# block 1

Block 1, M4 wires:
(4 px per um) Supply wires on this layer in gray.
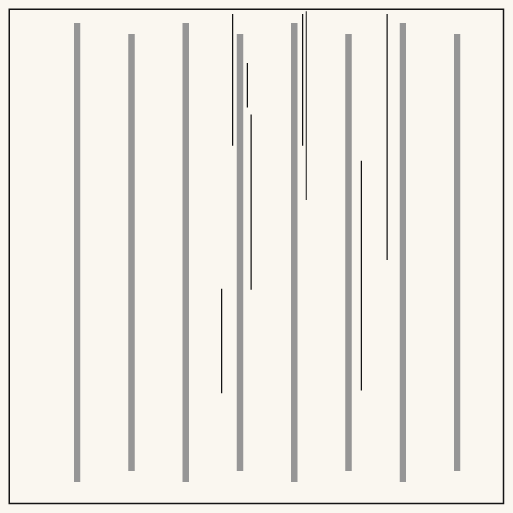

<file path="config.mk">
export PLATFORM = sky130hd
export DESIGN_NAME = dsp_dot_ctrl
export DESIGN_NICKNAME = d
export VERILOG_FILES = /design/src/rtl/dsp_dot_ctrl.sv
export SDC_FILE = /design/constraint.sdc
export NUM_CORES = 1
export LEC_CHECK = 0
export ABC_AREA = 1
export CELL_PAD_IN_SITES_DETAIL_PLACEMENT = 1
export CELL_PAD_IN_SITES_GLOBAL_PLACEMENT = 1
export CORE_MARGIN = 3
export CORE_UTILIZATION = 26
export CTS_BUF_LIST = sky130_fd_sc_hd__clkbuf_8
export DETAILED_ROUTE_END_ITERATION = 16
export GPL_TIMING_DRIVEN = 0
export HOLD_SLACK_MARGIN = 0.06
export PLACE_DENSITY = 0.79
export SYNTH_ARGS = -nofsm -noshare
export SYNTH_HDL_FRONTEND = slang
export SYNTH_SLANG_ARGS = --single-unit
export TNS_END_PERCENT = 30
</file>
<file path="constraint.sdc">
create_clock -name CLK -period 1.5 [get_ports CLK]
set_clock_uncertainty 0.05 [all_clocks]
set_input_delay 0.45 -clock CLK [delete_from_list [all_inputs] [get_ports CLK]]
set_output_delay 0.45 -clock CLK [all_outputs]
set_load 0.03 [all_outputs]
</file>
<file path="src/rtl/dsp_dot_ctrl.sv">
// dsp_dot_ctrl: operand sequencer for a DSP48A1 slice computing length-LEN
// dot products. Operand pairs arrive on a valid/ready stream and go straight
// to the slice A/B inputs. OPMODE is sequenced as FIRST (multiply), ACC
// (multiply-accumulate) or HOLD (bubble). After the last pair the block waits
// for the slice pipeline, then captures slice P into a result register that is
// offered on a valid/ready stream.
//
// Ports:
//   CLK, RSTN             clock (rising edge), async active-low reset
//   in_valid/in_ready     operand pair handshake
//   in_a, in_b            18-bit operands
//   DSP_A, DSP_B          combinational copies of in_a/in_b to the slice
//   DSP_OPMODE            slice OPMODE, last stage of the internal OPMODE pipe
//   DSP_P                 48-bit slice P output
//   out_valid/out_ready   result handshake
//   out_data              captured dot-product result
//   busy                  group in progress or result pending
//
// state | meaning
// ------+---------------------------------------------------------------
// ACCUM | accepting pairs, count = pairs taken so far in this group
// DRAIN | waiting for the slice pipeline to land the final sum in P
// DONE  | result held on out_data until out_ready
module dsp_dot_ctrl #(
  parameter int LEN     = 4,
  parameter int P_LAT   = 3,
  parameter int OPM_DLY = 1
) (
  input  logic        CLK,
  input  logic        RSTN,
  input  logic        in_valid,
  output logic        in_ready,
  input  logic [17:0] in_a,
  input  logic [17:0] in_b,
  output logic [17:0] DSP_A,
  output logic [17:0] DSP_B,
  output logic [7:0]  DSP_OPMODE,
  input  logic [47:0] DSP_P,
  output logic        out_valid,
  input  logic        out_ready,
  output logic [47:0] out_data,
  output logic        busy
);

  localparam logic [7:0] OPM_FIRST  = 8'h01;
  localparam logic [7:0] OPM_ACC    = 8'h09;
  localparam logic [7:0] OPM_HOLD   = 8'h08;
  localparam logic [7:0] LEN_M1     = 8'(LEN - 1);
  localparam logic [7:0] DRAIN_INIT = 8'(P_LAT - 1);

  typedef enum logic [1:0] {
    ACCUM = 2'd0,
    DRAIN = 2'd1,
    DONE  = 2'd2
  } state_t;

  state_t      state, state_nxt;
  logic [7:0]  count, count_nxt;
  logic [7:0]  drain_cnt, drain_nxt;
  logic [7:0]  opm_src;
  logic [7:0]  opm_pipe [OPM_DLY];
  logic        accept;
  logic        capture;
  logic        done_ack;

  assign DSP_A      = in_a;
  assign DSP_B      = in_b;
  assign DSP_OPMODE = opm_pipe[OPM_DLY-1];

  // Decoded from registered state only; no path from in_valid/out_ready.
  assign in_ready = (state == ACCUM);
  assign busy     = (state != ACCUM) || (count != 8'd0);
  assign accept   = in_valid && in_ready;

  always_comb begin
    state_nxt = state;
    count_nxt = count;
    drain_nxt = drain_cnt;
    opm_src   = OPM_HOLD;
    capture   = 1'b0;
    done_ack  = 1'b0;
    case (state)
      ACCUM: begin
        if (accept) begin
          // Z=0 on the first pair of every group, so stale P never leaks in.
          opm_src = (count == 8'd0) ? OPM_FIRST : OPM_ACC;
          if (count == LEN_M1) begin
            count_nxt = 8'd0;
            drain_nxt = DRAIN_INIT;
            state_nxt = DRAIN;
          end else begin
            count_nxt = count + 8'd1;
          end
        end
      end
      DRAIN: begin
        if (drain_cnt == 8'd0) begin
          capture   = 1'b1;
          state_nxt = DONE;
        end else begin
          drain_nxt = drain_cnt - 8'd1;
        end
      end
      DONE: begin
        if (out_ready) begin
          done_ack  = 1'b1;
          state_nxt = ACCUM;
        end
      end
      default: state_nxt = ACCUM;
    endcase
  end

  always_ff @(posedge CLK or negedge RSTN) begin
    if (!RSTN) begin
      state     <= ACCUM;
      count     <= 8'd0;
      drain_cnt <= 8'd0;
      out_valid <= 1'b0;
      out_data  <= 48'd0;
    end else begin
      state     <= state_nxt;
      count     <= count_nxt;
      drain_cnt <= drain_nxt;
      if (capture) begin
        out_valid <= 1'b1;
        out_data  <= DSP_P;
      end else if (done_ack) begin
        out_valid <= 1'b0;
      end
    end
  end

  // OPMODE delay pipe; its depth matches the slice's OPMODE register so the
  // code meets its product at the P register.
  always_ff @(posedge CLK or negedge RSTN) begin
    if (!RSTN) begin
      for (int i = 0; i < OPM_DLY; i++) opm_pipe[i] <= OPM_HOLD;
    end else begin
      opm_pipe[0] <= opm_src;
      for (int i = 1; i < OPM_DLY; i++) opm_pipe[i] <= opm_pipe[i-1];
    end
  end

endmodule

</file>
# block 2

==> config.mk <==
export PLATFORM = sky130hd
export DESIGN_NAME = booth_mul_seq_flat
export DESIGN_NICKNAME = d
export VERILOG_FILES = /design/src/rtl/booth_mul_seq_pkg.sv /design/src/rtl/booth_mul_seq_if.sv /design/src/rtl/booth_mul_seq_ctrl.sv /design/src/rtl/booth_mul_seq.sv /design/src/flat_wrapper.sv
export SDC_FILE = /design/constraint.sdc
export NUM_CORES = 1
export LEC_CHECK = 0
export ABC_AREA = 0
export CELL_PAD_IN_SITES_DETAIL_PLACEMENT = 1
export CELL_PAD_IN_SITES_GLOBAL_PLACEMENT = 1
export CORE_MARGIN = 2
export CORE_UTILIZATION = 40
export CTS_CLUSTER_SIZE = 28
export DETAILED_ROUTE_END_ITERATION = 10
export GPL_ROUTABILITY_DRIVEN = 0
export GPL_TIMING_DRIVEN = 0
export PLACE_DENSITY = 0.8
export SKIP_CTS_REPAIR_TIMING = 1
export SYNTH_ARGS = -nofsm -noshare
export SYNTH_HDL_FRONTEND = slang
export SYNTH_SLANG_ARGS = --single-unit
export TNS_END_PERCENT = 5
==> constraint.sdc <==
create_clock -name clk -period 3.47 [get_ports clk]
set_input_delay 0.5205 -clock clk [delete_from_list [all_inputs] [get_ports clk]]
set_output_delay 0.5205 -clock clk [all_outputs]
set_load 0.005 [all_outputs]
==> src/rtl/booth_mul_seq_pkg.sv <==
// Shared types for the sequential Booth multiplier: FSM states and Booth step ops.
// Latency: n/a (types and a pure decode function only).
// Backpressure: n/a.
package booth_mul_seq_pkg;

   typedef enum logic [1:0] {
      ST_IDLE = 2'd0,
      ST_CALC = 2'd1,
      ST_DONE = 2'd2
   } state_t;

   typedef enum logic [1:0] {
      OP_NOP = 2'd0,
      OP_ADD = 2'd1,
      OP_SUB = 2'd2
   } op_t;

   // Radix-2 Booth recoding of the current multiplier bit pair {Q[0], Q_1}.
   function automatic op_t booth_op(input logic q0, input logic q_1);
      case ({q0, q_1})
         2'b01:   return OP_ADD;
         2'b10:   return OP_SUB;
         default: return OP_NOP;
      endcase
   endfunction

endpackage

==> src/rtl/booth_mul_seq_if.sv <==
// Request/result bundle of the Booth multiplier: operands + start in, busy/done/product out.
// Latency: n/a (wires only).
// Backpressure: none; start is simply ignored by the slave while busy is high.
interface booth_mul_seq_if #(
   parameter int WIDTH = 4
);
   logic                 start;
   logic                 signed_mode;
   logic [WIDTH-1:0]     Min;
   logic [WIDTH-1:0]     Q;
   logic                 busy;
   logic                 done;
   logic [2*WIDTH-1:0]   Dout;

   modport master (output start, signed_mode, Min, Q, input busy, done, Dout);
   modport slave  (input start, signed_mode, Min, Q, output busy, done, Dout);
endinterface

==> src/rtl/booth_mul_seq_ctrl.sv <==
// Booth control FSM and iteration down-counter; issues load/op/shift/capture and busy/done.
// Latency: WIDTH (signed) or WIDTH+1 (unsigned) CALC cycles plus one DONE cycle per request.
// Backpressure: start is only looked at in IDLE; requests while busy are dropped.
module booth_mul_seq_ctrl
   import booth_mul_seq_pkg::*;
#(
   parameter int WIDTH = 4
) (
   input  logic clk,
   input  logic rst,
   input  logic start,
   input  logic signed_mode,
   input  logic q0,
   input  logic q_1,
   output logic load,
   output op_t  op,
   output logic shift,
   output logic capture,
   output logic busy,
   output logic done
);
   localparam int CW = $clog2(WIDTH + 2);

   state_t          state_q, state_d;
   logic [CW-1:0]   count_q, count_d;

   // Next-state, counter update and per-cycle datapath controls.
   always_comb begin
      state_d = state_q;
      count_d = count_q;
      load    = 1'b0;
      op      = OP_NOP;
      shift   = 1'b0;
      capture = 1'b0;
      case (state_q)
         ST_IDLE: begin
            if (start) begin
               load    = 1'b1;
               // Unsigned operands need one extra step to consume the zero extension bit.
               count_d = signed_mode ? CW'(WIDTH) : CW'(WIDTH + 1);
               state_d = ST_CALC;
            end
         end
         ST_CALC: begin
            op      = booth_op(q0, q_1);
            shift   = 1'b1;
            count_d = count_q - CW'(1);
            if (count_q == CW'(1)) begin
               state_d = ST_DONE;
            end
         end
         ST_DONE: begin
            capture = 1'b1;
            state_d = ST_IDLE;
         end
         default: state_d = ST_IDLE;
      endcase
   end

   // State, counter and registered handshake outputs; reset aborts any operation.
   always_ff @(posedge clk) begin
      if (rst) begin
         state_q <= ST_IDLE;
         count_q <= '0;
         busy    <= 1'b0;
         done    <= 1'b0;
      end else begin
         state_q <= state_d;
         count_q <= count_d;
         busy    <= (state_d != ST_IDLE);
         done    <= (state_q == ST_DONE);
      end
   end

endmodule

==> src/rtl/booth_mul_seq.sv <==
// Sequential radix-2 Booth multiplier, signed or unsigned WIDTH x WIDTH -> 2*WIDTH product.
// Latency: done pulses WIDTH+1 (signed) / WIDTH+2 (unsigned) cycles after the start edge.
// Backpressure: start ignored while busy; Dout held from done until the next accepted start.
module booth_mul_seq
   import booth_mul_seq_pkg::*;
#(
   parameter int WIDTH = 4
) (
   input  logic          clk,
   input  logic          rst,
   booth_mul_seq_if.slave bus
);
   // One guard bit so A-M cannot overflow when M is the most negative value.
   localparam int XW = WIDTH + 1;

   logic [XW-1:0]        m_q, a_q, q_q, a_nxt;
   logic                 q1_q;
   logic                 mode_q;
   logic [2*WIDTH-1:0]   dout_q;

   logic                 load, shift, capture, busy, done;
   op_t                  op;

   booth_mul_seq_ctrl #(.WIDTH(WIDTH)) u_ctrl (
      .clk         (clk),
      .rst         (rst),
      .start       (bus.start),
      .signed_mode (bus.signed_mode),
      .q0          (q_q[0]),
      .q_1         (q1_q),
      .load        (load),
      .op          (op),
      .shift       (shift),
      .capture     (capture),
      .busy        (busy),
      .done        (done)
   );

   // Add/sub unit, modulo 2^(WIDTH+1).
   always_comb begin
      a_nxt = a_q;
      case (op)
         OP_ADD:  a_nxt = a_q + m_q;
         OP_SUB:  a_nxt = a_q - m_q;
         default: a_nxt = a_q;
      endcase
   end

   // Operand load, then one add/sub plus arithmetic right shift of {A,Q,Q_1} per CALC cycle.
   always_ff @(posedge clk) begin
      if (rst) begin
         m_q    <= '0;
         a_q    <= '0;
         q_q    <= '0;
         q1_q   <= 1'b0;
         mode_q <= 1'b0;
      end else if (load) begin
         m_q    <= {bus.signed_mode & bus.Min[WIDTH-1], bus.Min};
         q_q    <= {bus.signed_mode & bus.Q[WIDTH-1], bus.Q};
         a_q    <= '0;
         q1_q   <= 1'b0;
         mode_q <= bus.signed_mode;
      end else if (shift) begin
         {a_q, q_q, q1_q} <= {a_nxt[XW-1], a_nxt, q_q};
      end
   end

   // Product capture: signed runs one step short, so their product sits one bit higher in {A,Q}.
   always_ff @(posedge clk) begin
      if (rst) begin
         dout_q <= '0;
      end else if (capture) begin
         dout_q <= mode_q ? {a_q[WIDTH-1:0], q_q[WIDTH:1]}
                          : {a_q[WIDTH-2:0], q_q};
      end
   end

   assign bus.busy = busy;
   assign bus.done = done;
   assign bus.Dout = dout_q;

endmodule
==> src/flat_wrapper.sv <==
// flat-port wrapper written by rule: the top's interface ports become plain ports
module booth_mul_seq_flat import booth_mul_seq_pkg::*;
#(
   parameter int WIDTH = 4
)
  (clk, rst, bus_start, bus_signed_mode, bus_Min, bus_Q, bus_busy, bus_done, bus_Dout);
  booth_mul_seq_if #(.WIDTH(WIDTH)) bus_i ();
  input  logic clk;
  input  logic rst;
  input wire logic [$bits(bus_i.start)-1:0] bus_start;
  input wire logic [$bits(bus_i.signed_mode)-1:0] bus_signed_mode;
  input wire logic [$bits(bus_i.Min)-1:0] bus_Min;
  input wire logic [$bits(bus_i.Q)-1:0] bus_Q;
  output wire logic [$bits(bus_i.busy)-1:0] bus_busy;
  output wire logic [$bits(bus_i.done)-1:0] bus_done;
  output wire logic [$bits(bus_i.Dout)-1:0] bus_Dout;
  assign bus_i.start = bus_start;
  assign bus_i.signed_mode = bus_signed_mode;
  assign bus_i.Min = bus_Min;
  assign bus_i.Q = bus_Q;
  assign bus_busy = bus_i.busy;
  assign bus_done = bus_i.done;
  assign bus_Dout = bus_i.Dout;
  booth_mul_seq #(.WIDTH(WIDTH)) u_core (.clk(clk), .rst(rst), .bus(bus_i));
endmodule

==> layout pictures side by side <==
Gate-type map.
panel A
(8 px per um)
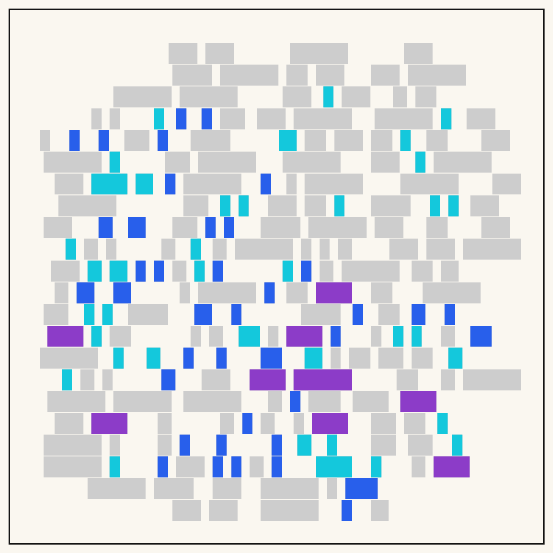
panel B
(4 px per um)
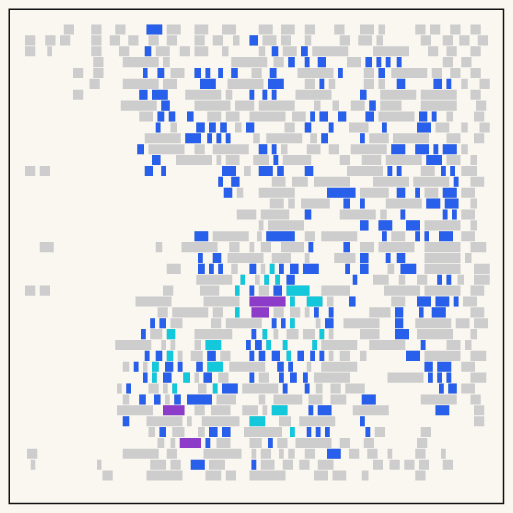
block 2: panel A
block 1: panel B

Key to panel A:
Key: cyan = nor cells [cells 38]; purple = fa/ha/maj cells [cells 9]; blue = nand cells [cells 40]

Block 2, track usage over the die:
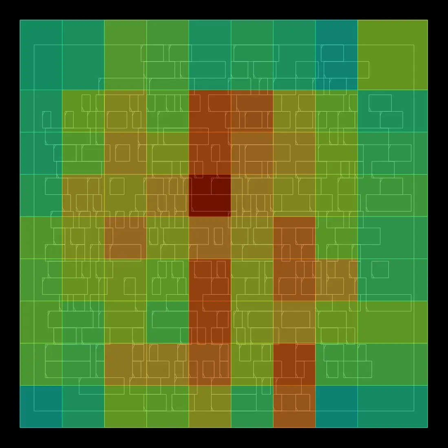
GRT met2 Usage: 39.13%
Total GRT Usage: 21.81%

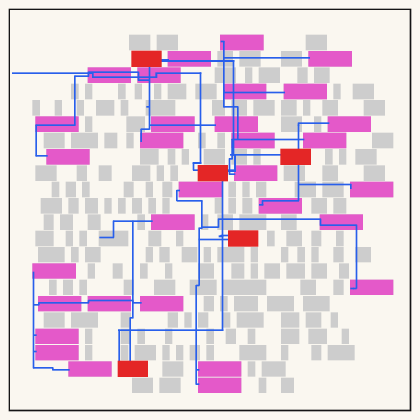
Block 2: clock distribution
(6 px per um)
Key: magenta = flip-flops [count 31]; blue = clock wires [length 482 um]; red = clock-net drivers [count 5]
Position of the flops: widely spread.
power share of the clock group: 36.1%
Clock Power: 0.327 mW

==> run summary, block 2 <==
flow finished, numbers: most used flip-flop cell dfxtp_1, critical path class reg2reg, met2 WL between 2000 and 2500 um, max-cap violation count 0, Yosys reg bits 31, CTS sink count 31, Vias/cell ~5.3, DR top layer met4, clk latency late pin around 0.29 ns, mux share of post-synthesis cell area under 10%, pin count of the biggest net entering global routing 11, Max Fclk 0.3064 GHz, yosys simple share between 20% and 30%, top-count cell post-synth dfxtp_1, slowest stage delay, CP 0.41 ns, metal3 WL approximately 160 um, Period Utilization, post-route 94.06%, die area roughly 4400 um2, clock network area share under 10%, Slew @ Worst Pin 0.5925 ns, Pleak approximately 0.68 nW, crit path DAT 3.49 ns, fillcell total approximately 460, number of library cell types mapped by synthesis 32, WHS ~0.48 ns, status completed, HPWL after DPL around 3000 um, Critical Path Fanout Max 10
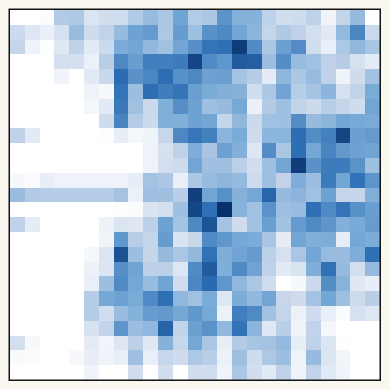
Block 1: wiring heat map
(3 px per um) 25 x 25 tiles, from white (low) to dark blue (high), scaled to the fullest tile. Values are wire area over tile area, all layers added.
24% of the tiles are over half the peak. 20% of the tiles are nearly empty. The mean over all tiles is 0.12. The fullest tile reaches 0.40. The emptiest ninth of the die: middle left.
DRT Wirelength: 11650 um
via count: 3313

## Picture notes: 'M4 wires' of block 1
The wires run mostly vertical. The longest straight run is 61.2 um. The layer holds 2.7% of the routed length.

==> run summary, block 1 <==
flow finished, numbers: status finished with violations, failing checks setup timing, final setup vio count ~64, drt drc 0, Internal approximately 4.4 mW, final worst slack -0.2720 ns, CTS tree yes, Most flops, register out_data, max-cap violation count 0, max-slew violations 0, Nets 678, yosys warns 0, RSZ-0062 raised after global routing true, fin cells around 770, Clock Power approximately 1.4 mW, CTS H-tree depth 3, Crit. End Element output port, Metal-1 WL 4477 um, pin count of the biggest net entering global routing approximately 70

# block 3

Block 3, wiring heat map:
(3 px per um) 18 x 25 tiles, from white (low) to dark blue (high), scaled to the fullest tile. Values are wire area over tile area, all layers added.
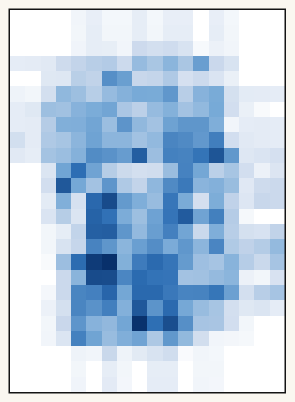

$ cat src/rtl/uart_word_loader.sv
// Byte-stream loader: UART command/count/data frames to 32-bit imem writes.
// Optional idle timeout inside a frame: define UART_LOADER_TIMEOUT_EN.
module uart_word_loader #(
  parameter int ADDR_W         = 8,
  parameter int TIMEOUT_CYCLES = 100000
) (
  input  logic              clk,
  input  logic              reset,
  input  logic              rx_done_tick,
  input  logic [7:0]        rx_data,
  output logic              imem_we,
  output logic [ADDR_W-1:0] imem_addr,
  output logic [31:0]       imem_wdata,
  output logic              load_busy,
  output logic              load_done,
  output logic              cpu_start,
  output logic              err_pulse
);

  typedef enum logic [1:0] {
    IDLE,
    GET_CNT,
    DATA,
    WRITE
  } state_t;

  state_t            state;
  logic [8:0]        cnt;
  logic [1:0]        idx;
  logic [ADDR_W-1:0] addr;
  logic [31:0]       buffer;
  logic              cmd_tick;
  logic              tmo_hit;

  // load_done is high during WRITE only for the last word, so a byte
  // arriving then belongs to the command decoder, not the next word.
  assign cmd_tick  = rx_done_tick &&
                     (state == IDLE || (state == WRITE && load_done));
  assign load_busy = (state != IDLE);

`ifdef UART_LOADER_TIMEOUT_EN
  localparam int TW = $clog2(TIMEOUT_CYCLES + 1);

  logic [TW-1:0] tmo;
  logic          waiting;

  assign waiting = (state == GET_CNT) || (state == DATA);
  assign tmo_hit = waiting && !rx_done_tick &&
                   (tmo == TW'(TIMEOUT_CYCLES - 1));

  always_ff @(posedge clk) begin
    if (reset || rx_done_tick || state == IDLE)
      tmo <= '0;
    else if (waiting)
      tmo <= tmo + 1'b1;
  end
`else
  // Never true; the limit only matters with the timeout built in.
  assign tmo_hit = (TIMEOUT_CYCLES < 0);
`endif

  always_ff @(posedge clk) begin
    if (reset) begin
      state      <= IDLE;
      cnt        <= '0;
      idx        <= '0;
      addr       <= '0;
      buffer     <= '0;
      imem_we    <= 1'b0;
      imem_addr  <= '0;
      imem_wdata <= '0;
      load_done  <= 1'b0;
      cpu_start  <= 1'b0;
      err_pulse  <= 1'b0;
    end else begin
      imem_we   <= 1'b0;
      load_done <= 1'b0;
      cpu_start <= 1'b0;
      err_pulse <= 1'b0;

      unique case (state)
        IDLE: ;
        GET_CNT: begin
          if (rx_done_tick) begin
            cnt   <= (rx_data == 8'h00) ? 9'd256 : {1'b0, rx_data};
            idx   <= '0;
            addr  <= '0;
            state <= DATA;
          end
        end
        DATA: begin
          if (rx_done_tick) begin
            buffer[8*idx +: 8] <= rx_data;
            idx                <= idx + 1'b1;
            if (idx == 2'd3) begin
              state      <= WRITE;
              imem_we    <= 1'b1;
              imem_addr  <= addr;
              imem_wdata <= {rx_data, buffer[23:0]};
              load_done  <= (cnt == 9'd1);
            end
          end
        end
        WRITE: begin
          addr <= addr + 1'b1;
          cnt  <= cnt - 9'd1;
          if (load_done) begin
            state <= IDLE;
          end else begin
            state <= DATA;
            if (rx_done_tick) begin
              buffer[7:0] <= rx_data;
              idx         <= 2'd1;
            end
          end
        end
      endcase

      if (cmd_tick) begin
        unique case (1'b1)
          (rx_data == 8'h01): state <= GET_CNT;
          (rx_data == 8'h02): begin
            state     <= IDLE;
            cpu_start <= 1'b1;
          end
          default: begin
            state     <= IDLE;
            err_pulse <= 1'b1;
          end
        endcase
      end

      if (tmo_hit) begin
        state     <= IDLE;
        err_pulse <= 1'b1;
        idx       <= '0;
        buffer    <= '0;
      end
    end
  end

endmodule
$ cat config.mk
export PLATFORM = sky130hd
export DESIGN_NAME = uart_word_loader
export DESIGN_NICKNAME = d
export VERILOG_FILES = /design/src/rtl/uart_word_loader.sv
export SDC_FILE = /design/constraint.sdc
export NUM_CORES = 1
export LEC_CHECK = 0
export ABC_CLOCK_PERIOD_IN_PS = 1600
export CORE_ASPECT_RATIO = 1.5
export CORE_MARGIN = 10
export CORE_UTILIZATION = 48
export DETAILED_ROUTE_END_ITERATION = 7
export PLACE_DENSITY_LB_ADDON = 0.2
export SYNTH_ARGS = -nofsm -noshare
export SYNTH_HDL_FRONTEND = slang
export SYNTH_SLANG_ARGS = --single-unit
$ cat constraint.sdc
create_clock -name clk -period 1.6 [get_ports clk]
set_input_delay 0.32 -clock clk [delete_from_list [all_inputs] [get_ports clk]]
set_output_delay 0.32 -clock clk [all_outputs]
set_load 0.05 [all_outputs]
# block 4

`config.mk`:
```
export PLATFORM = sky130hd
export DESIGN_NAME = lab3_mem_cache_base_ctrl
export DESIGN_NICKNAME = d
export VERILOG_FILES = /design/src/rtl/lab3_mem_cache_base_ctrl.sv
export SDC_FILE = /design/constraint.sdc
export NUM_CORES = 1
export LEC_CHECK = 0
export ABC_AREA = 1
export CORE_ASPECT_RATIO = 2
export CORE_MARGIN = 3
export CORE_UTILIZATION = 52
export CTS_CLUSTER_SIZE = 28
export DETAILED_ROUTE_END_ITERATION = 10
export GPL_TIMING_DRIVEN = 0
export PLACE_DENSITY = 0.89
export SLEW_MARGIN = 20
export SYNTH_ARGS = -nofsm -noshare
export SYNTH_HDL_FRONTEND = slang
export SYNTH_SLANG_ARGS = --single-unit
```
`constraint.sdc`:
```
create_clock -name clk -period 3 [get_ports clk]
set_input_delay 0.6 -clock clk [delete_from_list [all_inputs] [get_ports clk]]
set_output_delay 0.6 -clock clk [all_outputs]
set_load 0.01 [all_outputs]
```
`src/rtl/lab3_mem_cache_base_ctrl.sv`:
```
// Control unit for the lab3 blocking cache: one request at a time, write-back/write-allocate,
// direct-mapped with 16 lines. Owns the valid/dirty state; tags and data live in the datapath.
module lab3_mem_cache_base_ctrl #(
    parameter int unsigned p_num_banks = 1
) (
    input  logic        clk,
    input  logic        reset,

    input  logic        proc2cache_reqstream_val,
    output logic        proc2cache_reqstream_rdy,
    output logic        proc2cache_respstream_val,
    input  logic        proc2cache_respstream_rdy,

    output logic        cache2mem_reqstream_val,
    input  logic        cache2mem_reqstream_rdy,
    input  logic        cache2mem_respstream_val,
    output logic        cache2mem_respstream_rdy,

    input  logic [2:0]  cachereq_type,
    input  logic [31:0] cachereq_addr,
    input  logic        tag_match,

    output logic        cachereq_reg_en,
    output logic        tag_array_ren,
    output logic        tag_array_wen,
    output logic        evict_addr_reg_en,
    output logic        memreq_addr_mux_sel,
    output logic        memresp_reg_en,
    output logic        write_data_mux_sel,
    output logic        wben_mux_sel,
    output logic        data_array_ren,
    output logic        data_array_wen,
    output logic        read_data_zero_mux_sel,
    output logic        read_data_reg_en,

    output logic [2:0]  cacheresp_type,
    output logic [1:0]  hit_WAIT,
    output logic [2:0]  memreq_type
);

    // With four banks, address bits [5:4] select the bank, so the line index moves up by two.
    localparam int unsigned IdxLsb = (p_num_banks == 4) ? 6 : 4;

    if (!(p_num_banks == 1 || p_num_banks == 4)) begin : g_bad_banks
        $error("p_num_banks must be 1 or 4");
    end

    localparam logic [2:0] TypeRead  = 3'd0;
    localparam logic [2:0] TypeWrite = 3'd1;
    localparam logic [2:0] TypeInit  = 3'd2;

    typedef enum logic [3:0] {
        StIdle,
        StTc,
        StIn,
        StRd,
        StWd,
        StEp,
        StEr,
        StEw,
        StRr,
        StRw,
        StRu,
        StWt
    } state_e;

    state_e      state_q, state_d;
    logic [15:0] valid_q, valid_d;
    logic [15:0] dirty_q, dirty_d;
    logic        hit_q, hit_d;
    logic [2:0]  type_q, type_d;

    logic [3:0]  idx;
    logic        hit;
    logic        unused_addr;

    assign idx         = cachereq_addr[IdxLsb +: 4];
    assign hit         = valid_q[idx] && tag_match;
    assign unused_addr = ^cachereq_addr;

    always_ff @(posedge clk) begin
        if (reset) begin
            state_q <= StIdle;
            valid_q <= '0;
            dirty_q <= '0;
            hit_q   <= 1'b0;
            type_q  <= TypeRead;
        end else begin
            state_q <= state_d;
            valid_q <= valid_d;
            dirty_q <= dirty_d;
            hit_q   <= hit_d;
            type_q  <= type_d;
        end
    end

    always_comb begin
        state_d = state_q;
        valid_d = valid_q;
        dirty_d = dirty_q;
        hit_d   = hit_q;
        type_d  = type_q;

        proc2cache_reqstream_rdy  = 1'b0;
        proc2cache_respstream_val = 1'b0;
        cache2mem_reqstream_val   = 1'b0;
        cache2mem_respstream_rdy  = 1'b0;
        cachereq_reg_en           = 1'b0;
        tag_array_ren             = 1'b0;
        tag_array_wen             = 1'b0;
        evict_addr_reg_en         = 1'b0;
        memreq_addr_mux_sel       = 1'b0;
        memresp_reg_en            = 1'b0;
        write_data_mux_sel        = 1'b0;
        wben_mux_sel              = 1'b0;
        data_array_ren            = 1'b0;
        data_array_wen            = 1'b0;
        read_data_zero_mux_sel    = 1'b0;
        read_data_reg_en          = 1'b0;
        cacheresp_type            = 3'd0;
        hit_WAIT                  = 2'd0;
        memreq_type               = 3'd0;

        // Outputs stay quiet while reset is held, whatever the stale state register says.
        if (!reset) begin
            unique case (state_q)
                StIdle: begin
                    proc2cache_reqstream_rdy = 1'b1;
                    cachereq_reg_en          = 1'b1;
                    if (proc2cache_reqstream_val) begin
                        state_d = StTc;
                    end
                end
                StTc: begin
                    tag_array_ren = 1'b1;
                    hit_d         = hit;
                    type_d        = cachereq_type;
                    if (cachereq_type == TypeInit) begin
                        state_d = StIn;
                    end else if (hit) begin
                        state_d = (cachereq_type == TypeWrite) ? StWd : StRd;
                    end else if (valid_q[idx] && dirty_q[idx]) begin
                        state_d = StEp;
                    end else begin
                        state_d = StRr;
                    end
                end
                StIn: begin
                    tag_array_wen  = 1'b1;
                    data_array_wen = 1'b1;
                    valid_d[idx]   = 1'b1;
                    dirty_d[idx]   = 1'b0;
                    state_d        = StWt;
                end
                StRd: begin
                    data_array_ren   = 1'b1;
                    read_data_reg_en = 1'b1;
                    state_d          = StWt;
                end
                StWd: begin
                    data_array_wen = 1'b1;
                    dirty_d[idx]   = 1'b1;
                    state_d        = StWt;
                end
                StEp: begin
                    tag_array_ren     = 1'b1;
                    data_array_ren    = 1'b1;
                    read_data_reg_en  = 1'b1;
                    evict_addr_reg_en = 1'b1;
                    state_d           = StEr;
                end
                StEr: begin
                    cache2mem_reqstream_val = 1'b1;
                    memreq_type             = 3'd1;
                    if (cache2mem_reqstream_rdy) begin
                        state_d = StEw;
                    end
                end
                StEw: begin
                    cache2mem_respstream_rdy = 1'b1;
                    if (cache2mem_respstream_val) begin
                        state_d = StRr;
                    end
                end
                StRr: begin
                    cache2mem_reqstream_val = 1'b1;
                    memreq_addr_mux_sel     = 1'b1;
                    if (cache2mem_reqstream_rdy) begin
                        state_d = StRw;
                    end
                end
                StRw: begin
                    cache2mem_respstream_rdy = 1'b1;
                    memresp_reg_en           = 1'b1;
                    if (cache2mem_respstream_val) begin
                        state_d = StRu;
                    end
                end
                StRu: begin
                    tag_array_wen      = 1'b1;
                    data_array_wen     = 1'b1;
                    write_data_mux_sel = 1'b1;
                    wben_mux_sel       = 1'b1;
                    valid_d[idx]       = 1'b1;
                    dirty_d[idx]       = 1'b0;
                    state_d            = (type_q == TypeWrite) ? StWd : StRd;
                end
                StWt: begin
                    proc2cache_respstream_val = 1'b1;
                    cacheresp_type            = type_q;
                    hit_WAIT                  = {1'b0, hit_q};
                    if (proc2cache_respstream_rdy) begin
                        state_d = StIdle;
                    end
                end
                default: begin
                    state_d = StIdle;
                end
            endcase
        end
    end

endmodule

```
# block 5

<file path="config.mk">
export PLATFORM = sky130hd
export DESIGN_NAME = mac_pipe_acc
export DESIGN_NICKNAME = d
export VERILOG_FILES = /design/src/rtl/mac_pipe_acc.sv
export SDC_FILE = /design/constraint.sdc
export NUM_CORES = 1
export LEC_CHECK = 0
export CORE_ASPECT_RATIO = 2
export CORE_MARGIN = 3
export CORE_UTILIZATION = 55
export CTS_BUF_LIST = sky130_fd_sc_hd__clkbuf_8
export DETAILED_ROUTE_END_ITERATION = 8
export GPL_TIMING_DRIVEN = 0
export PLACE_DENSITY = 0.8
export SKIP_LAST_GASP = 1
export SLEW_MARGIN = 15
export SYNTH_ARGS = -nofsm -noshare
export SYNTH_HDL_FRONTEND = slang
export SYNTH_SLANG_ARGS = --single-unit
</file>
<file path="constraint.sdc">
create_clock -name clk -period 4.2 [get_ports clk]
set_input_delay 0.63 -clock clk [delete_from_list [all_inputs] [get_ports clk]]
set_output_delay 0.63 -clock clk [all_outputs]
set_load 0.01 [all_outputs]
</file>
<file path="src/rtl/mac_pipe_acc.sv">
// mac_pipe_acc: three-stage pipelined multiply-accumulate.
//   S1 registers the operands and framing bits, S2 forms the full 2*WIDTH product,
//   and S3 adds the product to the accumulator (or loads it on a first term).
//   Signed or unsigned operands, with saturating or wrapping accumulation.
// Ports:
//   clk, rst          clock and synchronous active-high reset
//   in_valid          qualifies a, b, first and last in this cycle
//   first / last      start / end of a dot product
//   a, b              WIDTH-bit operands
//   acc_val           accumulator register, always visible
//   out_valid         one-cycle strobe: acc_val holds a completed accumulation
//   ovf               sticky overflow flag for the current accumulation
module mac_pipe_acc #(
  parameter int unsigned WIDTH    = 8,
  parameter int unsigned GUARD    = 4,
  parameter int unsigned ACC_W    = 2 * WIDTH + GUARD,
  parameter bit          SIGNED   = 1'b0,
  parameter bit          SATURATE = 1'b1
) (
  input  logic             clk,
  input  logic             rst,
  input  logic             in_valid,
  input  logic             first,
  input  logic             last,
  input  logic [WIDTH-1:0] a,
  input  logic [WIDTH-1:0] b,
  output logic [ACC_W-1:0] acc_val,
  output logic             out_valid,
  output logic             ovf
);

  localparam int unsigned PW = 2 * WIDTH;

  if (ACC_W < PW) begin : g_bad_acc_w
    $error("mac_pipe_acc: ACC_W (%0d) must be >= 2*WIDTH (%0d)", ACC_W, PW);
  end

  // S1
  logic [WIDTH-1:0] a1_q, a1_d, b1_q, b1_d;
  logic             vld1_q, vld1_d, first1_q, first1_d, last1_q, last1_d;
  // S2
  logic [PW-1:0]    p2_q, p2_d;
  logic             vld2_q, vld2_d, first2_q, first2_d, last2_q, last2_d;
  // S3
  logic [ACC_W-1:0] acc_q, acc_d;
  logic             out_valid_q, out_valid_d, ovf_q, ovf_d;

  logic [PW-1:0]    a_ext, b_ext;
  logic [ACC_W-1:0] p_ext, sat_val;
  logic [ACC_W:0]   sum;
  logic             ov;

  always_comb begin
    a1_d     = a;
    b1_d     = b;
    vld1_d   = in_valid;
    first1_d = first;
    last1_d  = last;

    // Low 2*WIDTH bits of the product of the extended operands equal the
    // signed (or unsigned) product; extension keeps the multiply width-clean.
    a_ext = {{WIDTH{SIGNED & a1_q[WIDTH-1]}}, a1_q};
    b_ext = {{WIDTH{SIGNED & b1_q[WIDTH-1]}}, b1_q};
    p2_d     = a_ext * b_ext;
    vld2_d   = vld1_q;
    first2_d = first1_q;
    last2_d  = last1_q;

    // Fill first then overlay the product, so GUARD=0 needs no zero-width replication.
    p_ext = (SIGNED && p2_q[PW-1]) ? '1 : '0;
    p_ext[PW-1:0] = p2_q;

    sum = {1'b0, acc_q} + {1'b0, p_ext};
    if (SIGNED) begin
      ov = (acc_q[ACC_W-1] == p_ext[ACC_W-1]) && (sum[ACC_W-1] != acc_q[ACC_W-1]);
    end else begin
      ov = sum[ACC_W];
    end

    // Signed clamp direction follows the common operand sign.
    if (!SIGNED) begin
      sat_val = '1;
    end else if (!acc_q[ACC_W-1]) begin
      sat_val = '1;
      sat_val[ACC_W-1] = 1'b0;
    end else begin
      sat_val = '0;
      sat_val[ACC_W-1] = 1'b1;
    end

    acc_d       = acc_q;
    ovf_d       = ovf_q;
    out_valid_d = 1'b0;
    if (vld2_q) begin
      out_valid_d = last2_q;
      if (first2_q) begin
        acc_d = p_ext;
        ovf_d = 1'b0;
      end else begin
        acc_d = sum[ACC_W-1:0];
        if (ov) begin
          ovf_d = 1'b1;
          if (SATURATE) acc_d = sat_val;
        end
      end
    end
  end

  always_ff @(posedge clk) begin
    if (rst) begin
      a1_q        <= '0;
      b1_q        <= '0;
      vld1_q      <= 1'b0;
      first1_q    <= 1'b0;
      last1_q     <= 1'b0;
      p2_q        <= '0;
      vld2_q      <= 1'b0;
      first2_q    <= 1'b0;
      last2_q     <= 1'b0;
      acc_q       <= '0;
      out_valid_q <= 1'b0;
      ovf_q       <= 1'b0;
    end else begin
      a1_q        <= a1_d;
      b1_q        <= b1_d;
      vld1_q      <= vld1_d;
      first1_q    <= first1_d;
      last1_q     <= last1_d;
      p2_q        <= p2_d;
      vld2_q      <= vld2_d;
      first2_q    <= first2_d;
      last2_q     <= last2_d;
      acc_q       <= acc_d;
      out_valid_q <= out_valid_d;
      ovf_q       <= ovf_d;
    end
  end

  assign acc_val   = acc_q;
  assign out_valid = out_valid_q;
  assign ovf       = ovf_q;

endmodule

</file>
Block 3, M4 wires:
(4 px per um) Supply wires on this layer in gray.
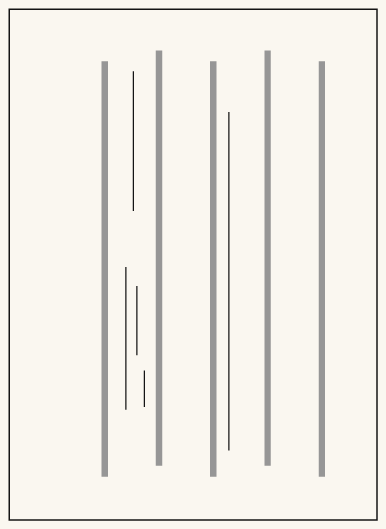
4 nets have wire on it. The layer holds 1.8% of the routed length.
DRT Wirelength: 9935 um
via count: 3337

## Picture notes: 'wiring heat map' of block 3
22% of the tiles are over half the peak. The mean over all tiles is 0.14. The emptiest ninth of the die: upper right. 21% of the tiles are nearly empty. The fullest tile reaches 0.48.
WL per Instance: 15.90 um
Total GRT Usage: 16.52%

==> run summary, block 3 <==
flow finished, numbers: Largest Pwr Group registers, delay-heaviest family, CP simple AND/OR/NAND/NOR gates, Hold Crit Endpoint imem_we, chip width about 90 um, share of layout cells above drive strength 1 between 30% and 40%, Max Fclk around 0.63 GHz, yosys xor share about 1.4%, Metal-1 WL 4039 um, combinational share of power between 20% and 30%, Commonest Layout Cell nand2_1, final setup TNS 0 ns, Seq pwr share roughly two fifths, GR Overflow Total 0, RSZ-0062 raised after global routing true, CTS H-tree depth 3, Yosys reg bits between 80 and 90, Most flops, register imem_wdata, dpl cells a little over 600, crit path DAT ~1.9 ns, Cell Area, Synth around 3700 um2, Non-clk invs 9, status completed, Top Usage Layer GRT met2, post-synth top area cell dfxtp_1, Seq power 2.45 mW
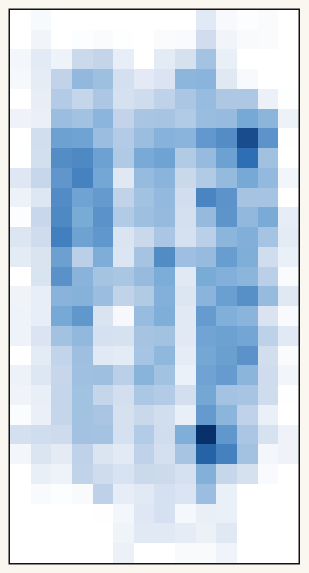
Block 5: wiring heat map
(4 px per um) 14 x 28 tiles, from white (low) to dark blue (high), scaled to the fullest tile. Values are wire area over tile area, all layers added.
The fullest tile reaches 0.76. 17% of the tiles are nearly empty. The mean over all tiles is 0.19. The emptiest ninth of the die: lower left.
via count: 4048
DRT Wirelength: 11450 um
Total GRT Usage: 23.81%

==> run summary, block 5 <==
flow finished, numbers: status completed, CTS H-tree depth 3, Slew @ Worst Pin between 0.6 and 0.7 ns, combinational share of power around 19%, CP Launch Type flip-flop, WHS about 0.43 ns, Seq pwr share between 40 and 50%, max-cap violation count 0, Stages on worst setup path 14, Comb area share between 50% and 60%, Crit. End Element flip-flop, Core Box Area approximately 8400 um2, top-count cell post-synth inv_1, die height 138.3 um, Crit Reg-Reg Endpoint p2_q[15], met2 WL roughly 6500 um, Seq/Total Area, Yosys 24.97%, Tmin final 4.117 ns, CP startpoint a1_q[6], CTS sink count ~60, yosys xor share 3.459%, GRT met2 Usage 44.49%, RSZ-0062 raised after global routing true, Yosys reg bits ~60
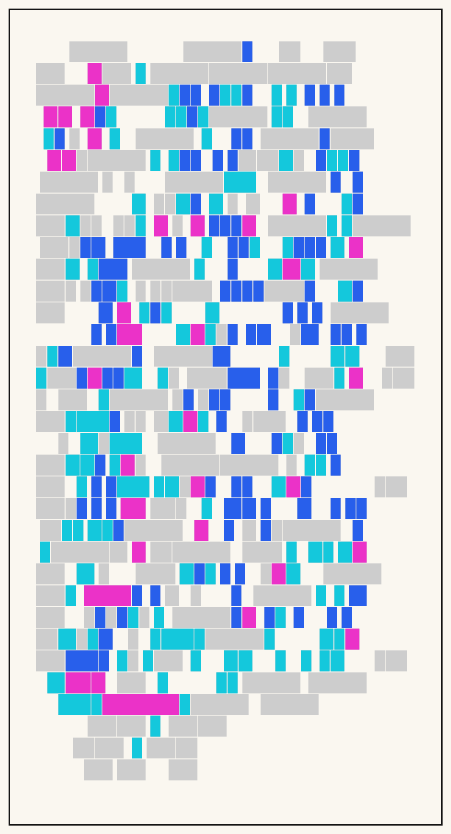
Block 4: gate-type map
(8 px per um)
Key: magenta = aoi and oai cells [cells 34, where widely spread]; blue = nand cells [cells 123]; cyan = nor cells [cells 118, where widely spread]
Comb area share: 44.98%
fin cells: 476

==> run summary, block 4 <==
flow finished, numbers: Area Growth Syn to Fin 19.67%, share of layout cells above drive strength 1 13.27%, Placement Setup Slack 0.2073 ns, Total GRT Usage around 27%, Core Box Area about 4400 um2, chip area in the Yosys report approximately 2400 um2, pwr/cell area approximately 500 nW/um2, status completed, top comb family, area simple AND/OR/NAND/NOR gates, Worst-path clk slew 0.08 ns, Cell Area, Synth approximately 2400 um2, WL per Instance roughly 14 um, Pleak 1.283 nW, CTS sink count approximately 40, RSZ-0062 raised after global routing false, Period Utilization, post-route between 90% and 100%, Commonest Layout Cell nand2_1, Worst Skew about 0.013 ns, clk latency late pin 0.29 ns, Mapped Cells 381

# block 6

## src/rtl/cmd_dispatch_pkg.sv

```systemverilog
`default_nettype none
// +----------------------------------------------------------------------------+
// | Module      : cmd_dispatch_pkg                                             |
// | Description : Shared constants and types for the command dispatcher:      |
// |               local-window command offsets, queue entry width and the      |
// |               bus issue state encoding.                                    |
// | Revision    : 1.0 - initial release                                        |
// +----------------------------------------------------------------------------+
package cmd_dispatch_pkg;

  // Offsets within the 16-address local control window
  localparam logic [3:0] LOC_CTRL  = 4'h0;  // write ctrl_out
  localparam logic [3:0] LOC_CLR   = 4'h1;  // clear overflow / drop_cnt
  localparam logic [3:0] LOC_FLUSH = 4'hF;  // discard all queued commands

  // Queue entry layout: {addr[7:0], data[15:0]}
  localparam int CMD_W = 24;

  typedef enum logic [0:0] {
    ST_IDLE  = 1'b0,
    ST_ISSUE = 1'b1
  } issue_state_e;

endpackage
`default_nettype wire

```

## src/rtl/cmd_fifo.sv

```systemverilog
`default_nettype none
// +----------------------------------------------------------------------------+
// | Module      : cmd_fifo                                                     |
// | Description : Synchronous FIFO with push, pop and flush. Read data is the  |
// |               current head (show-ahead). Push into a full FIFO and pop of  |
// |               an empty FIFO are ignored. Flush clears pointers and level   |
// |               and takes priority over push/pop bookkeeping.                |
// | Ports       : i_clk, rst_n (async, active-low), push_i, pop_i, flush_i,    |
// |               wdata_i, rdata_o, full_o, empty_o, level_o                   |
// | Revision    : 1.0 - initial release                                        |
// +----------------------------------------------------------------------------+
module cmd_fifo #(
  parameter  int DEPTH = 4,
  parameter  int WIDTH = 24,
  localparam int AW    = $clog2(DEPTH),
  localparam int LW    = AW + 1
) (
  input  logic             i_clk,
  input  logic             rst_n,
  input  logic             push_i,
  input  logic             pop_i,
  input  logic             flush_i,
  input  logic [WIDTH-1:0] wdata_i,
  output logic [WIDTH-1:0] rdata_o,
  output logic             full_o,
  output logic             empty_o,
  output logic [LW-1:0]    level_o
);

  logic [WIDTH-1:0] mem_q [DEPTH];
  logic [AW-1:0]    wr_ptr_q;
  logic [AW-1:0]    rd_ptr_q;
  logic [LW-1:0]    level_q;
  logic             w_push_ok;
  logic             w_pop_ok;

  assign full_o    = (level_q == LW'(DEPTH));
  assign empty_o   = (level_q == '0);
  assign level_o   = level_q;
  assign rdata_o   = mem_q[rd_ptr_q];

  // Fullness is judged on the level before the edge, so a same-cycle pop
  // never makes room for a push.
  assign w_push_ok = push_i && !full_o;
  assign w_pop_ok  = pop_i && !empty_o;

  // Storage carries no reset; only pointers and level define validity.
  always_ff @(posedge i_clk) begin
    if (w_push_ok) begin
      mem_q[wr_ptr_q] <= wdata_i;
    end
  end

  // DEPTH is a power of two, so pointers wrap by natural overflow.
  always_ff @(posedge i_clk or negedge rst_n) begin
    if (!rst_n) begin
      wr_ptr_q <= '0;
      rd_ptr_q <= '0;
      level_q  <= '0;
    end else if (flush_i) begin
      wr_ptr_q <= '0;
      rd_ptr_q <= '0;
      level_q  <= '0;
    end else begin
      if (w_push_ok) wr_ptr_q <= wr_ptr_q + AW'(1);
      if (w_pop_ok)  rd_ptr_q <= rd_ptr_q + AW'(1);
      case ({w_push_ok, w_pop_ok})
        2'b10:   level_q <= level_q + LW'(1);
        2'b01:   level_q <= level_q - LW'(1);
        default: level_q <= level_q;
      endcase
    end
  end

endmodule
`default_nettype wire

```

## src/rtl/cmd_dispatch.sv

```systemverilog
`default_nettype none
// +----------------------------------------------------------------------------+
// | Module      : cmd_dispatch                                                 |
// | Description : Consumes completed UART commands. Addresses in the local     |
// |               16-address window act on control/status state; all others   |
// |               are queued and issued to the register bus via valid/ready.   |
// | Ports       : i_clk, rst_n (async, active-low)                             |
// |               cmd_en/cmd_addr/cmd_data  - command strobe and payload       |
// |               bus_valid/bus_addr/bus_data/bus_ready - register bus write   |
// |               ctrl_out   - local control register                          |
// |               fifo_level - queue occupancy                                 |
// |               overflow, drop_cnt - sticky drop flag, saturating count      |
// | Revision    : 1.0 - initial release                                        |
// +----------------------------------------------------------------------------+
module cmd_dispatch
  import cmd_dispatch_pkg::*;
#(
  parameter int         DEPTH      = 4,
  parameter logic [7:0] LOCAL_BASE = 8'hF0
) (
  input  logic                     i_clk,
  input  logic                     rst_n,
  input  logic                     cmd_en,
  input  logic [7:0]               cmd_addr,
  input  logic [16:0]              cmd_data,
  output logic                     bus_valid,
  output logic [7:0]               bus_addr,
  output logic [15:0]              bus_data,
  input  logic                     bus_ready,
  output logic [15:0]              ctrl_out,
  output logic [$clog2(DEPTH):0]   fifo_level,
  output logic                     overflow,
  output logic [7:0]               drop_cnt
);

  issue_state_e     state_q;
  logic             bus_valid_q;
  logic [7:0]       bus_addr_q;
  logic [15:0]      bus_data_q;
  logic [15:0]      ctrl_q;
  logic             overflow_q, overflow_d;
  logic [7:0]       drop_cnt_q, drop_cnt_d;

  logic             w_local, w_loc_cmd, w_push, w_pop, w_flush, w_clr, w_drop;
  logic             w_full, w_empty;
  logic [CMD_W-1:0] w_rdata;
  logic             w_unused_ok;

  // Bit 16 of the command data carries no meaning here.
  assign w_unused_ok = cmd_data[16];

  assign w_local   = (cmd_addr[7:4] == LOCAL_BASE[7:4]);
  assign w_loc_cmd = cmd_en && w_local;
  assign w_push    = cmd_en && !w_local;
  assign w_flush   = w_loc_cmd && (cmd_addr[3:0] == LOC_FLUSH);
  assign w_clr     = w_loc_cmd && (cmd_addr[3:0] == LOC_CLR);
  assign w_drop    = w_push && w_full;
  assign w_pop     = (state_q == ST_IDLE) && !w_empty;

  cmd_fifo #(
    .DEPTH (DEPTH),
    .WIDTH (CMD_W)
  ) u_fifo (
    .i_clk   (i_clk),
    .rst_n   (rst_n),
    .push_i  (w_push),
    .pop_i   (w_pop),
    .flush_i (w_flush),
    .wdata_i ({cmd_addr, cmd_data[15:0]}),
    .rdata_o (w_rdata),
    .full_o  (w_full),
    .empty_o (w_empty),
    .level_o (fifo_level)
  );

  // Local control register
  always_ff @(posedge i_clk or negedge rst_n) begin
    if (!rst_n) begin
      ctrl_q <= '0;
    end else if (w_loc_cmd && (cmd_addr[3:0] == LOC_CTRL)) begin
      ctrl_q <= cmd_data[15:0];
    end
  end

  // Drop status; clear and drop are mutually exclusive (local vs. queued).
  always_comb begin
    overflow_d = overflow_q;
    drop_cnt_d = drop_cnt_q;
    if (w_clr) begin
      overflow_d = 1'b0;
      drop_cnt_d = '0;
    end else if (w_drop) begin
      overflow_d = 1'b1;
      if (drop_cnt_q != 8'hFF) drop_cnt_d = drop_cnt_q + 8'd1;
    end
  end

  always_ff @(posedge i_clk or negedge rst_n) begin
    if (!rst_n) begin
      overflow_q <= 1'b0;
      drop_cnt_q <= '0;
    end else begin
      overflow_q <= overflow_d;
      drop_cnt_q <= drop_cnt_d;
    end
  end

  // Issue FSM: the pop loads the head straight into the bus registers, so a
  // flush on the same edge cannot cancel the transfer being issued.
  always_ff @(posedge i_clk or negedge rst_n) begin
    if (!rst_n) begin
      state_q     <= ST_IDLE;
      bus_valid_q <= 1'b0;
      bus_addr_q  <= '0;
      bus_data_q  <= '0;
    end else begin
      case (state_q)
        ST_IDLE: begin
          if (!w_empty) begin
            bus_addr_q  <= w_rdata[23:16];
            bus_data_q  <= w_rdata[15:0];
            bus_valid_q <= 1'b1;
            state_q     <= ST_ISSUE;
          end
        end
        ST_ISSUE: begin
          if (bus_ready) begin
            bus_valid_q <= 1'b0;
            state_q     <= ST_IDLE;
          end
        end
        default: begin
          bus_valid_q <= 1'b0;
          state_q     <= ST_IDLE;
        end
      endcase
    end
  end

  assign bus_valid = bus_valid_q;
  assign bus_addr  = bus_addr_q;
  assign bus_data  = bus_data_q;
  assign ctrl_out  = ctrl_q;
  assign overflow  = overflow_q;
  assign drop_cnt  = drop_cnt_q;

endmodule
`default_nettype wire

```

## config.mk

```make
export PLATFORM = sky130hd
export DESIGN_NAME = cmd_dispatch
export DESIGN_NICKNAME = d
export VERILOG_FILES = /design/src/rtl/cmd_dispatch_pkg.sv /design/src/rtl/cmd_fifo.sv /design/src/rtl/cmd_dispatch.sv
export SDC_FILE = /design/constraint.sdc
export NUM_CORES = 1
export LEC_CHECK = 0
export CAP_MARGIN = 20
export CORE_MARGIN = 2
export CORE_UTILIZATION = 30
export CTS_BUF_LIST = sky130_fd_sc_hd__clkbuf_8
export DETAILED_ROUTE_END_ITERATION = 8
export GPL_ROUTABILITY_DRIVEN = 0
export PLACE_DENSITY = 0.54
export REMOVE_ABC_BUFFERS = 1
export SLEW_MARGIN = 10
export SYNTH_ARGS = -nofsm -noshare
export SYNTH_HDL_FRONTEND = slang
export SYNTH_SLANG_ARGS = --single-unit
export TNS_END_PERCENT = 30
```

## constraint.sdc

```tcl
create_clock -name i_clk -period 2.8 [get_ports i_clk]
set_input_delay 0.56 -clock i_clk [delete_from_list [all_inputs] [get_ports i_clk]]
set_output_delay 0.56 -clock i_clk [all_outputs]
set_load 0.1 [all_outputs]
```

# block 7

`src/rtl/bcd_pkg.sv`:
```
// Shared types and constants for the packed-BCD to binary converter.
// Holds the FSM state encoding and the minimum result width helper.
package bcd_pkg;

  localparam int BCD_DIGIT_W = 4;

  typedef enum logic [1:0] {
    IDLE = 2'd0,
    CONV = 2'd1,
    DONE = 2'd2
  } state_t;

  // Smallest width able to hold 10^digits - 1, i.e. ceil(log2(10^digits)).
  function automatic int bcd_min_bin_w(input int digits);
    logic [255:0] pow10;
    int           width;
    pow10 = 256'd1;
    for (int i = 0; i < digits; i++) pow10 = pow10 * 256'd10;
    width = 0;
    for (int b = 0; b < 256; b++) begin
      if ((256'd1 << b) < pow10) width = b + 1;
    end
    return width;
  endfunction

endpackage

```
`src/rtl/bcd_digit_step.sv`:
```
// One Horner step of the conversion: acc*10 + digit, built from two shifts
// and an add, plus a flag for digit values outside 0..9.
module bcd_digit_step
  import bcd_pkg::*;
#(
  parameter int BIN_W = 14
) (
  input  logic [BIN_W-1:0]       acc,
  input  logic [BCD_DIGIT_W-1:0] digit,
  output logic [BIN_W-1:0]       acc_next,
  output logic                   digit_illegal
);

  // Product is formed four bits wider than acc, then truncated back.
  assign acc_next = BIN_W'(({4'b0000, acc} << 3) + ({4'b0000, acc} << 1)
                           + (BIN_W + 4)'(digit));

  assign digit_illegal = (digit > 4'd9);

endmodule

```
`src/rtl/bcd_to_bin_converter_n.sv`:
```
// Multi-digit packed-BCD to unsigned binary converter, MSD first, one digit per clock.
// Optional digit range checking is enabled by defining BCD_DIGIT_CHECK_EN.
module bcd_to_bin_converter_n
  import bcd_pkg::*;
#(
  parameter int DIGITS = 4,
  parameter int BIN_W  = 14
) (
  input  logic                          clk,
  input  logic                          rst_n,
  input  logic [BCD_DIGIT_W*DIGITS-1:0] in_bcd,
  input  logic                          in_valid,
  output logic                          in_ready,
  output logic [BIN_W-1:0]              out_bin,
  output logic                          out_err,
  output logic                          out_valid,
  input  logic                          out_ready
);

  localparam int IN_W  = BCD_DIGIT_W * DIGITS;
  localparam int CNT_W = (DIGITS > 1) ? $clog2(DIGITS) : 1;
  localparam logic [CNT_W-1:0] LAST_CNT = CNT_W'(DIGITS - 1);

`ifdef BCD_DIGIT_CHECK_EN
  localparam bit CHECK_EN = 1'b1;
`else
  localparam bit CHECK_EN = 1'b0;
`endif

  if (DIGITS < 1) begin : g_digits_chk
    $error("bcd_to_bin_converter_n: DIGITS must be >= 1");
  end
  if (BIN_W < bcd_min_bin_w(DIGITS)) begin : g_width_chk
    $error("bcd_to_bin_converter_n: BIN_W too small for DIGITS");
  end

  state_t            state, state_next;
  logic [IN_W-1:0]   digits_q;
  logic [BIN_W-1:0]  acc_q;
  logic [BIN_W-1:0]  step_acc;
  logic [BIN_W-1:0]  out_bin_q;
  logic [CNT_W-1:0]  cnt_q;
  logic              err_q;
  logic              err_next;
  logic              out_err_q;
  logic              step_illegal;

  bcd_digit_step #(.BIN_W(BIN_W)) u_step (
    .acc          (acc_q),
    .digit        (digits_q[IN_W-1 -: BCD_DIGIT_W]),
    .acc_next     (step_acc),
    .digit_illegal(step_illegal)
  );

  // Sticky error including the digit being consumed this cycle; constant 0 when checking is off.
  assign err_next = CHECK_EN & (err_q | step_illegal);

  // NOTE: sequential state uses non-blocking (<=) so every flop samples pre-edge values.
  always_ff @(posedge clk or negedge rst_n) begin
    if (!rst_n) state <= IDLE;
    else        state <= state_next;
  end

  // NOTE: default assignment first keeps this block free of inferred latches.
  always_comb begin
    state_next = state;
    unique case (state)
      IDLE:    if (in_valid)          state_next = CONV;
      CONV:    if (cnt_q == LAST_CNT) state_next = DONE;
      DONE:    if (out_ready)         state_next = IDLE;
      default:                        state_next = IDLE;
    endcase
  end

  assign in_ready  = (state == IDLE);
  assign out_valid = (state == DONE);
  assign out_bin   = out_bin_q;
  assign out_err   = out_err_q;

  // NOTE: the digit shift register is only a few flops, so it is reset along with the rest.
  always_ff @(posedge clk or negedge rst_n) begin
    if (!rst_n) begin
      digits_q  <= '0;
      acc_q     <= '0;
      cnt_q     <= '0;
      err_q     <= 1'b0;
      out_bin_q <= '0;
      out_err_q <= 1'b0;
    end else begin
      unique case (state)
        IDLE: if (in_valid) begin
          digits_q <= in_bcd;
          acc_q    <= '0;
          cnt_q    <= '0;
          err_q    <= 1'b0;
        end
        CONV: begin
          acc_q    <= step_acc;
          digits_q <= digits_q << BCD_DIGIT_W;
          cnt_q    <= cnt_q + 1'b1;
          err_q    <= err_next;
          if (cnt_q == LAST_CNT) begin
            out_bin_q <= err_next ? '0 : step_acc;
            out_err_q <= err_next;
          end
        end
        default: ;
      endcase
    end
  end

endmodule

```
`config.mk`:
```
export PLATFORM = sky130hd
export DESIGN_NAME = bcd_to_bin_converter_n
export DESIGN_NICKNAME = d
export VERILOG_FILES = /design/src/rtl/bcd_pkg.sv /design/src/rtl/bcd_digit_step.sv /design/src/rtl/bcd_to_bin_converter_n.sv
export SDC_FILE = /design/constraint.sdc
export NUM_CORES = 1
export LEC_CHECK = 0
export CELL_PAD_IN_SITES_DETAIL_PLACEMENT = 1
export CELL_PAD_IN_SITES_GLOBAL_PLACEMENT = 1
export CORE_ASPECT_RATIO = 1.1
export CORE_MARGIN = 2
export CORE_UTILIZATION = 47
export CTS_BUF_LIST = sky130_fd_sc_hd__clkbuf_4
export CTS_CLUSTER_SIZE = 24
export DETAILED_ROUTE_END_ITERATION = 16
export PLACE_DENSITY = 0.9
export SYNTH_ARGS = -nofsm -noshare
export SYNTH_HDL_FRONTEND = slang
export SYNTH_SLANG_ARGS = --single-unit
```
`constraint.sdc`:
```
create_clock -name clk -period 6.8 [get_ports clk]
set_input_delay 1.36 -clock clk [delete_from_list [all_inputs] [get_ports clk]]
set_output_delay 1.36 -clock clk [all_outputs]
set_load 0.01 [all_outputs]
```
# block 8

===== config.mk =====
export PLATFORM = sky130hd
export DESIGN_NAME = ppu_result_queue
export DESIGN_NICKNAME = d
export VERILOG_FILES = /design/src/rtl/ppu_result_queue.sv
export SDC_FILE = /design/constraint.sdc
export NUM_CORES = 1
export LEC_CHECK = 0
export CAP_MARGIN = 20
export CORE_MARGIN = 2
export CORE_UTILIZATION = 55
export DETAILED_ROUTE_END_ITERATION = 10
export PLACE_DENSITY = 0.83
export SLEW_MARGIN = 40
export SYNTH_ARGS = -nofsm -noshare
export SYNTH_HDL_FRONTEND = slang
export SYNTH_SLANG_ARGS = --single-unit

===== constraint.sdc =====
create_clock -name clk_i -period 4.6 [get_ports clk_i]
set_input_delay 0.69 -clock clk_i [delete_from_list [all_inputs] [get_ports clk_i]]
set_output_delay 0.69 -clock clk_i [all_outputs]
set_load 0.02 [all_outputs]

===== src/rtl/ppu_result_queue.sv =====
// ppu_result_queue
//   In-order result FIFO between posit normalization and core writeback.
//   The head of the queue is held in a dedicated output register. A word
//   pushed into an empty queue is loaded into that register directly, so it
//   is visible one cycle after acceptance with no combinational path from
//   posit_i to posit_o.
//
// Optional feature macro: PPU_RESULT_STATS_EN
//   defined   -> saturating counters of accepted NaR and zero results
//   undefined -> nar_cnt_o / zero_cnt_o tied to 0, no counter flops
//
// Ports
//   clk_i       clock, rising edge
//   rst_i       synchronous reset, active-high (priority over flush_i)
//   flush_i     discard all queued results (priority over push/pop)
//   posit_i     N-bit result word from normalization
//   valid_i     posit_i valid this cycle
//   ready_o     queue can accept (registered, count_o != DEPTH)
//   posit_o     head-of-queue result (registered)
//   valid_o     posit_o valid (registered)
//   ready_i     writeback consumes posit_o
//   count_o     entries held, head included
//   nar_cnt_o   accepted NaR results (stats build only)
//   zero_cnt_o  accepted zero results (stats build only)

module ppu_result_queue #(
    parameter int unsigned N     = 16,
    parameter int unsigned DEPTH = 4,
    parameter int unsigned CNT_W = 16
) (
    input  logic                         clk_i,
    input  logic                         rst_i,
    input  logic                         flush_i,
    input  logic [N-1:0]                 posit_i,
    input  logic                         valid_i,
    output logic                         ready_o,
    output logic [N-1:0]                 posit_o,
    output logic                         valid_o,
    input  logic                         ready_i,
    output logic [$clog2(DEPTH):0]       count_o,
    output logic [CNT_W-1:0]             nar_cnt_o,
    output logic [CNT_W-1:0]             zero_cnt_o
);

    localparam int unsigned PTR_W  = $clog2(DEPTH);
    localparam int unsigned CNT_OW = PTR_W + 1;

    // Storage holds every queued entry, head included; posit_q mirrors the head.
    logic [N-1:0]      mem_q [DEPTH];
    logic [N-1:0]      mem_d [DEPTH];
    logic [PTR_W-1:0]  wr_ptr_q, wr_ptr_d;
    logic [PTR_W-1:0]  rd_ptr_q, rd_ptr_d;
    logic [CNT_OW-1:0] count_q, count_d;
    logic [N-1:0]      posit_q, posit_d;
    logic              valid_q, valid_d;
    logic              ready_q, ready_d;
    logic              push;
    logic              pop;
    logic [CNT_OW-1:0] remain;

    // Next-state for pointers, count, head register and ready.
    always_comb begin
        push     = valid_i && ready_q;
        pop      = valid_q && ready_i;
        remain   = count_q - CNT_OW'(pop);
        mem_d    = mem_q;
        wr_ptr_d = wr_ptr_q;
        rd_ptr_d = rd_ptr_q;
        count_d  = count_q;
        posit_d  = posit_q;
        valid_d  = valid_q;
        ready_d  = ready_q;

        if (flush_i) begin
            // posit_q is left as is; valid_o low marks it stale.
            wr_ptr_d = '0;
            rd_ptr_d = '0;
            count_d  = '0;
            valid_d  = 1'b0;
            ready_d  = 1'b1;
        end else begin
            if (push) begin
                mem_d[wr_ptr_q] = posit_i;
                wr_ptr_d        = wr_ptr_q + PTR_W'(1);
            end
            if (pop) begin
                rd_ptr_d = rd_ptr_q + PTR_W'(1);
            end
            count_d = count_q + CNT_OW'(push) - CNT_OW'(pop);
            valid_d = (count_d != '0);
            ready_d = (count_d != CNT_OW'(DEPTH));
            // Reload the head register when the head changes. If nothing
            // else is left after the pop, the new head is the word being
            // pushed this cycle, which is not in mem_q yet.
            if ((count_d != '0) && (pop || (count_q == '0))) begin
                posit_d = (remain == '0) ? posit_i : mem_q[rd_ptr_d];
            end
        end
    end

    // Control and head registers.
    always_ff @(posedge clk_i) begin
        if (rst_i) begin
            wr_ptr_q <= '0;
            rd_ptr_q <= '0;
            count_q  <= '0;
            posit_q  <= '0;
            valid_q  <= 1'b0;
            ready_q  <= 1'b1;
        end else begin
            wr_ptr_q <= wr_ptr_d;
            rd_ptr_q <= rd_ptr_d;
            count_q  <= count_d;
            posit_q  <= posit_d;
            valid_q  <= valid_d;
            ready_q  <= ready_d;
        end
    end

    // Payload storage; contents are only read behind a valid count.
    always_ff @(posedge clk_i) begin
        mem_q <= mem_d;
    end

    assign ready_o = ready_q;
    assign posit_o = posit_q;
    assign valid_o = valid_q;
    assign count_o = count_q;

`ifdef PPU_RESULT_STATS_EN
    localparam logic [N-1:0] NAR_WORD = {1'b1, {(N-1){1'b0}}};

    logic [CNT_W-1:0] nar_cnt_q, nar_cnt_d;
    logic [CNT_W-1:0] zero_cnt_q, zero_cnt_d;

    // Saturating counters over accepted pushes; a push lost to flush is not counted.
    always_comb begin
        nar_cnt_d  = nar_cnt_q;
        zero_cnt_d = zero_cnt_q;
        if (push && !flush_i) begin
            if ((posit_i == NAR_WORD) && (nar_cnt_q != '1)) begin
                nar_cnt_d = nar_cnt_q + CNT_W'(1);
            end
            if ((posit_i == '0) && (zero_cnt_q != '1)) begin
                zero_cnt_d = zero_cnt_q + CNT_W'(1);
            end
        end
    end

    // Counters clear only on reset.
    always_ff @(posedge clk_i) begin
        if (rst_i) begin
            nar_cnt_q  <= '0;
            zero_cnt_q <= '0;
        end else begin
            nar_cnt_q  <= nar_cnt_d;
            zero_cnt_q <= zero_cnt_d;
        end
    end

    assign nar_cnt_o  = nar_cnt_q;
    assign zero_cnt_o = zero_cnt_q;
`else
    assign nar_cnt_o  = '0;
    assign zero_cnt_o = '0;
`endif

endmodule

# block 9

==> config.mk <==
export PLATFORM = sky130hd
export DESIGN_NAME = match_controller_flat
export DESIGN_NICKNAME = d
export VERILOG_FILES = /design/src/rtl/match_controller_if.sv /design/src/rtl/match_controller.sv /design/src/flat_wrapper.sv
export SDC_FILE = /design/constraint.sdc
export NUM_CORES = 1
export LEC_CHECK = 0
export CAP_MARGIN = 20
export CORE_ASPECT_RATIO = 0.9
export CORE_MARGIN = 4
export CORE_UTILIZATION = 40
export CTS_BUF_LIST = sky130_fd_sc_hd__clkbuf_4 sky130_fd_sc_hd__clkbuf_8
export DETAILED_ROUTE_END_ITERATION = 10
export SYNTH_ARGS = -nofsm -noshare
export SYNTH_HDL_FRONTEND = slang
export SYNTH_SLANG_ARGS = --single-unit
==> constraint.sdc <==
create_clock -name clk_fpga -period 8.95 [get_ports clk_fpga]
set_clock_uncertainty 0.1 [all_clocks]
set_input_delay 0.895 -clock clk_fpga [delete_from_list [all_inputs] [get_ports clk_fpga]]
set_output_delay 0.895 -clock clk_fpga [all_outputs]
set_load 0.05 [all_outputs]
==> src/rtl/match_controller_if.sv <==
// match_controller_if: delivery inputs and scoreboard outputs of the cricket match controller.
//   master: drives start, ball_valid, ball_outcome; observes all score/result signals
//   slave:  the controller side (receives deliveries, publishes score/result)
interface match_controller_if;
    logic        start;
    logic        ball_valid;
    logic [2:0]  ball_outcome;
    logic [11:0] team1Data;
    logic [11:0] team2Data;
    logic [6:0]  team1Balls;
    logic [6:0]  team2Balls;
    logic [3:0]  wickets;
    logic [7:0]  balls;
    logic        battingTeam;
    logic [2:0]  state;
    logic        ball_accept;
    logic        winner;
    logic        tie;
    logic        winner_valid;
    modport master (
        output start, ball_valid, ball_outcome,
        input  team1Data, team2Data, team1Balls, team2Balls, wickets, balls,
        input  battingTeam, state, ball_accept, winner, tie, winner_valid
    );
    modport slave (
        input  start, ball_valid, ball_outcome,
        output team1Data, team2Data, team1Balls, team2Balls, wickets, balls,
        output battingTeam, state, ball_accept, winner, tie, winner_valid
    );
endinterface

==> src/rtl/match_controller.sv <==
// match_controller: two-innings cricket score keeper and result decider.
//   clk_fpga : system clock, all state changes on rising edge
//   reset    : asynchronous active-low reset
//   bus      : match_controller_if.slave (start/ball_valid/ball_outcome in; per-team
//              {runs,wickets}, balls, batting-team copies, FSM state, ball_accept,
//              winner/tie/winner_valid out)
module match_controller (
    input  logic              clk_fpga,
    input  logic              reset,
    match_controller_if.slave bus
);
    typedef enum logic [2:0] {IDLE = 3'd0, INN1 = 3'd1, BREAK = 3'd2, INN2 = 3'd3, DONE = 3'd4} state_t;
    state_t     st, st_n;
    logic [7:0] r1, r1_n, r2, r2_n;
    logic [3:0] w1, w1_n, w2, w2_n;
    logic [6:0] b1, b1_n, b2, b2_n;
    logic       acc, acc_n, win, win_n, tie, tie_n, wv, wv_n;
    logic       in2, bt, wk, apply, over;
    logic [7:0] cur_r, nr;
    logic [3:0] cur_w, nw;
    logic [6:0] cur_b, nb;
    logic [8:0] sum;
    assign in2   = st == INN2;
    assign bt    = in2 || st == DONE;
    assign cur_r = in2 ? r2 : r1;
    assign cur_w = in2 ? w2 : w1;
    assign cur_b = in2 ? b2 : b1;
    assign wk    = bus.ball_outcome == 3'd7;
    // Post-delivery values for whichever team is batting; runs saturate at 255.
    assign sum   = {1'b0, cur_r} + {6'd0, bus.ball_outcome};
    assign nr    = wk ? cur_r : (sum[8] ? 8'hff : sum[7:0]);
    assign nw    = (wk && cur_w < 4'd10) ? cur_w + 4'd1 : cur_w;
    assign nb    = cur_b < 7'd120 ? cur_b + 7'd1 : cur_b;
    assign over  = nw == 4'd10 || nb == 7'd120;
    // Start never overlaps an applied ball: start is only honoured outside the innings.
    assign apply = bus.ball_valid && (st == INN1 || in2);
    always_comb begin
        st_n  = st;
        r1_n  = r1;
        w1_n  = w1;
        b1_n  = b1;
        r2_n  = r2;
        w2_n  = w2;
        b2_n  = b2;
        win_n = win;
        tie_n = tie;
        wv_n  = wv;
        acc_n = apply;
        unique case (st)
            IDLE:  st_n = bus.start ? INN1 : IDLE;
            INN1: begin
                if (apply) begin
                    r1_n = nr;
                    w1_n = nw;
                    b1_n = nb;
                    st_n = over ? BREAK : INN1;
                end
            end
            BREAK: st_n = bus.start ? INN2 : BREAK;
            INN2: begin
                if (apply) begin
                    r2_n = nr;
                    w2_n = nw;
                    b2_n = nb;
                    if (over || nr > r1) begin
                        st_n  = DONE;
                        win_n = nr > r1;
                        tie_n = nr == r1;
                        wv_n  = 1'b1;
                    end
                end
            end
            DONE: begin
                if (bus.start) begin
                    st_n  = INN1;
                    r1_n  = '0;
                    w1_n  = '0;
                    b1_n  = '0;
                    r2_n  = '0;
                    w2_n  = '0;
                    b2_n  = '0;
                    win_n = 1'b0;
                    tie_n = 1'b0;
                    wv_n  = 1'b0;
                end
            end
            default: st_n = IDLE;
        endcase
    end
    always_ff @(posedge clk_fpga or negedge reset) begin
        if (!reset) begin
            st  <= IDLE;
            r1  <= '0;
            w1  <= '0;
            b1  <= '0;
            r2  <= '0;
            w2  <= '0;
            b2  <= '0;
            acc <= 1'b0;
            win <= 1'b0;
            tie <= 1'b0;
            wv  <= 1'b0;
        end else begin
            st  <= st_n;
            r1  <= r1_n;
            w1  <= w1_n;
            b1  <= b1_n;
            r2  <= r2_n;
            w2  <= w2_n;
            b2  <= b2_n;
            acc <= acc_n;
            win <= win_n;
            tie <= tie_n;
            wv  <= wv_n;
        end
    end
    assign bus.team1Data    = {r1, w1};
    assign bus.team2Data    = {r2, w2};
    assign bus.team1Balls   = b1;
    assign bus.team2Balls   = b2;
    assign bus.wickets      = bt ? w2 : w1;
    assign bus.balls        = {1'b0, bt ? b2 : b1};
    assign bus.battingTeam  = bt;
    assign bus.state        = st;
    assign bus.ball_accept  = acc;
    assign bus.winner       = win;
    assign bus.tie          = tie;
    assign bus.winner_valid = wv;
endmodule

==> src/flat_wrapper.sv <==
// flat-port wrapper written by rule: the top's interface ports become plain ports
module match_controller_flat 
  (clk_fpga, reset, bus_start, bus_ball_valid, bus_ball_outcome, bus_team1Data, bus_team2Data, bus_team1Balls, bus_team2Balls, bus_wickets, bus_balls, bus_battingTeam, bus_state, bus_ball_accept, bus_winner, bus_tie, bus_winner_valid);
  match_controller_if bus_i ();
  input  logic clk_fpga;
  input  logic reset;
  input wire logic [$bits(bus_i.start)-1:0] bus_start;
  input wire logic [$bits(bus_i.ball_valid)-1:0] bus_ball_valid;
  input wire logic [$bits(bus_i.ball_outcome)-1:0] bus_ball_outcome;
  output wire logic [$bits(bus_i.team1Data)-1:0] bus_team1Data;
  output wire logic [$bits(bus_i.team2Data)-1:0] bus_team2Data;
  output wire logic [$bits(bus_i.team1Balls)-1:0] bus_team1Balls;
  output wire logic [$bits(bus_i.team2Balls)-1:0] bus_team2Balls;
  output wire logic [$bits(bus_i.wickets)-1:0] bus_wickets;
  output wire logic [$bits(bus_i.balls)-1:0] bus_balls;
  output wire logic [$bits(bus_i.battingTeam)-1:0] bus_battingTeam;
  output wire logic [$bits(bus_i.state)-1:0] bus_state;
  output wire logic [$bits(bus_i.ball_accept)-1:0] bus_ball_accept;
  output wire logic [$bits(bus_i.winner)-1:0] bus_winner;
  output wire logic [$bits(bus_i.tie)-1:0] bus_tie;
  output wire logic [$bits(bus_i.winner_valid)-1:0] bus_winner_valid;
  assign bus_i.start = bus_start;
  assign bus_i.ball_valid = bus_ball_valid;
  assign bus_i.ball_outcome = bus_ball_outcome;
  assign bus_team1Data = bus_i.team1Data;
  assign bus_team2Data = bus_i.team2Data;
  assign bus_team1Balls = bus_i.team1Balls;
  assign bus_team2Balls = bus_i.team2Balls;
  assign bus_wickets = bus_i.wickets;
  assign bus_balls = bus_i.balls;
  assign bus_battingTeam = bus_i.battingTeam;
  assign bus_state = bus_i.state;
  assign bus_ball_accept = bus_i.ball_accept;
  assign bus_winner = bus_i.winner;
  assign bus_tie = bus_i.tie;
  assign bus_winner_valid = bus_i.winner_valid;
  match_controller u_core (.clk_fpga(clk_fpga), .reset(reset), .bus(bus_i));
endmodule
Block 9, wiring heat map:
(4 px per um) 20 x 19 tiles, from white (low) to dark blue (high), scaled to the fullest tile. Values are wire area over tile area, all layers added.
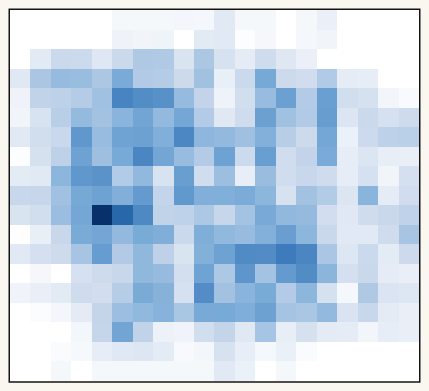
15% of the tiles are nearly empty. 12% of the tiles are over half the peak. The fullest tile reaches 0.58. The mean over all tiles is 0.14.
Total GRT Usage: 19.26%
via count: 2882
DRT Wirelength: 8673 um
WL per Instance: 16.94 um

==> run summary, block 9 <==
flow finished, numbers: Antenna Nets Post-Route 0, max-slew violations 0, status completed, RR Startpoint u_core.bus.state[1], post-synth top area cell dfrtp_1, Non-clk invs 17, flop share of the area approximately 28%, clock network area share under 10%, normalized max-slew margin about a third, critical path class reg2reg, Tmin final around 4.9 ns, async set-reset flop share out of synthesis 100.0%, CP Launch Type flip-flop, final setup vio count 0, Max Fclk approximately 0.21 GHz, Reg area around 1100 um2, initial antenna violation count 0, ys cells 360, synthesized area per cell between 8 and 9 um2
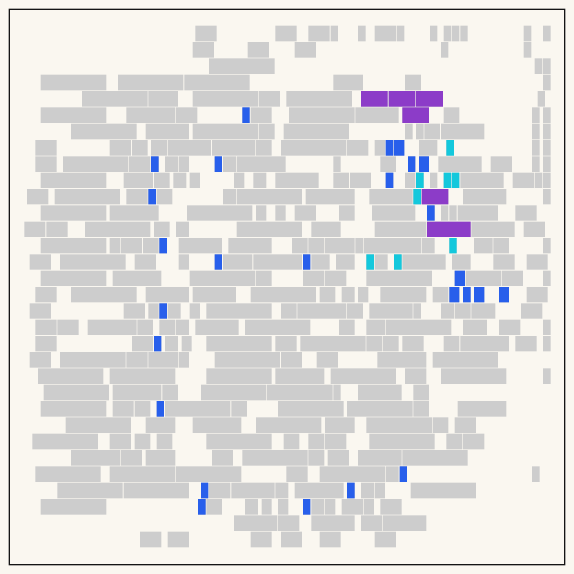
Block 8: gate-type map
(6 px per um)
Key: purple = fa/ha/maj cells [cells 6, where upper right]; cyan = nor cells [cells 8]; blue = nand cells [cells 26]
Commonest Layout Cell: edfxtp_1
fin cells: 461

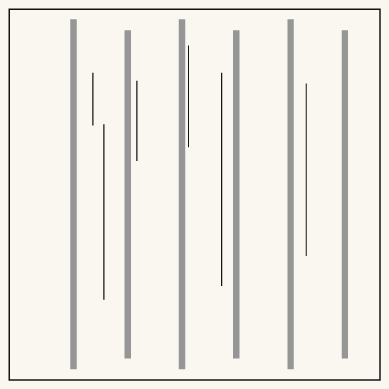
Block 8: M4 wires
(4 px per um) Supply wires on this layer in gray.
The layer carries 197 um of wire. The longest straight run is 53.0 um. The layer holds 2.3% of the routed length. 4 nets have wire on it. The wires run mostly vertical.
via count: 2667
DRT Wirelength: 8517 um

==> run summary, block 8 <==
flow finished, numbers: fin util 63.22%, chip width slightly above 90 um, Antenna Diode Count 0, CP endpoint posit_o[6], yosys simple share ~4.2%, flop share of the area between 50% and 60%, WHS roughly 0.50 ns, pin count of the biggest net entering global routing between 40 and 50, Inserted Clock Buffers 9, top-count cell post-synth edfxtp_1, slowest CP cell clkdlybuf4s50_1, Period Utilization, post-route about four fifths, fin area approximately 4800 um2, aoi share between 10% and 20%, delay-heaviest family, CP buffers and inverters, status completed, die area 8523 um2, DR top layer met4, async set-reset flop share out of synthesis 0%, max-slew violations 0, GRT met2 Usage 34.85%, Synth top cells by count 64 x edfxtp_1, 34 x buf_4, 30 x mux2i_1, 25 x dfxtp_1, 20 x nand2_1, Root Buffer Master clkbuf_8, initial antenna violation count 0, Required @ worst endpoint around 5 ns, max-cap violation count 0
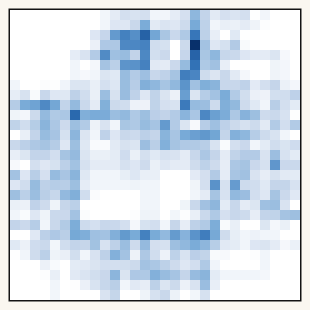
Block 6: wiring heat map
(2 px per um) 29 x 29 tiles, from white (low) to dark blue (high), scaled to the fullest tile. Values are wire area over tile area, all layers added.
The fullest tile reaches 0.45. The emptiest ninth of the die: upper left. 22% of the tiles are nearly empty.
DRT Wirelength: 11800 um
Total GRT Usage: 11.74%
WL per Instance: 17.10 um
via count: 3179

==> run summary, block 6 <==
flow finished, numbers: Buf+Inv Stages, Crit Path 2, metal3 WL about 440 um, fp_density a little under a third, max FFs per register about 96, Yosys reg bits approximately 150, Top cells excl fill/tap 96 x edfxtp_1, 64 x buf_4, 57 x dfrtp_1, status completed, CP Launch Type primary input, Crit. End Element flip-flop, RR Startpoint u_fifo.level_o[1], pin count of the biggest net entering global routing 59, chip width about 140 um, HPWL after DPL between 7000 and 8000 um, yosys warns 0
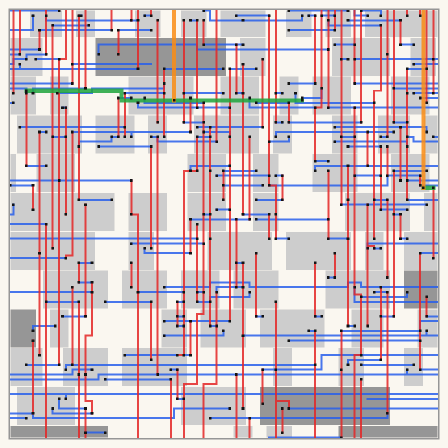
Block 7: a small window of the routed layout
Region (23, 10) to (53, 40) um. Cells in gray, sequential cells in the stronger gray; small squares are vias.
Key: blue = M1; green = M3; red = M2; orange = M4
Netlist names of flops here include acc_q (1), digits_q (1). Most frequent: ha_1 (11), a21oi_1 (8), o21ai_0 (6). 64 logic cells have their middle in the window. Sequential cells in the window: 2.

==> run summary, block 7 <==
flow finished, numbers: vias in the first global route about 2200, Buf+Inv Stages, Crit Path 2, Tap Count 75, fin util between 50 and 60%, critical path class reg2out, setup bufs post-CTS 0, Fin. Hold Viols 0, logic area 1349 um2, Comb area share between 40 and 50%, crit path DAT a little under 2 ns, CTS tree yes, Crit. End Element output port, GRT met2 Usage about two fifths, Root Buffer Master clkbuf_4, top comb family, area AND-OR/OR-AND gates, Synth top cells by count 47 x dfrtp_1, 40 x o21ai_0, 31 x nand2_1, 25 x a21oi_1, 23 x ha_1, Multi-In Gates approximately 200, status completed, Critical Path Fanout Max 23, Seq/Total Area, Yosys a little under half

# block 10

Block 10, clock distribution:
(4 px per um)
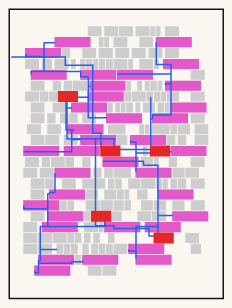

## src/rtl/alu_seq_pkg.sv

```systemverilog
// Shared types and constants for the ALU operand sequencer.
// Holds the FSM state encoding and the bit positions inside the registered flags word.
package alu_seq_pkg;

  typedef enum logic [2:0] {
    S_A    = 3'd0,
    S_B    = 3'd1,
    S_OP   = 3'd2,
    S_EXEC = 3'd3,
    S_CAPT = 3'd4,
    S_SHOW = 3'd5
  } state_t;

  localparam int FLG_NEG   = 3;
  localparam int FLG_ZERO  = 2;
  localparam int FLG_CARRY = 1;
  localparam int FLG_OVER  = 0;

endpackage

```

## src/rtl/btn_edge_sync.sv

```systemverilog
// Two-flop synchronizer plus an edge register for an asynchronous button.
// Produces a single-cycle pulse per press, however long the button is held.
module btn_edge_sync (
  input  logic clk,
  input  logic rst_n,
  input  logic async_in,
  output logic pulse_o
);

  logic s1_q, s2_q, s3_q;

  // Synchronizer chain and edge-detect register.
  always_ff @(posedge clk or negedge rst_n) begin
    if (!rst_n) begin
      s1_q <= 1'b0;
      s2_q <= 1'b0;
      s3_q <= 1'b0;
    end else begin
      s1_q <= async_in;
      s2_q <= s1_q;
      s3_q <= s2_q;
    end
  end

  assign pulse_o = s2_q & ~s3_q;

endmodule

```

## src/rtl/alu_operand_sequencer.sv

```systemverilog
// Steps the operator through operand A, operand B and the operation, one button press each,
// then captures the combinational ALU result and flags and counts completed executions.
module alu_operand_sequencer
  import alu_seq_pkg::*;
#(
  parameter int N     = 4,
  parameter int CNT_W = 8
) (
  input  logic             clk,
  input  logic             rst_n,
  input  logic [N-1:0]     data_in,
  input  logic [2:0]       op_in,
  input  logic [1:0]       mode_in,
  input  logic             btn_next,
  input  logic             clear,
  input  logic [N-1:0]     alu_result,
  input  logic             alu_neg,
  input  logic             alu_zero,
  input  logic             alu_carry,
  input  logic             alu_over,
  output logic [N-1:0]     alu_a,
  output logic [N-1:0]     alu_b,
  output logic [2:0]       alu_op,
  output logic             alu_op_sum,
  output logic             alu_op_subt,
  output logic [N-1:0]     res_q,
  output logic [3:0]       flags_q,
  output logic             res_valid,
  output logic [2:0]       state_o,
  output logic [CNT_W-1:0] exec_count
);

  state_t             state_q, state_d;
  logic [N-1:0]       a_q, a_d, b_q, b_d, res_r_q, res_d;
  logic [2:0]         op_q, op_d;
  logic [1:0]         mode_q, mode_d;
  logic [3:0]         flags_r_q, flags_d;
  logic               valid_q, valid_d;
  logic [CNT_W-1:0]   cnt_q, cnt_d;
  logic               nxt;

  btn_edge_sync u_btn (
    .clk      (clk),
    .rst_n    (rst_n),
    .async_in (btn_next),
    .pulse_o  (nxt)
  );

  // State and datapath registers.
  always_ff @(posedge clk or negedge rst_n) begin
    if (!rst_n) begin
      state_q   <= S_A;
      a_q       <= '0;
      b_q       <= '0;
      op_q      <= 3'd0;
      mode_q    <= 2'd0;
      res_r_q   <= '0;
      flags_r_q <= 4'd0;
      valid_q   <= 1'b0;
      cnt_q     <= '0;
    end else begin
      state_q   <= state_d;
      a_q       <= a_d;
      b_q       <= b_d;
      op_q      <= op_d;
      mode_q    <= mode_d;
      res_r_q   <= res_d;
      flags_r_q <= flags_d;
      valid_q   <= valid_d;
      cnt_q     <= cnt_d;
    end
  end

  // Next-state and capture logic; clear overrides everything except the counter.
  always_comb begin
    state_d = state_q;
    a_d     = a_q;
    b_d     = b_q;
    op_d    = op_q;
    mode_d  = mode_q;
    res_d   = res_r_q;
    flags_d = flags_r_q;
    valid_d = valid_q;
    cnt_d   = cnt_q;
    case (state_q)
      S_A: begin
        if (nxt) begin
          a_d     = data_in;
          state_d = S_B;
        end else begin
          state_d = S_A;
        end
      end
      S_B: begin
        if (nxt) begin
          b_d     = data_in;
          state_d = S_OP;
        end else begin
          state_d = S_B;
        end
      end
      S_OP: begin
        if (nxt) begin
          op_d    = op_in;
          mode_d  = mode_in;
          state_d = S_EXEC;
        end else begin
          state_d = S_OP;
        end
      end
      S_EXEC: state_d = S_CAPT;
      S_CAPT: begin
        res_d              = alu_result;
        flags_d[FLG_NEG]   = alu_neg;
        flags_d[FLG_ZERO]  = alu_zero;
        flags_d[FLG_CARRY] = alu_carry;
        flags_d[FLG_OVER]  = alu_over;
        valid_d            = 1'b1;
        cnt_d              = cnt_q + {{(CNT_W-1){1'b0}}, 1'b1};
        state_d            = S_SHOW;
      end
      S_SHOW: begin
        if (nxt) begin
          state_d = S_A;
        end else begin
          state_d = S_SHOW;
        end
      end
      default: state_d = S_A;
    endcase
    if (clear) begin
      state_d = S_A;
      a_d     = '0;
      b_d     = '0;
      op_d    = 3'd0;
      mode_d  = 2'd0;
      res_d   = '0;
      flags_d = 4'd0;
      valid_d = 1'b0;
    end else begin
      cnt_d = cnt_d;
    end
  end

  assign alu_a       = a_q;
  assign alu_b       = b_q;
  assign alu_op      = op_q;
  assign alu_op_sum  = mode_q[1];
  assign alu_op_subt = mode_q[0];
  assign res_q       = res_r_q;
  assign flags_q     = flags_r_q;
  assign res_valid   = valid_q;
  assign state_o     = state_q;
  assign exec_count  = cnt_q;

endmodule

```

## config.mk

```make
export PLATFORM = sky130hd
export DESIGN_NAME = alu_operand_sequencer
export DESIGN_NICKNAME = d
export VERILOG_FILES = /design/src/rtl/alu_seq_pkg.sv /design/src/rtl/btn_edge_sync.sv /design/src/rtl/alu_operand_sequencer.sv
export SDC_FILE = /design/constraint.sdc
export NUM_CORES = 1
export LEC_CHECK = 0
export CORE_ASPECT_RATIO = 1.4
export CORE_MARGIN = 3
export CORE_UTILIZATION = 50
export CTS_BUF_LIST = sky130_fd_sc_hd__clkbuf_8
export DETAILED_ROUTE_END_ITERATION = 6
export PLACE_DENSITY = 0.9
export SYNTH_ARGS = -nofsm -noshare
export SYNTH_HDL_FRONTEND = slang
export SYNTH_SLANG_ARGS = --single-unit
export TNS_END_PERCENT = 20
```

## constraint.sdc

```tcl
create_clock -name clk -period 2.05 [get_ports clk]
set_input_delay 0.3075 -clock clk [delete_from_list [all_inputs] [get_ports clk]]
set_output_delay 0.3075 -clock clk [all_outputs]
set_load 0.01 [all_outputs]
```

# block 11

[config.mk]
export PLATFORM = sky130hd
export DESIGN_NAME = ltc_sequencer
export DESIGN_NICKNAME = d
export VERILOG_FILES = /design/src/rtl/ltc_sequencer.sv
export SDC_FILE = /design/constraint.sdc
export NUM_CORES = 1
export LEC_CHECK = 0
export ABC_CLOCK_PERIOD_IN_PS = 4400
export CORE_AREA = 2 2 70 89
export CTS_BUF_LIST = sky130_fd_sc_hd__clkbuf_2
export DETAILED_ROUTE_END_ITERATION = 8
export DIE_AREA = 0 0 72 91
export GPL_ROUTABILITY_DRIVEN = 0
export PLACE_DENSITY_LB_ADDON = 0.12
export SKIP_LAST_GASP = 1
export SYNTH_ARGS = -nofsm -noshare
export SYNTH_HDL_FRONTEND = slang
export SYNTH_SLANG_ARGS = --single-unit
[constraint.sdc]
create_clock -name clk -period 4.4 [get_ports clk]
set_clock_uncertainty 0.15 [all_clocks]
set_input_delay 0.88 -clock clk [delete_from_list [all_inputs] [get_ports clk]]
set_output_delay 0.88 -clock clk [all_outputs]
set_load 0.03 [all_outputs]
[src/rtl/ltc_sequencer.sv]
// ltc_sequencer
// Run/stop/preset controller for an LTC generator. The host writes a BCD start
// timecode one byte at a time (frames, seconds, minutes, hours), arms the block,
// and starts it either with an external trigger edge or with a direct command.
// The block then pulses load_strobe so the generator loads preset_tc, enables
// the generator, and counts frames, optionally stopping after MAX_FRAMES.
//
// Ports
//   clk          system clock
//   reset        asynchronous active-high reset
//   framerate    00=24 fps, 01=25 fps, 11=30 fps, 10=invalid
//   cmd_valid    command present
//   cmd_ready    command accepted when cmd_valid & cmd_ready
//   cmd_op       00=WRITE_BYTE 01=ARM 10=STOP 11=START_NOW
//   cmd_data     BCD byte for WRITE_BYTE
//   trig_in      external start, rising-edge sensitive
//   frame_tick   one-cycle pulse at each generator frame boundary
//   preset_tc    {hrs_d[1:0],hrs_u,min_d[2:0],min_u,sec_d[2:0],sec_u,frm_d[1:0],frm_u}
//   load_strobe  one-cycle pulse telling the generator to load preset_tc
//   gen_enable   generator counting/output enable
//   state        00=IDLE 01=ARMED 10=RUN
//   preset_ok    complete, valid preset held
//   err          sticky error flag
//   run_frames   frames counted since start, saturating
module ltc_sequencer #(
  parameter int unsigned MAX_FRAMES = 0
) (
  input  logic        clk,
  input  logic        reset,
  input  logic [1:0]  framerate,
  input  logic        cmd_valid,
  output logic        cmd_ready,
  input  logic [1:0]  cmd_op,
  input  logic [7:0]  cmd_data,
  input  logic        trig_in,
  input  logic        frame_tick,
  output logic [25:0] preset_tc,
  output logic        load_strobe,
  output logic        gen_enable,
  output logic [1:0]  state,
  output logic        preset_ok,
  output logic        err,
  output logic [15:0] run_frames
);

  localparam logic [1:0] IDLE  = 2'b00;
  localparam logic [1:0] ARMED = 2'b01;
  localparam logic [1:0] RUN   = 2'b10;

  localparam logic [1:0] OP_WRITE = 2'b00;
  localparam logic [1:0] OP_ARM   = 2'b01;
  localparam logic [1:0] OP_STOP  = 2'b10;
  localparam logic [1:0] OP_START = 2'b11;

  localparam logic [15:0] MAX_F = 16'(MAX_FRAMES);

  logic [1:0]  state_q, state_d;
  logic [25:0] tc_q, tc_d;
  logic [1:0]  idx_q, idx_d;
  logic        ok_q, ok_d;
  logic        err_q, err_d;
  logic        ls_q, ls_d;
  logic        ge_q, ge_d;
  logic [15:0] rf_q, rf_d;
  logic        trig_q;

  logic accept, write_en, tc_d_valid, start, stop;
  logic unused_data_msb;

  // Bit 7 of every BCD byte lies outside all field widths.
  assign unused_data_msb = cmd_data[7];

  function automatic logic [15:0] sat_inc16(input logic [15:0] v);
    return (v == 16'hFFFF) ? v : v + 16'd1;
  endfunction

  function automatic logic tc_valid(input logic [25:0] tc, input logic [1:0] fr);
    logic [3:0] fu, su, mu, hu;
    logic [2:0] sd, md;
    logic [1:0] fd, hd;
    logic [6:0] frames, hours, fps;
    fu = tc[3:0];   fd = tc[5:4];
    su = tc[9:6];   sd = tc[12:10];
    mu = tc[16:13]; md = tc[19:17];
    hu = tc[23:20]; hd = tc[25:24];
    frames = {5'd0, fd} * 7'd10 + {3'd0, fu};
    hours  = {5'd0, hd} * 7'd10 + {3'd0, hu};
    case (fr)
      2'b00:   fps = 7'd24;
      2'b01:   fps = 7'd25;
      2'b11:   fps = 7'd30;
      default: fps = 7'd0;  // reserved rate: nothing is valid
    endcase
    return (fu <= 4'd9) && (su <= 4'd9) && (mu <= 4'd9) && (hu <= 4'd9) &&
           (sd <= 3'd5) && (md <= 3'd5) && (hours < 7'd24) && (frames < fps);
  endfunction

  assign accept   = cmd_valid & cmd_ready;
  assign write_en = accept && (cmd_op == OP_WRITE) && (state_q != RUN);

  // Candidate preset after this cycle's write, if any.
  always_comb begin
    tc_d = tc_q;
    if (write_en) begin
      case (idx_q)
        2'd0:    tc_d[5:0]   = cmd_data[5:0];
        2'd1:    tc_d[12:6]  = cmd_data[6:0];
        2'd2:    tc_d[19:13] = cmd_data[6:0];
        default: tc_d[25:20] = cmd_data[5:0];
      endcase
    end
  end

  assign tc_d_valid = tc_valid(tc_d, framerate);

  always_comb begin
    state_d = state_q;
    idx_d   = idx_q;
    ok_d    = ok_q;
    err_d   = err_q;
    rf_d    = rf_q;
    ls_d    = 1'b0;
    start   = 1'b0;
    stop    = 1'b0;

    if (accept) begin
      case (cmd_op)
        OP_WRITE: begin
          if (state_q == RUN) begin
            err_d = 1'b1;
          end else begin
            idx_d = idx_q + 2'd1;
            if (idx_q == 2'd0) begin
              ok_d  = 1'b0;
              err_d = 1'b0;
            end
            if (idx_q == 2'd3) begin
              ok_d = tc_d_valid;
              if (!tc_d_valid) err_d = 1'b1;
            end
            if (state_q == ARMED) state_d = IDLE;
          end
        end
        OP_ARM: begin
          if (state_q == IDLE) begin
            if (ok_q) state_d = ARMED;
            else      err_d   = 1'b1;
          end
        end
        OP_STOP: begin
          stop    = 1'b1;
          state_d = IDLE;
        end
        default: begin
          if ((state_q != RUN) && ok_q) start = 1'b1;
          else                          err_d = 1'b1;
        end
      endcase
    end

    // STOP in the same cycle suppresses a trigger start; a coincident
    // START_NOW and trigger edge collapse into one start.
    if ((state_q == ARMED) && trig_in && !trig_q && !stop) start = 1'b1;

    // Continuous re-validation: a framerate change can invalidate a preset.
    ok_d = ok_d & tc_d_valid;

    if (start) begin
      state_d = RUN;
      ls_d    = 1'b1;
      rf_d    = 16'd0;
    end else if ((state_q == RUN) && frame_tick && !ls_q && !stop) begin
      rf_d = sat_inc16(rf_q);
      if ((MAX_F != 16'd0) && (rf_d == MAX_F)) state_d = IDLE;
    end

    // Enable follows the load strobe by one cycle and drops with RUN.
    ge_d = (state_d == RUN) && (ls_q || ge_q);
  end

  always_ff @(posedge clk or posedge reset) begin
    if (reset) begin
      state_q <= IDLE;
      tc_q    <= '0;
      idx_q   <= '0;
      ok_q    <= 1'b0;
      err_q   <= 1'b0;
      ls_q    <= 1'b0;
      ge_q    <= 1'b0;
      rf_q    <= '0;
      trig_q  <= 1'b0;
    end else begin
      state_q <= state_d;
      tc_q    <= tc_d;
      idx_q   <= idx_d;
      ok_q    <= ok_d;
      err_q   <= err_d;
      ls_q    <= ls_d;
      ge_q    <= ge_d;
      rf_q    <= rf_d;
      trig_q  <= trig_in;
    end
  end

  assign cmd_ready   = ~ls_q;
  assign preset_tc   = tc_q;
  assign load_strobe = ls_q;
  assign gen_enable  = ge_q;
  assign state       = state_q;
  assign preset_ok   = ok_q;
  assign err         = err_q;
  assign run_frames  = rf_q;

endmodule


==> notes/layouts.md <==
Pictures saved along the way, in no particular order.

Track usage over the die.
(a)
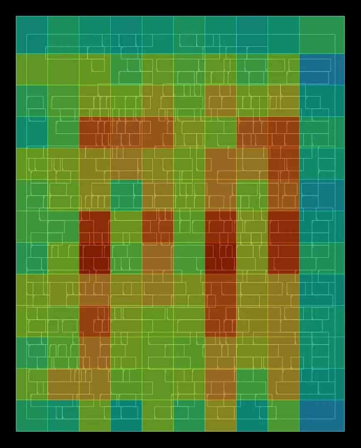
(b)
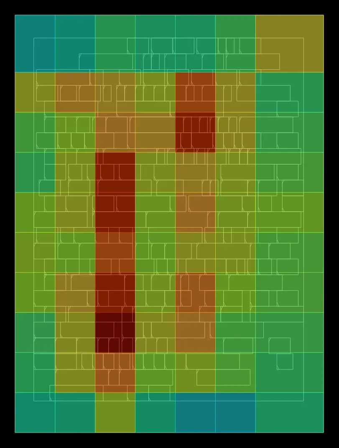
For block 10, see (b).
For block 11, see (a).
- highest utilization: (b)

Block 10, gate-type map:
(8 px per um)
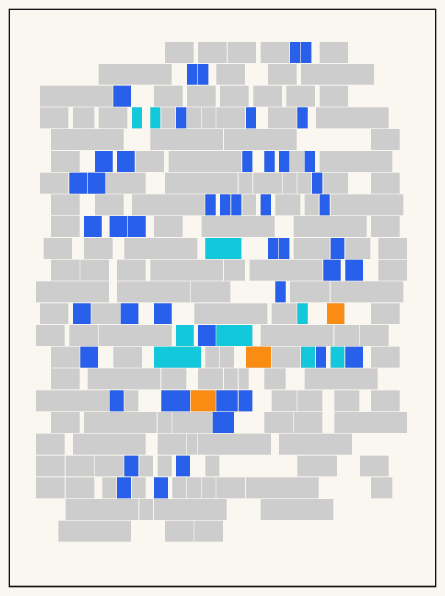
Key: orange = and/or cells [cells 3]; cyan = nor cells [cells 9]; blue = nand cells [cells 47]
fin cells: 238
Commonest Layout Cell: clkdlybuf4s50_1
Comb area share: 27.50%

## Picture notes: 'clock distribution' of block 10
Key: red = clock-net drivers [count 5]; blue = clock wires [length 410 um]; magenta = flip-flops [count 36]
Position of the flops: widely spread.
Worst Skew: 0.006367 ns
clk latency late pin: 0.29 ns
power share of the clock group: 33.7%
Clock Power: 0.489 mW

==> run summary, block 10 <==
flow finished, numbers: vias in the first global route between 1000 and 1500, Hold Path Depth 0, Total GRT Usage 21.53%, max-slew violations 0, I/O pin count approximately 54, biggest area cells dfrtp_1 58%, nand2b_1 5.2%, mux2i_1 5.2%, nand2_1 5.1%, a21oi_1 4.8%, CP startpoint state_o[1], Tap Count 37, chip width 53.12 um, Net Sw Frac 25.27%, fp_density between 50% and 60%, RR Startpoint state_o[1], flip-flops 36, delay-heaviest family, CP buffers and inverters, status completed
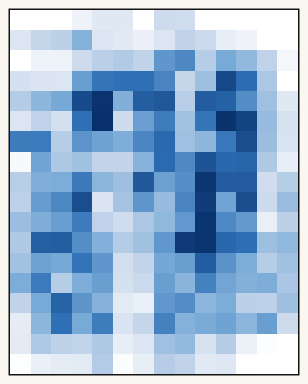
Block 11: wiring heat map
(4 px per um) 14 x 18 tiles, from white (low) to dark blue (high), scaled to the fullest tile. Values are wire area over tile area, all layers added.
The mean over all tiles is 0.15. 37% of the tiles are over half the peak. The fullest tile reaches 0.35.
WL per Instance: 15.15 um
DRT Wirelength: 6213 um
Total GRT Usage: 19.27%
via count: 2288

==> run summary, block 11 <==
flow finished, numbers: Antenna Diode Count 0, Reg area 1276 um2, yosys simple share between 10% and 20%, Buf+Inv Stages, Crit Path 1, CTS tree yes, GRT met2 Usage about 35%, Pleak 1.647 nW, logic area about 1500 um2, ys cells 271, Synth top cells by count 51 x dfrtp_1, 27 x nor2_1, 26 x mux2_2, 17 x nand2_1, 14 x ha_1, die area about 6600 um2, slowest stage delay, CP ~0.5 ns, Required @ worst endpoint 4.63 ns, overall power 2.243 mW, Largest Pwr Group combinational logic, Metal-1 WL 2566 um, CTS max path bufs 2, status completed

# block 12

**config.mk**
```make
export PLATFORM = sky130hd
export DESIGN_NAME = branch_resolution_sequencer
export DESIGN_NICKNAME = d
export VERILOG_FILES = /design/src/rtl/branch_resolution_sequencer_pkg.sv /design/src/rtl/branch_resolution_sequencer_stats.sv /design/src/rtl/branch_resolution_sequencer.sv
export SDC_FILE = /design/constraint.sdc
export NUM_CORES = 1
export LEC_CHECK = 0
export CELL_PAD_IN_SITES_DETAIL_PLACEMENT = 1
export CELL_PAD_IN_SITES_GLOBAL_PLACEMENT = 1
export CORE_MARGIN = 3
export CORE_UTILIZATION = 36
export DETAILED_ROUTE_END_ITERATION = 8
export PLACE_DENSITY_LB_ADDON = 0.05
export SYNTH_ARGS = -nofsm -noshare
export SYNTH_HDL_FRONTEND = slang
export SYNTH_SLANG_ARGS = --single-unit
```
**constraint.sdc**
```tcl
create_clock -name clk -period 2.05 [get_ports clk]
set_input_delay 0.41 -clock clk [delete_from_list [all_inputs] [get_ports clk]]
set_output_delay 0.41 -clock clk [all_outputs]
set_load 0.005 [all_outputs]
```
**src/rtl/branch_resolution_sequencer_pkg.sv**
```systemverilog
// Shared types and constants for the branch resolution sequencer.
package branch_resolution_sequencer_pkg;

    localparam int unsigned FLUSH_CNT_W = 4;
    localparam int unsigned STATS_CNT_W = 16;

    typedef enum logic [1:0] {
        ST_IDLE     = 2'd0,
        ST_SPEC     = 2'd1,
        ST_FLUSH    = 2'd2,
        ST_REDIRECT = 2'd3
    } brs_state_e;

endpackage

```
**src/rtl/branch_resolution_sequencer_stats.sv**
```systemverilog
// Saturating event counter used for resolution statistics.
// Only compiled when BRANCH_RESOLUTION_STATS_EN is defined.
`ifdef BRANCH_RESOLUTION_STATS_EN
module branch_stats_counter
    import branch_resolution_sequencer_pkg::*;
(
    input  logic                   clk,
    input  logic                   i_rst,
    input  logic                   i_inc,
    output logic [STATS_CNT_W-1:0] o_count
);

    logic [STATS_CNT_W-1:0] r_count;

    always_ff @(posedge clk) begin
        if (i_rst) begin
            r_count <= '0;
        end else if (i_inc && (r_count != '1)) begin
            r_count <= r_count + STATS_CNT_W'(1);
        end
    end

    assign o_count = r_count;

endmodule
`endif

```
**src/rtl/branch_resolution_sequencer.sv**
```systemverilog
// Tracks one speculative branch from prediction to resolution; on mispredict runs flush then redirect.
// Optional BRANCH_RESOLUTION_STATS_EN adds saturating resolve/mispredict counters.
module branch_resolution_sequencer
    import branch_resolution_sequencer_pkg::*;
#(
    parameter int unsigned DATABITWIDTH = 16,
    parameter int unsigned FLUSHCYCLES  = 2
) (
    input  logic                    clk,
    input  logic                    clk_en,
    input  logic                    sync_rst,
    input  logic                    BeginSpeculationPulse,
    input  logic                    PredictingTrue,
    input  logic [DATABITWIDTH-1:0] SpeculativeDestination,
    input  logic [DATABITWIDTH-1:0] FetchedInstructionAddress,
    input  logic                    ResolveValid,
    input  logic                    ResolvedTaken,
    input  logic [DATABITWIDTH-1:0] ResolvedDestination,
    output logic                    EndSpeculationPulse,
    output logic                    MispredictedSpeculationPulse,
    output logic [DATABITWIDTH-1:0] ActualDestination,
    output logic                    PipelineFlush,
    output logic                    FetchRedirect,
    output logic [DATABITWIDTH-1:0] RedirectAddress,
    output logic                    Busy
`ifdef BRANCH_RESOLUTION_STATS_EN
    ,
    output logic [STATS_CNT_W-1:0]  ResolvedCount,
    output logic [STATS_CNT_W-1:0]  MispredictCount
`endif
);

    localparam int unsigned W = DATABITWIDTH;
    localparam logic [FLUSH_CNT_W-1:0] FLUSH_LOAD = FLUSH_CNT_W'(FLUSHCYCLES - 1);

    brs_state_e             r_state;
    brs_state_e             w_state_nxt;
    logic [W-1:0]           r_fall;
    logic [W-1:0]           w_fall_nxt;
    logic [W-1:0]           r_pred;
    logic [W-1:0]           w_pred_nxt;
    logic [W-1:0]           r_actual;
    logic [W-1:0]           w_actual_nxt;
    logic [W-1:0]           r_raddr;
    logic [W-1:0]           w_raddr_nxt;
    logic [FLUSH_CNT_W-1:0] r_flush_cnt;
    logic [FLUSH_CNT_W-1:0] w_flush_cnt_nxt;
    logic                   w_end_nxt;
    logic                   w_mis_nxt;
    logic                   w_redir_nxt;
    logic                   r_end;
    logic                   r_mis;
    logic                   r_flush;
    logic                   r_redir;
    logic                   r_busy;
    logic [W-1:0]           w_fa_inc;
    logic [W-1:0]           w_resolved_pc;

    assign w_fa_inc      = FetchedInstructionAddress + W'(1);
    assign w_resolved_pc = ResolvedTaken ? ResolvedDestination : r_fall;

    // Next-state and next-output decode
    always_comb begin
        w_state_nxt     = r_state;
        w_fall_nxt      = r_fall;
        w_pred_nxt      = r_pred;
        w_actual_nxt    = r_actual;
        w_raddr_nxt     = r_raddr;
        w_flush_cnt_nxt = r_flush_cnt;
        w_end_nxt       = 1'b0;
        w_mis_nxt       = 1'b0;
        w_redir_nxt     = 1'b0;
        case (r_state)
            ST_IDLE: begin
                if (BeginSpeculationPulse) begin
                    w_fall_nxt  = w_fa_inc;
                    w_pred_nxt  = PredictingTrue ? SpeculativeDestination : w_fa_inc;
                    w_state_nxt = ST_SPEC;
                end
            end
            ST_SPEC: begin
                if (ResolveValid) begin
                    w_actual_nxt = w_resolved_pc;
                    w_end_nxt    = 1'b1;
                    if (w_resolved_pc != r_pred) begin
                        w_mis_nxt       = 1'b1;
                        w_flush_cnt_nxt = FLUSH_LOAD;
                        w_state_nxt     = ST_FLUSH;
                    end else begin
                        w_state_nxt = ST_IDLE;
                    end
                end
            end
            ST_FLUSH: begin
                if (r_flush_cnt == '0) begin
                    w_redir_nxt = 1'b1;
                    w_raddr_nxt = r_actual;
                    w_state_nxt = ST_REDIRECT;
                end else begin
                    w_flush_cnt_nxt = r_flush_cnt - FLUSH_CNT_W'(1);
                end
            end
            ST_REDIRECT: begin
                w_state_nxt = ST_IDLE;
            end
            default: begin
                w_state_nxt = ST_IDLE;
            end
        endcase
    end

    // State and registered outputs; pulses drop on disabled cycles so they never stretch
    always_ff @(posedge clk) begin
        if (sync_rst) begin
            r_state     <= ST_IDLE;
            r_fall      <= '0;
            r_pred      <= '0;
            r_actual    <= '0;
            r_raddr     <= '0;
            r_flush_cnt <= '0;
            r_end       <= 1'b0;
            r_mis       <= 1'b0;
            r_flush     <= 1'b0;
            r_redir     <= 1'b0;
            r_busy      <= 1'b0;
        end else if (clk_en) begin
            r_state     <= w_state_nxt;
            r_fall      <= w_fall_nxt;
            r_pred      <= w_pred_nxt;
            r_actual    <= w_actual_nxt;
            r_raddr     <= w_raddr_nxt;
            r_flush_cnt <= w_flush_cnt_nxt;
            r_end       <= w_end_nxt;
            r_mis       <= w_mis_nxt;
            r_flush     <= (w_state_nxt == ST_FLUSH);
            r_redir     <= w_redir_nxt;
            r_busy      <= (w_state_nxt != ST_IDLE);
        end else begin
            r_end   <= 1'b0;
            r_mis   <= 1'b0;
            r_redir <= 1'b0;
        end
    end

    assign EndSpeculationPulse          = r_end;
    assign MispredictedSpeculationPulse = r_mis;
    assign ActualDestination            = r_actual;
    assign PipelineFlush                = r_flush;
    assign FetchRedirect                = r_redir;
    assign RedirectAddress              = r_raddr;
    assign Busy                         = r_busy;

`ifdef BRANCH_RESOLUTION_STATS_EN
    logic w_res_inc;
    logic w_mis_inc;

    assign w_res_inc = clk_en & w_end_nxt;
    assign w_mis_inc = clk_en & w_mis_nxt;

    branch_stats_counter u_resolved_cnt (
        .clk     (clk),
        .i_rst   (sync_rst),
        .i_inc   (w_res_inc),
        .o_count (ResolvedCount)
    );

    branch_stats_counter u_mispredict_cnt (
        .clk     (clk),
        .i_rst   (sync_rst),
        .i_inc   (w_mis_inc),
        .o_count (MispredictCount)
    );
`endif

endmodule

```
# block 13

===== src/rtl/game_pkg.sv =====
// rtl/game_pkg.sv - shared screen geometry, sprite state encodings and vertical state type
package game_pkg;

    localparam int SCREEN_W = 640;
    localparam int SCREEN_H = 480;
    localparam int STAND_W  = 125;
    localparam int STAND_H  = 180;
    localparam int FLOOR_Y  = SCREEN_H - 80;

    localparam logic [9:0] GROUND_LEVEL_Y = 10'(FLOOR_Y - STAND_H);
    localparam logic [9:0] RIGHT_LIMIT_X  = 10'(SCREEN_W - STAND_W);

    localparam logic [3:0] STATE_STANDING        = 4'b0000;
    localparam logic [3:0] STATE_STANDING_ATTACK = 4'b1000;
    localparam logic [3:0] STATE_JUMPING         = 4'b0010;
    localparam logic [3:0] STATE_JUMPING_ATTACK  = 4'b1010;

    typedef enum logic {
        V_GROUNDED = 1'b0,
        V_AIRBORNE = 1'b1
    } vstate_t;

    function automatic logic [3:0] make_state(input logic attacking, input logic airborne);
        logic [3:0] s;
        case ({attacking, airborne})
            2'b00:   s = STATE_STANDING;
            2'b10:   s = STATE_STANDING_ATTACK;
            2'b01:   s = STATE_JUMPING;
            default: s = STATE_JUMPING_ATTACK;
        endcase
        return s;
    endfunction

endpackage


===== src/rtl/tick_edge.sv =====
// rtl/tick_edge.sv - samples a level at each frame tick and flags a rising edge seen at that tick
module tick_edge (
    input  logic clk,
    input  logic rst,
    input  logic tick,
    input  logic level,
    output logic rise
);

    logic prev;

    // remember the level as it was at the last tick
    always_ff @(posedge clk) begin
        if (rst) begin
            prev <= 1'b0;
        end else if (tick) begin
            prev <= level;
        end
    end

    assign rise = tick & level & ~prev;

endmodule


===== src/rtl/player_controller.sv =====
// rtl/player_controller.sv - per-frame fighter position, jump, attack and health logic
module player_controller
    import game_pkg::*;
#(
    parameter logic [9:0]        START_X       = 10'd100,
    parameter logic [9:0]        GROUND_Y      = GROUND_LEVEL_Y,
    parameter logic [9:0]        MIN_X         = 10'd0,
    parameter logic [9:0]        MAX_X         = RIGHT_LIMIT_X,
    parameter int                WALK_SPEED    = 4,
    parameter logic signed [7:0] JUMP_VEL      = 8'sd12,
    parameter logic signed [7:0] GRAVITY       = 8'sd1,
    parameter int                ATTACK_FRAMES = 15,
    parameter logic [3:0]        MAX_HEALTH    = 4'd8,
    parameter int                INVULN_FRAMES = 30
) (
    input  logic       clk,
    input  logic       rst,
    input  logic       frame_tick,
    input  logic       btn_left,
    input  logic       btn_right,
    input  logic       btn_jump,
    input  logic       btn_attack,
    input  logic       hit,
    output logic [9:0] pos_x,
    output logic [9:0] pos_y,
    output logic [3:0] state,
    output logic [3:0] health,
    output logic       dead
);

    logic [9:0]        x_q, x_d;
    logic [9:0]        y_q, y_d;
    logic signed [7:0] vy_q, vy_d;
    vstate_t           v_q, v_d;
    logic [3:0]        hp_q, hp_d;
    logic [4:0]        inv_q, inv_d;
    logic [4:0]        atk_q, atk_d;
    logic              hit_pending;
    logic              atk_rise;

    logic              is_dead;
    logic              attacking;
    logic              take_hit;
    logic signed [10:0] nx;
    logic signed [10:0] next_y;

    tick_edge u_atk_edge (
        .clk   (clk),
        .rst   (rst),
        .tick  (frame_tick),
        .level (btn_attack),
        .rise  (atk_rise)
    );

    // next-frame values for position, velocity, vertical state, health and timers
    always_comb begin
        x_d    = x_q;
        y_d    = y_q;
        vy_d   = vy_q;
        v_d    = v_q;
        hp_d   = hp_q;
        inv_d  = inv_q;
        atk_d  = atk_q;
        nx     = $signed({1'b0, x_q});
        next_y = $signed({1'b0, y_q}) - $signed({{3{vy_q[7]}}, vy_q});

        is_dead   = (hp_q == 4'd0);
        attacking = (atk_q != 5'd0);

        // a hit arriving on the tick itself counts along with one captured earlier
        take_hit = (hit_pending | hit) && (inv_q == 5'd0) && !is_dead;
        if (inv_q != 5'd0) begin
            inv_d = inv_q - 5'd1;
        end
        if (take_hit) begin
            hp_d  = hp_q - 4'd1;
            inv_d = 5'(INVULN_FRAMES);
        end

        if (is_dead) begin
            atk_d = 5'd0;
        end else if (attacking) begin
            atk_d = atk_q - 5'd1;
        end else if (atk_rise) begin
            atk_d = 5'(ATTACK_FRAMES);
        end

        // a grounded attack plants the feet; airborne attacks still drift
        if (!is_dead && !(attacking && v_q == V_GROUNDED) && (btn_left ^ btn_right)) begin
            if (btn_right) begin
                nx  = $signed({1'b0, x_q}) + 11'(WALK_SPEED);
                x_d = (nx > $signed({1'b0, MAX_X})) ? MAX_X : nx[9:0];
            end else begin
                nx  = $signed({1'b0, x_q}) - 11'(WALK_SPEED);
                x_d = (nx < $signed({1'b0, MIN_X})) ? MIN_X : nx[9:0];
            end
        end

        case (v_q)
            V_GROUNDED: begin
                if (btn_jump && !is_dead) begin
                    v_d  = V_AIRBORNE;
                    vy_d = JUMP_VEL;
                end
            end
            default: begin
                vy_d = vy_q - GRAVITY;
                if (vy_q < 0 && next_y >= $signed({1'b0, GROUND_Y})) begin
                    y_d  = GROUND_Y;
                    vy_d = 8'sd0;
                    v_d  = V_GROUNDED;
                end else if (next_y < 0) begin
                    y_d = 10'd0;
                end else begin
                    y_d = next_y[9:0];
                end
            end
        endcase
    end

    // commit the frame on each tick; latch hits that land between ticks
    always_ff @(posedge clk) begin
        if (rst) begin
            x_q         <= START_X;
            y_q         <= GROUND_Y;
            vy_q        <= 8'sd0;
            v_q         <= V_GROUNDED;
            hp_q        <= MAX_HEALTH;
            inv_q       <= 5'd0;
            atk_q       <= 5'd0;
            hit_pending <= 1'b0;
        end else if (frame_tick) begin
            x_q         <= x_d;
            y_q         <= y_d;
            vy_q        <= vy_d;
            v_q         <= v_d;
            hp_q        <= hp_d;
            inv_q       <= inv_d;
            atk_q       <= atk_d;
            hit_pending <= 1'b0;
        end else if (hit) begin
            hit_pending <= 1'b1;
        end
    end

    assign pos_x  = x_q;
    assign pos_y  = y_q;
    assign state  = make_state(atk_q != 5'd0, v_q == V_AIRBORNE);
    assign health = hp_q;
    assign dead   = (hp_q == 4'd0);

endmodule

===== config.mk =====
export PLATFORM = sky130hd
export DESIGN_NAME = player_controller
export DESIGN_NICKNAME = d
export VERILOG_FILES = /design/src/rtl/game_pkg.sv /design/src/rtl/tick_edge.sv /design/src/rtl/player_controller.sv
export SDC_FILE = /design/constraint.sdc
export NUM_CORES = 1
export LEC_CHECK = 0
export CORE_ASPECT_RATIO = 1.75
export CORE_MARGIN = 2
export CORE_UTILIZATION = 40
export CTS_CLUSTER_SIZE = 40
export DETAILED_ROUTE_END_ITERATION = 8
export GPL_ROUTABILITY_DRIVEN = 0
export HOLD_SLACK_MARGIN = 0.03
export SLEW_MARGIN = 20
export SYNTH_ARGS = -nofsm -noshare
export SYNTH_HDL_FRONTEND = slang
export SYNTH_SLANG_ARGS = --single-unit

===== constraint.sdc =====
create_clock -name clk -period 3.5 [get_ports clk]
set_input_delay 0.35 -clock clk [delete_from_list [all_inputs] [get_ports clk]]
set_output_delay 0.35 -clock clk [all_outputs]
set_load 0.03 [all_outputs]

Block 12, gate-type map:
(6 px per um)
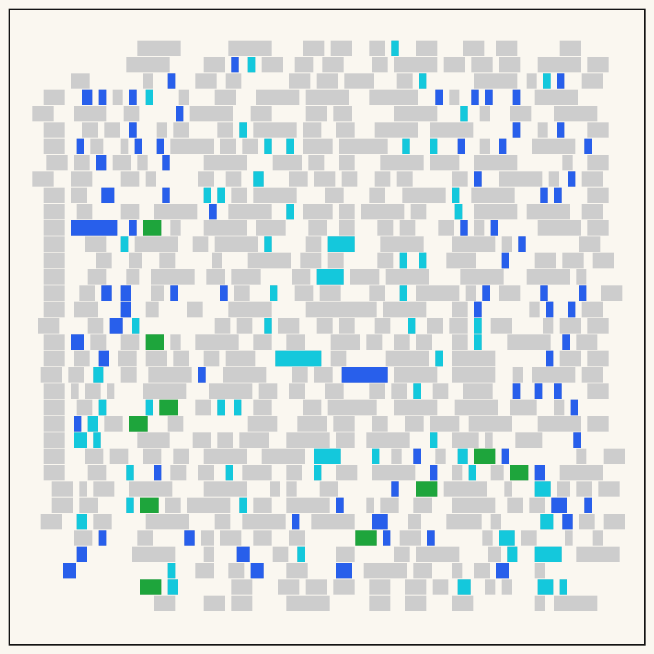
Key: blue = nand cells [cells 81, where widely spread]; cyan = nor cells [cells 63, where widely spread]; green = non-inverting ao/oa cells [cells 10]
Comb area share: 37.63%
Commonest Layout Cell: clkdlybuf4s50_1
fin cells: 677

==> run summary, block 12 <==
flow finished, numbers: Tmin final between 1.5 and 2 ns, CTS H-tree depth 3, overall power around 3.3 mW, logic area a little under 2000 um2, Repair and plain buffers 149, Critical Path Fanout Max 8, Crit. End Element flip-flop, Top Usage Layer GRT met2, dominant kind of cell by area combinational gates, Synth top cells by count 75 x dfxtp_1, 59 x nand2_1, 45 x nor2_1, 32 x a211oi_1, 28 x a21oi_1, slowest stage delay, CP 0.33 ns, Vias/cell 5.083, Internal 2.325 mW, mux share of post-synthesis cell area 4.967%, CP Cell Sequence dlygate4sd2_1, bufbuf_16, mux2i_4, xnor2_1, nor4_2, buf_4, nand4_4, a32o_1, chip width 105.7 um, Cell Area, Synth about 3600 um2, Buf+Inv Stages, Crit Path 3, CTS resizes 13, Pleak ~1.8 nW, I/O pin count about 92, status completed, CP Launch Type primary input, ys cells 413, RR Startpoint r_flush_cnt[0], Metal-1 WL 4858 um, reg2reg setup slack between 0.3 and 0.4 ns, initial antenna violation count 0, # hold bufs at CTS 0, crit path DAT roughly 2.2 ns
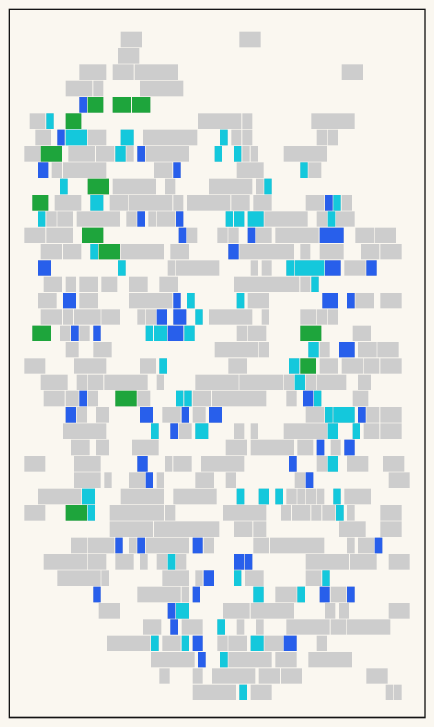
Block 13: gate-type map
(6 px per um)
Key: blue = nand cells [cells 55]; green = non-inverting ao/oa cells [cells 14]; cyan = nor cells [cells 61]
fin cells: 481
Commonest Layout Cell: dfxtp_1
Comb area share: 52.93%

==> run summary, block 13 <==
flow finished, numbers: max-slew violations 0, TritonRoute pass-1 iters 4, Internal approximately 1.4 mW, Top Usage Layer GRT met2, yosys simple share about a quarter, cell mode on critical path a21oi_1, # hold bufs at CTS 0, metal3 WL 197 um, row count between 40 and 50, Reg area roughly 900 um2, pin count of the biggest net entering global routing 33, crit path DAT about 3.0 ns, most used flip-flop cell dfxtp_1, yosys warns 0, Non-clk invs 25, Hold Crit Endpoint vy_q[1], fillcell total 751, Slew @ Worst Pin between 0.9 and 1 ns, status completed


==> gallery <==
Wiring heat map.
image #1
(4 px per um) 15 x 16 tiles, from white (low) to dark blue (high), scaled to the fullest tile. Values are wire area over tile area, all layers added.
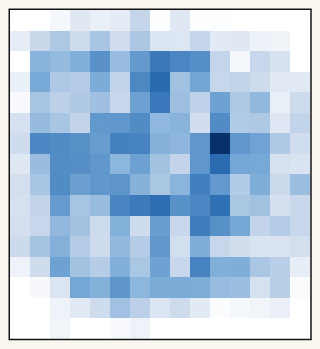
image #2
(4 px per um) 11 x 20 tiles, from white (low) to dark blue (high), scaled to the fullest tile. Values are wire area over tile area, all layers added.
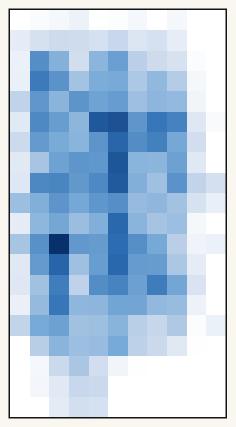
image #3
(4 px per um) 14 x 24 tiles, from white (low) to dark blue (high), scaled to the fullest tile. Values are wire area over tile area, all layers added.
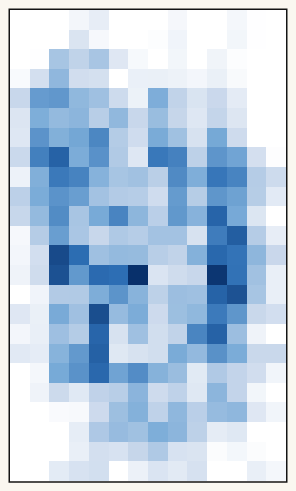
image #4
(4 px per um) 21 x 21 tiles, from white (low) to dark blue (high), scaled to the fullest tile. Values are wire area over tile area, all layers added.
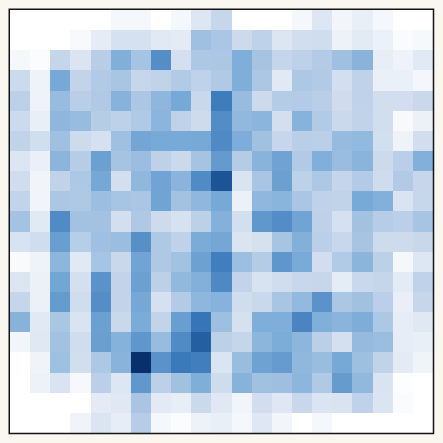
image #5
(6 px per um) 13 x 13 tiles, from white (low) to dark blue (high), scaled to the fullest tile. Values are wire area over tile area, all layers added.
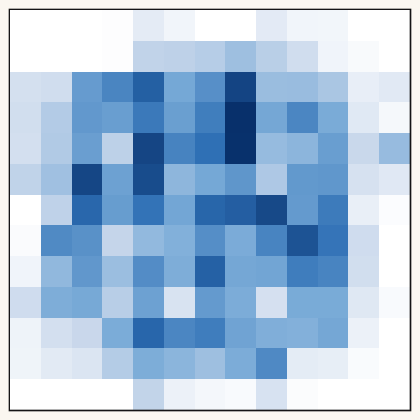
image #6
(4 px per um) 18 x 18 tiles, from white (low) to dark blue (high), scaled to the fullest tile. Values are wire area over tile area, all layers added.
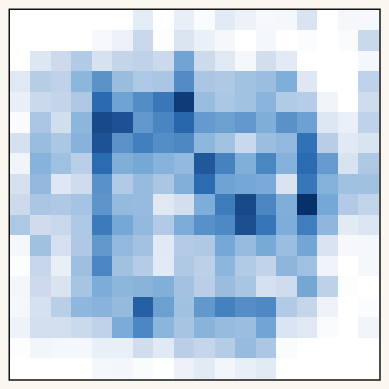
The one with the smallest die is image #5.
block 7 -> image #1
block 13 -> image #3
block 4 -> image #2
block 12 -> image #4
block 2 -> image #5
block 8 -> image #6

Key to image #2:
19% of the tiles are nearly empty. The fullest tile reaches 0.62. The mean over all tiles is 0.20. 29% of the tiles are over half the peak. The densest ninth of the die: center.


==> layout pictures side by side <==
Track usage over the die.
shot_01.png
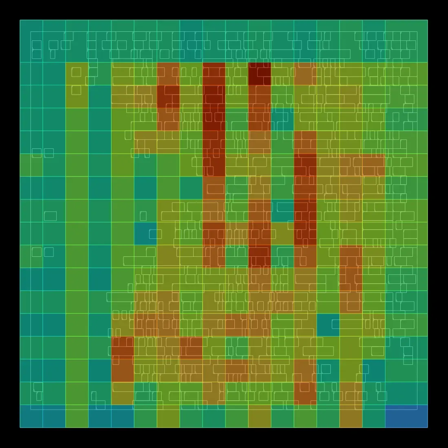
shot_02.png
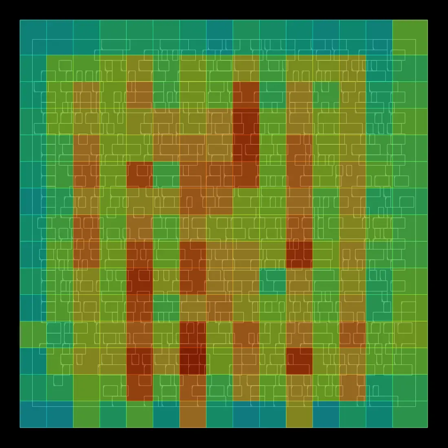
shot_03.png
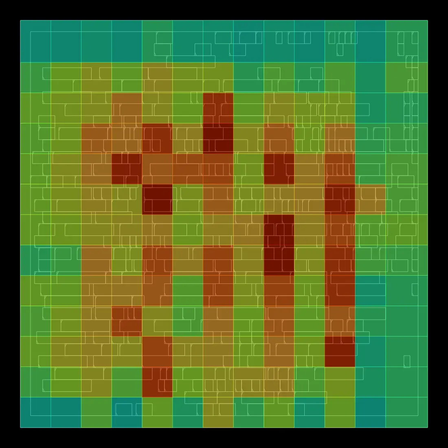
shot_04.png
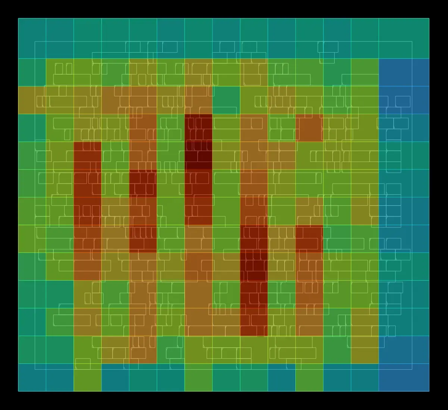
shot_05.png
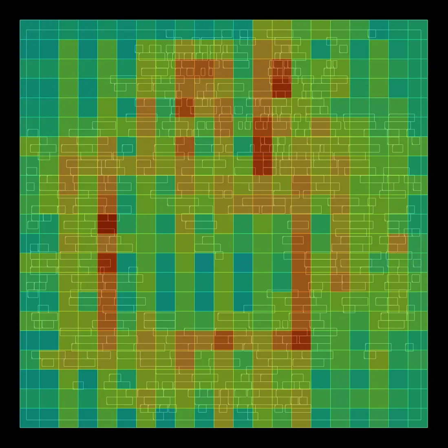
shot_06.png
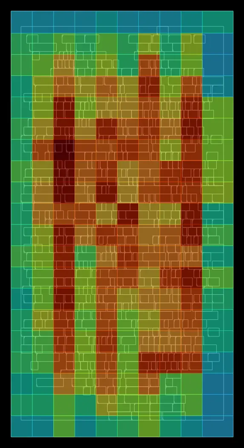
Of these, lowest track usage: shot_05.png
shot_04.png comes from block 9.
shot_06.png comes from block 5.
shot_02.png comes from block 12.
shot_03.png comes from block 8.
shot_01.png comes from block 1.
shot_05.png comes from block 6.

Power is estimated from default activity; no workload was simulated.
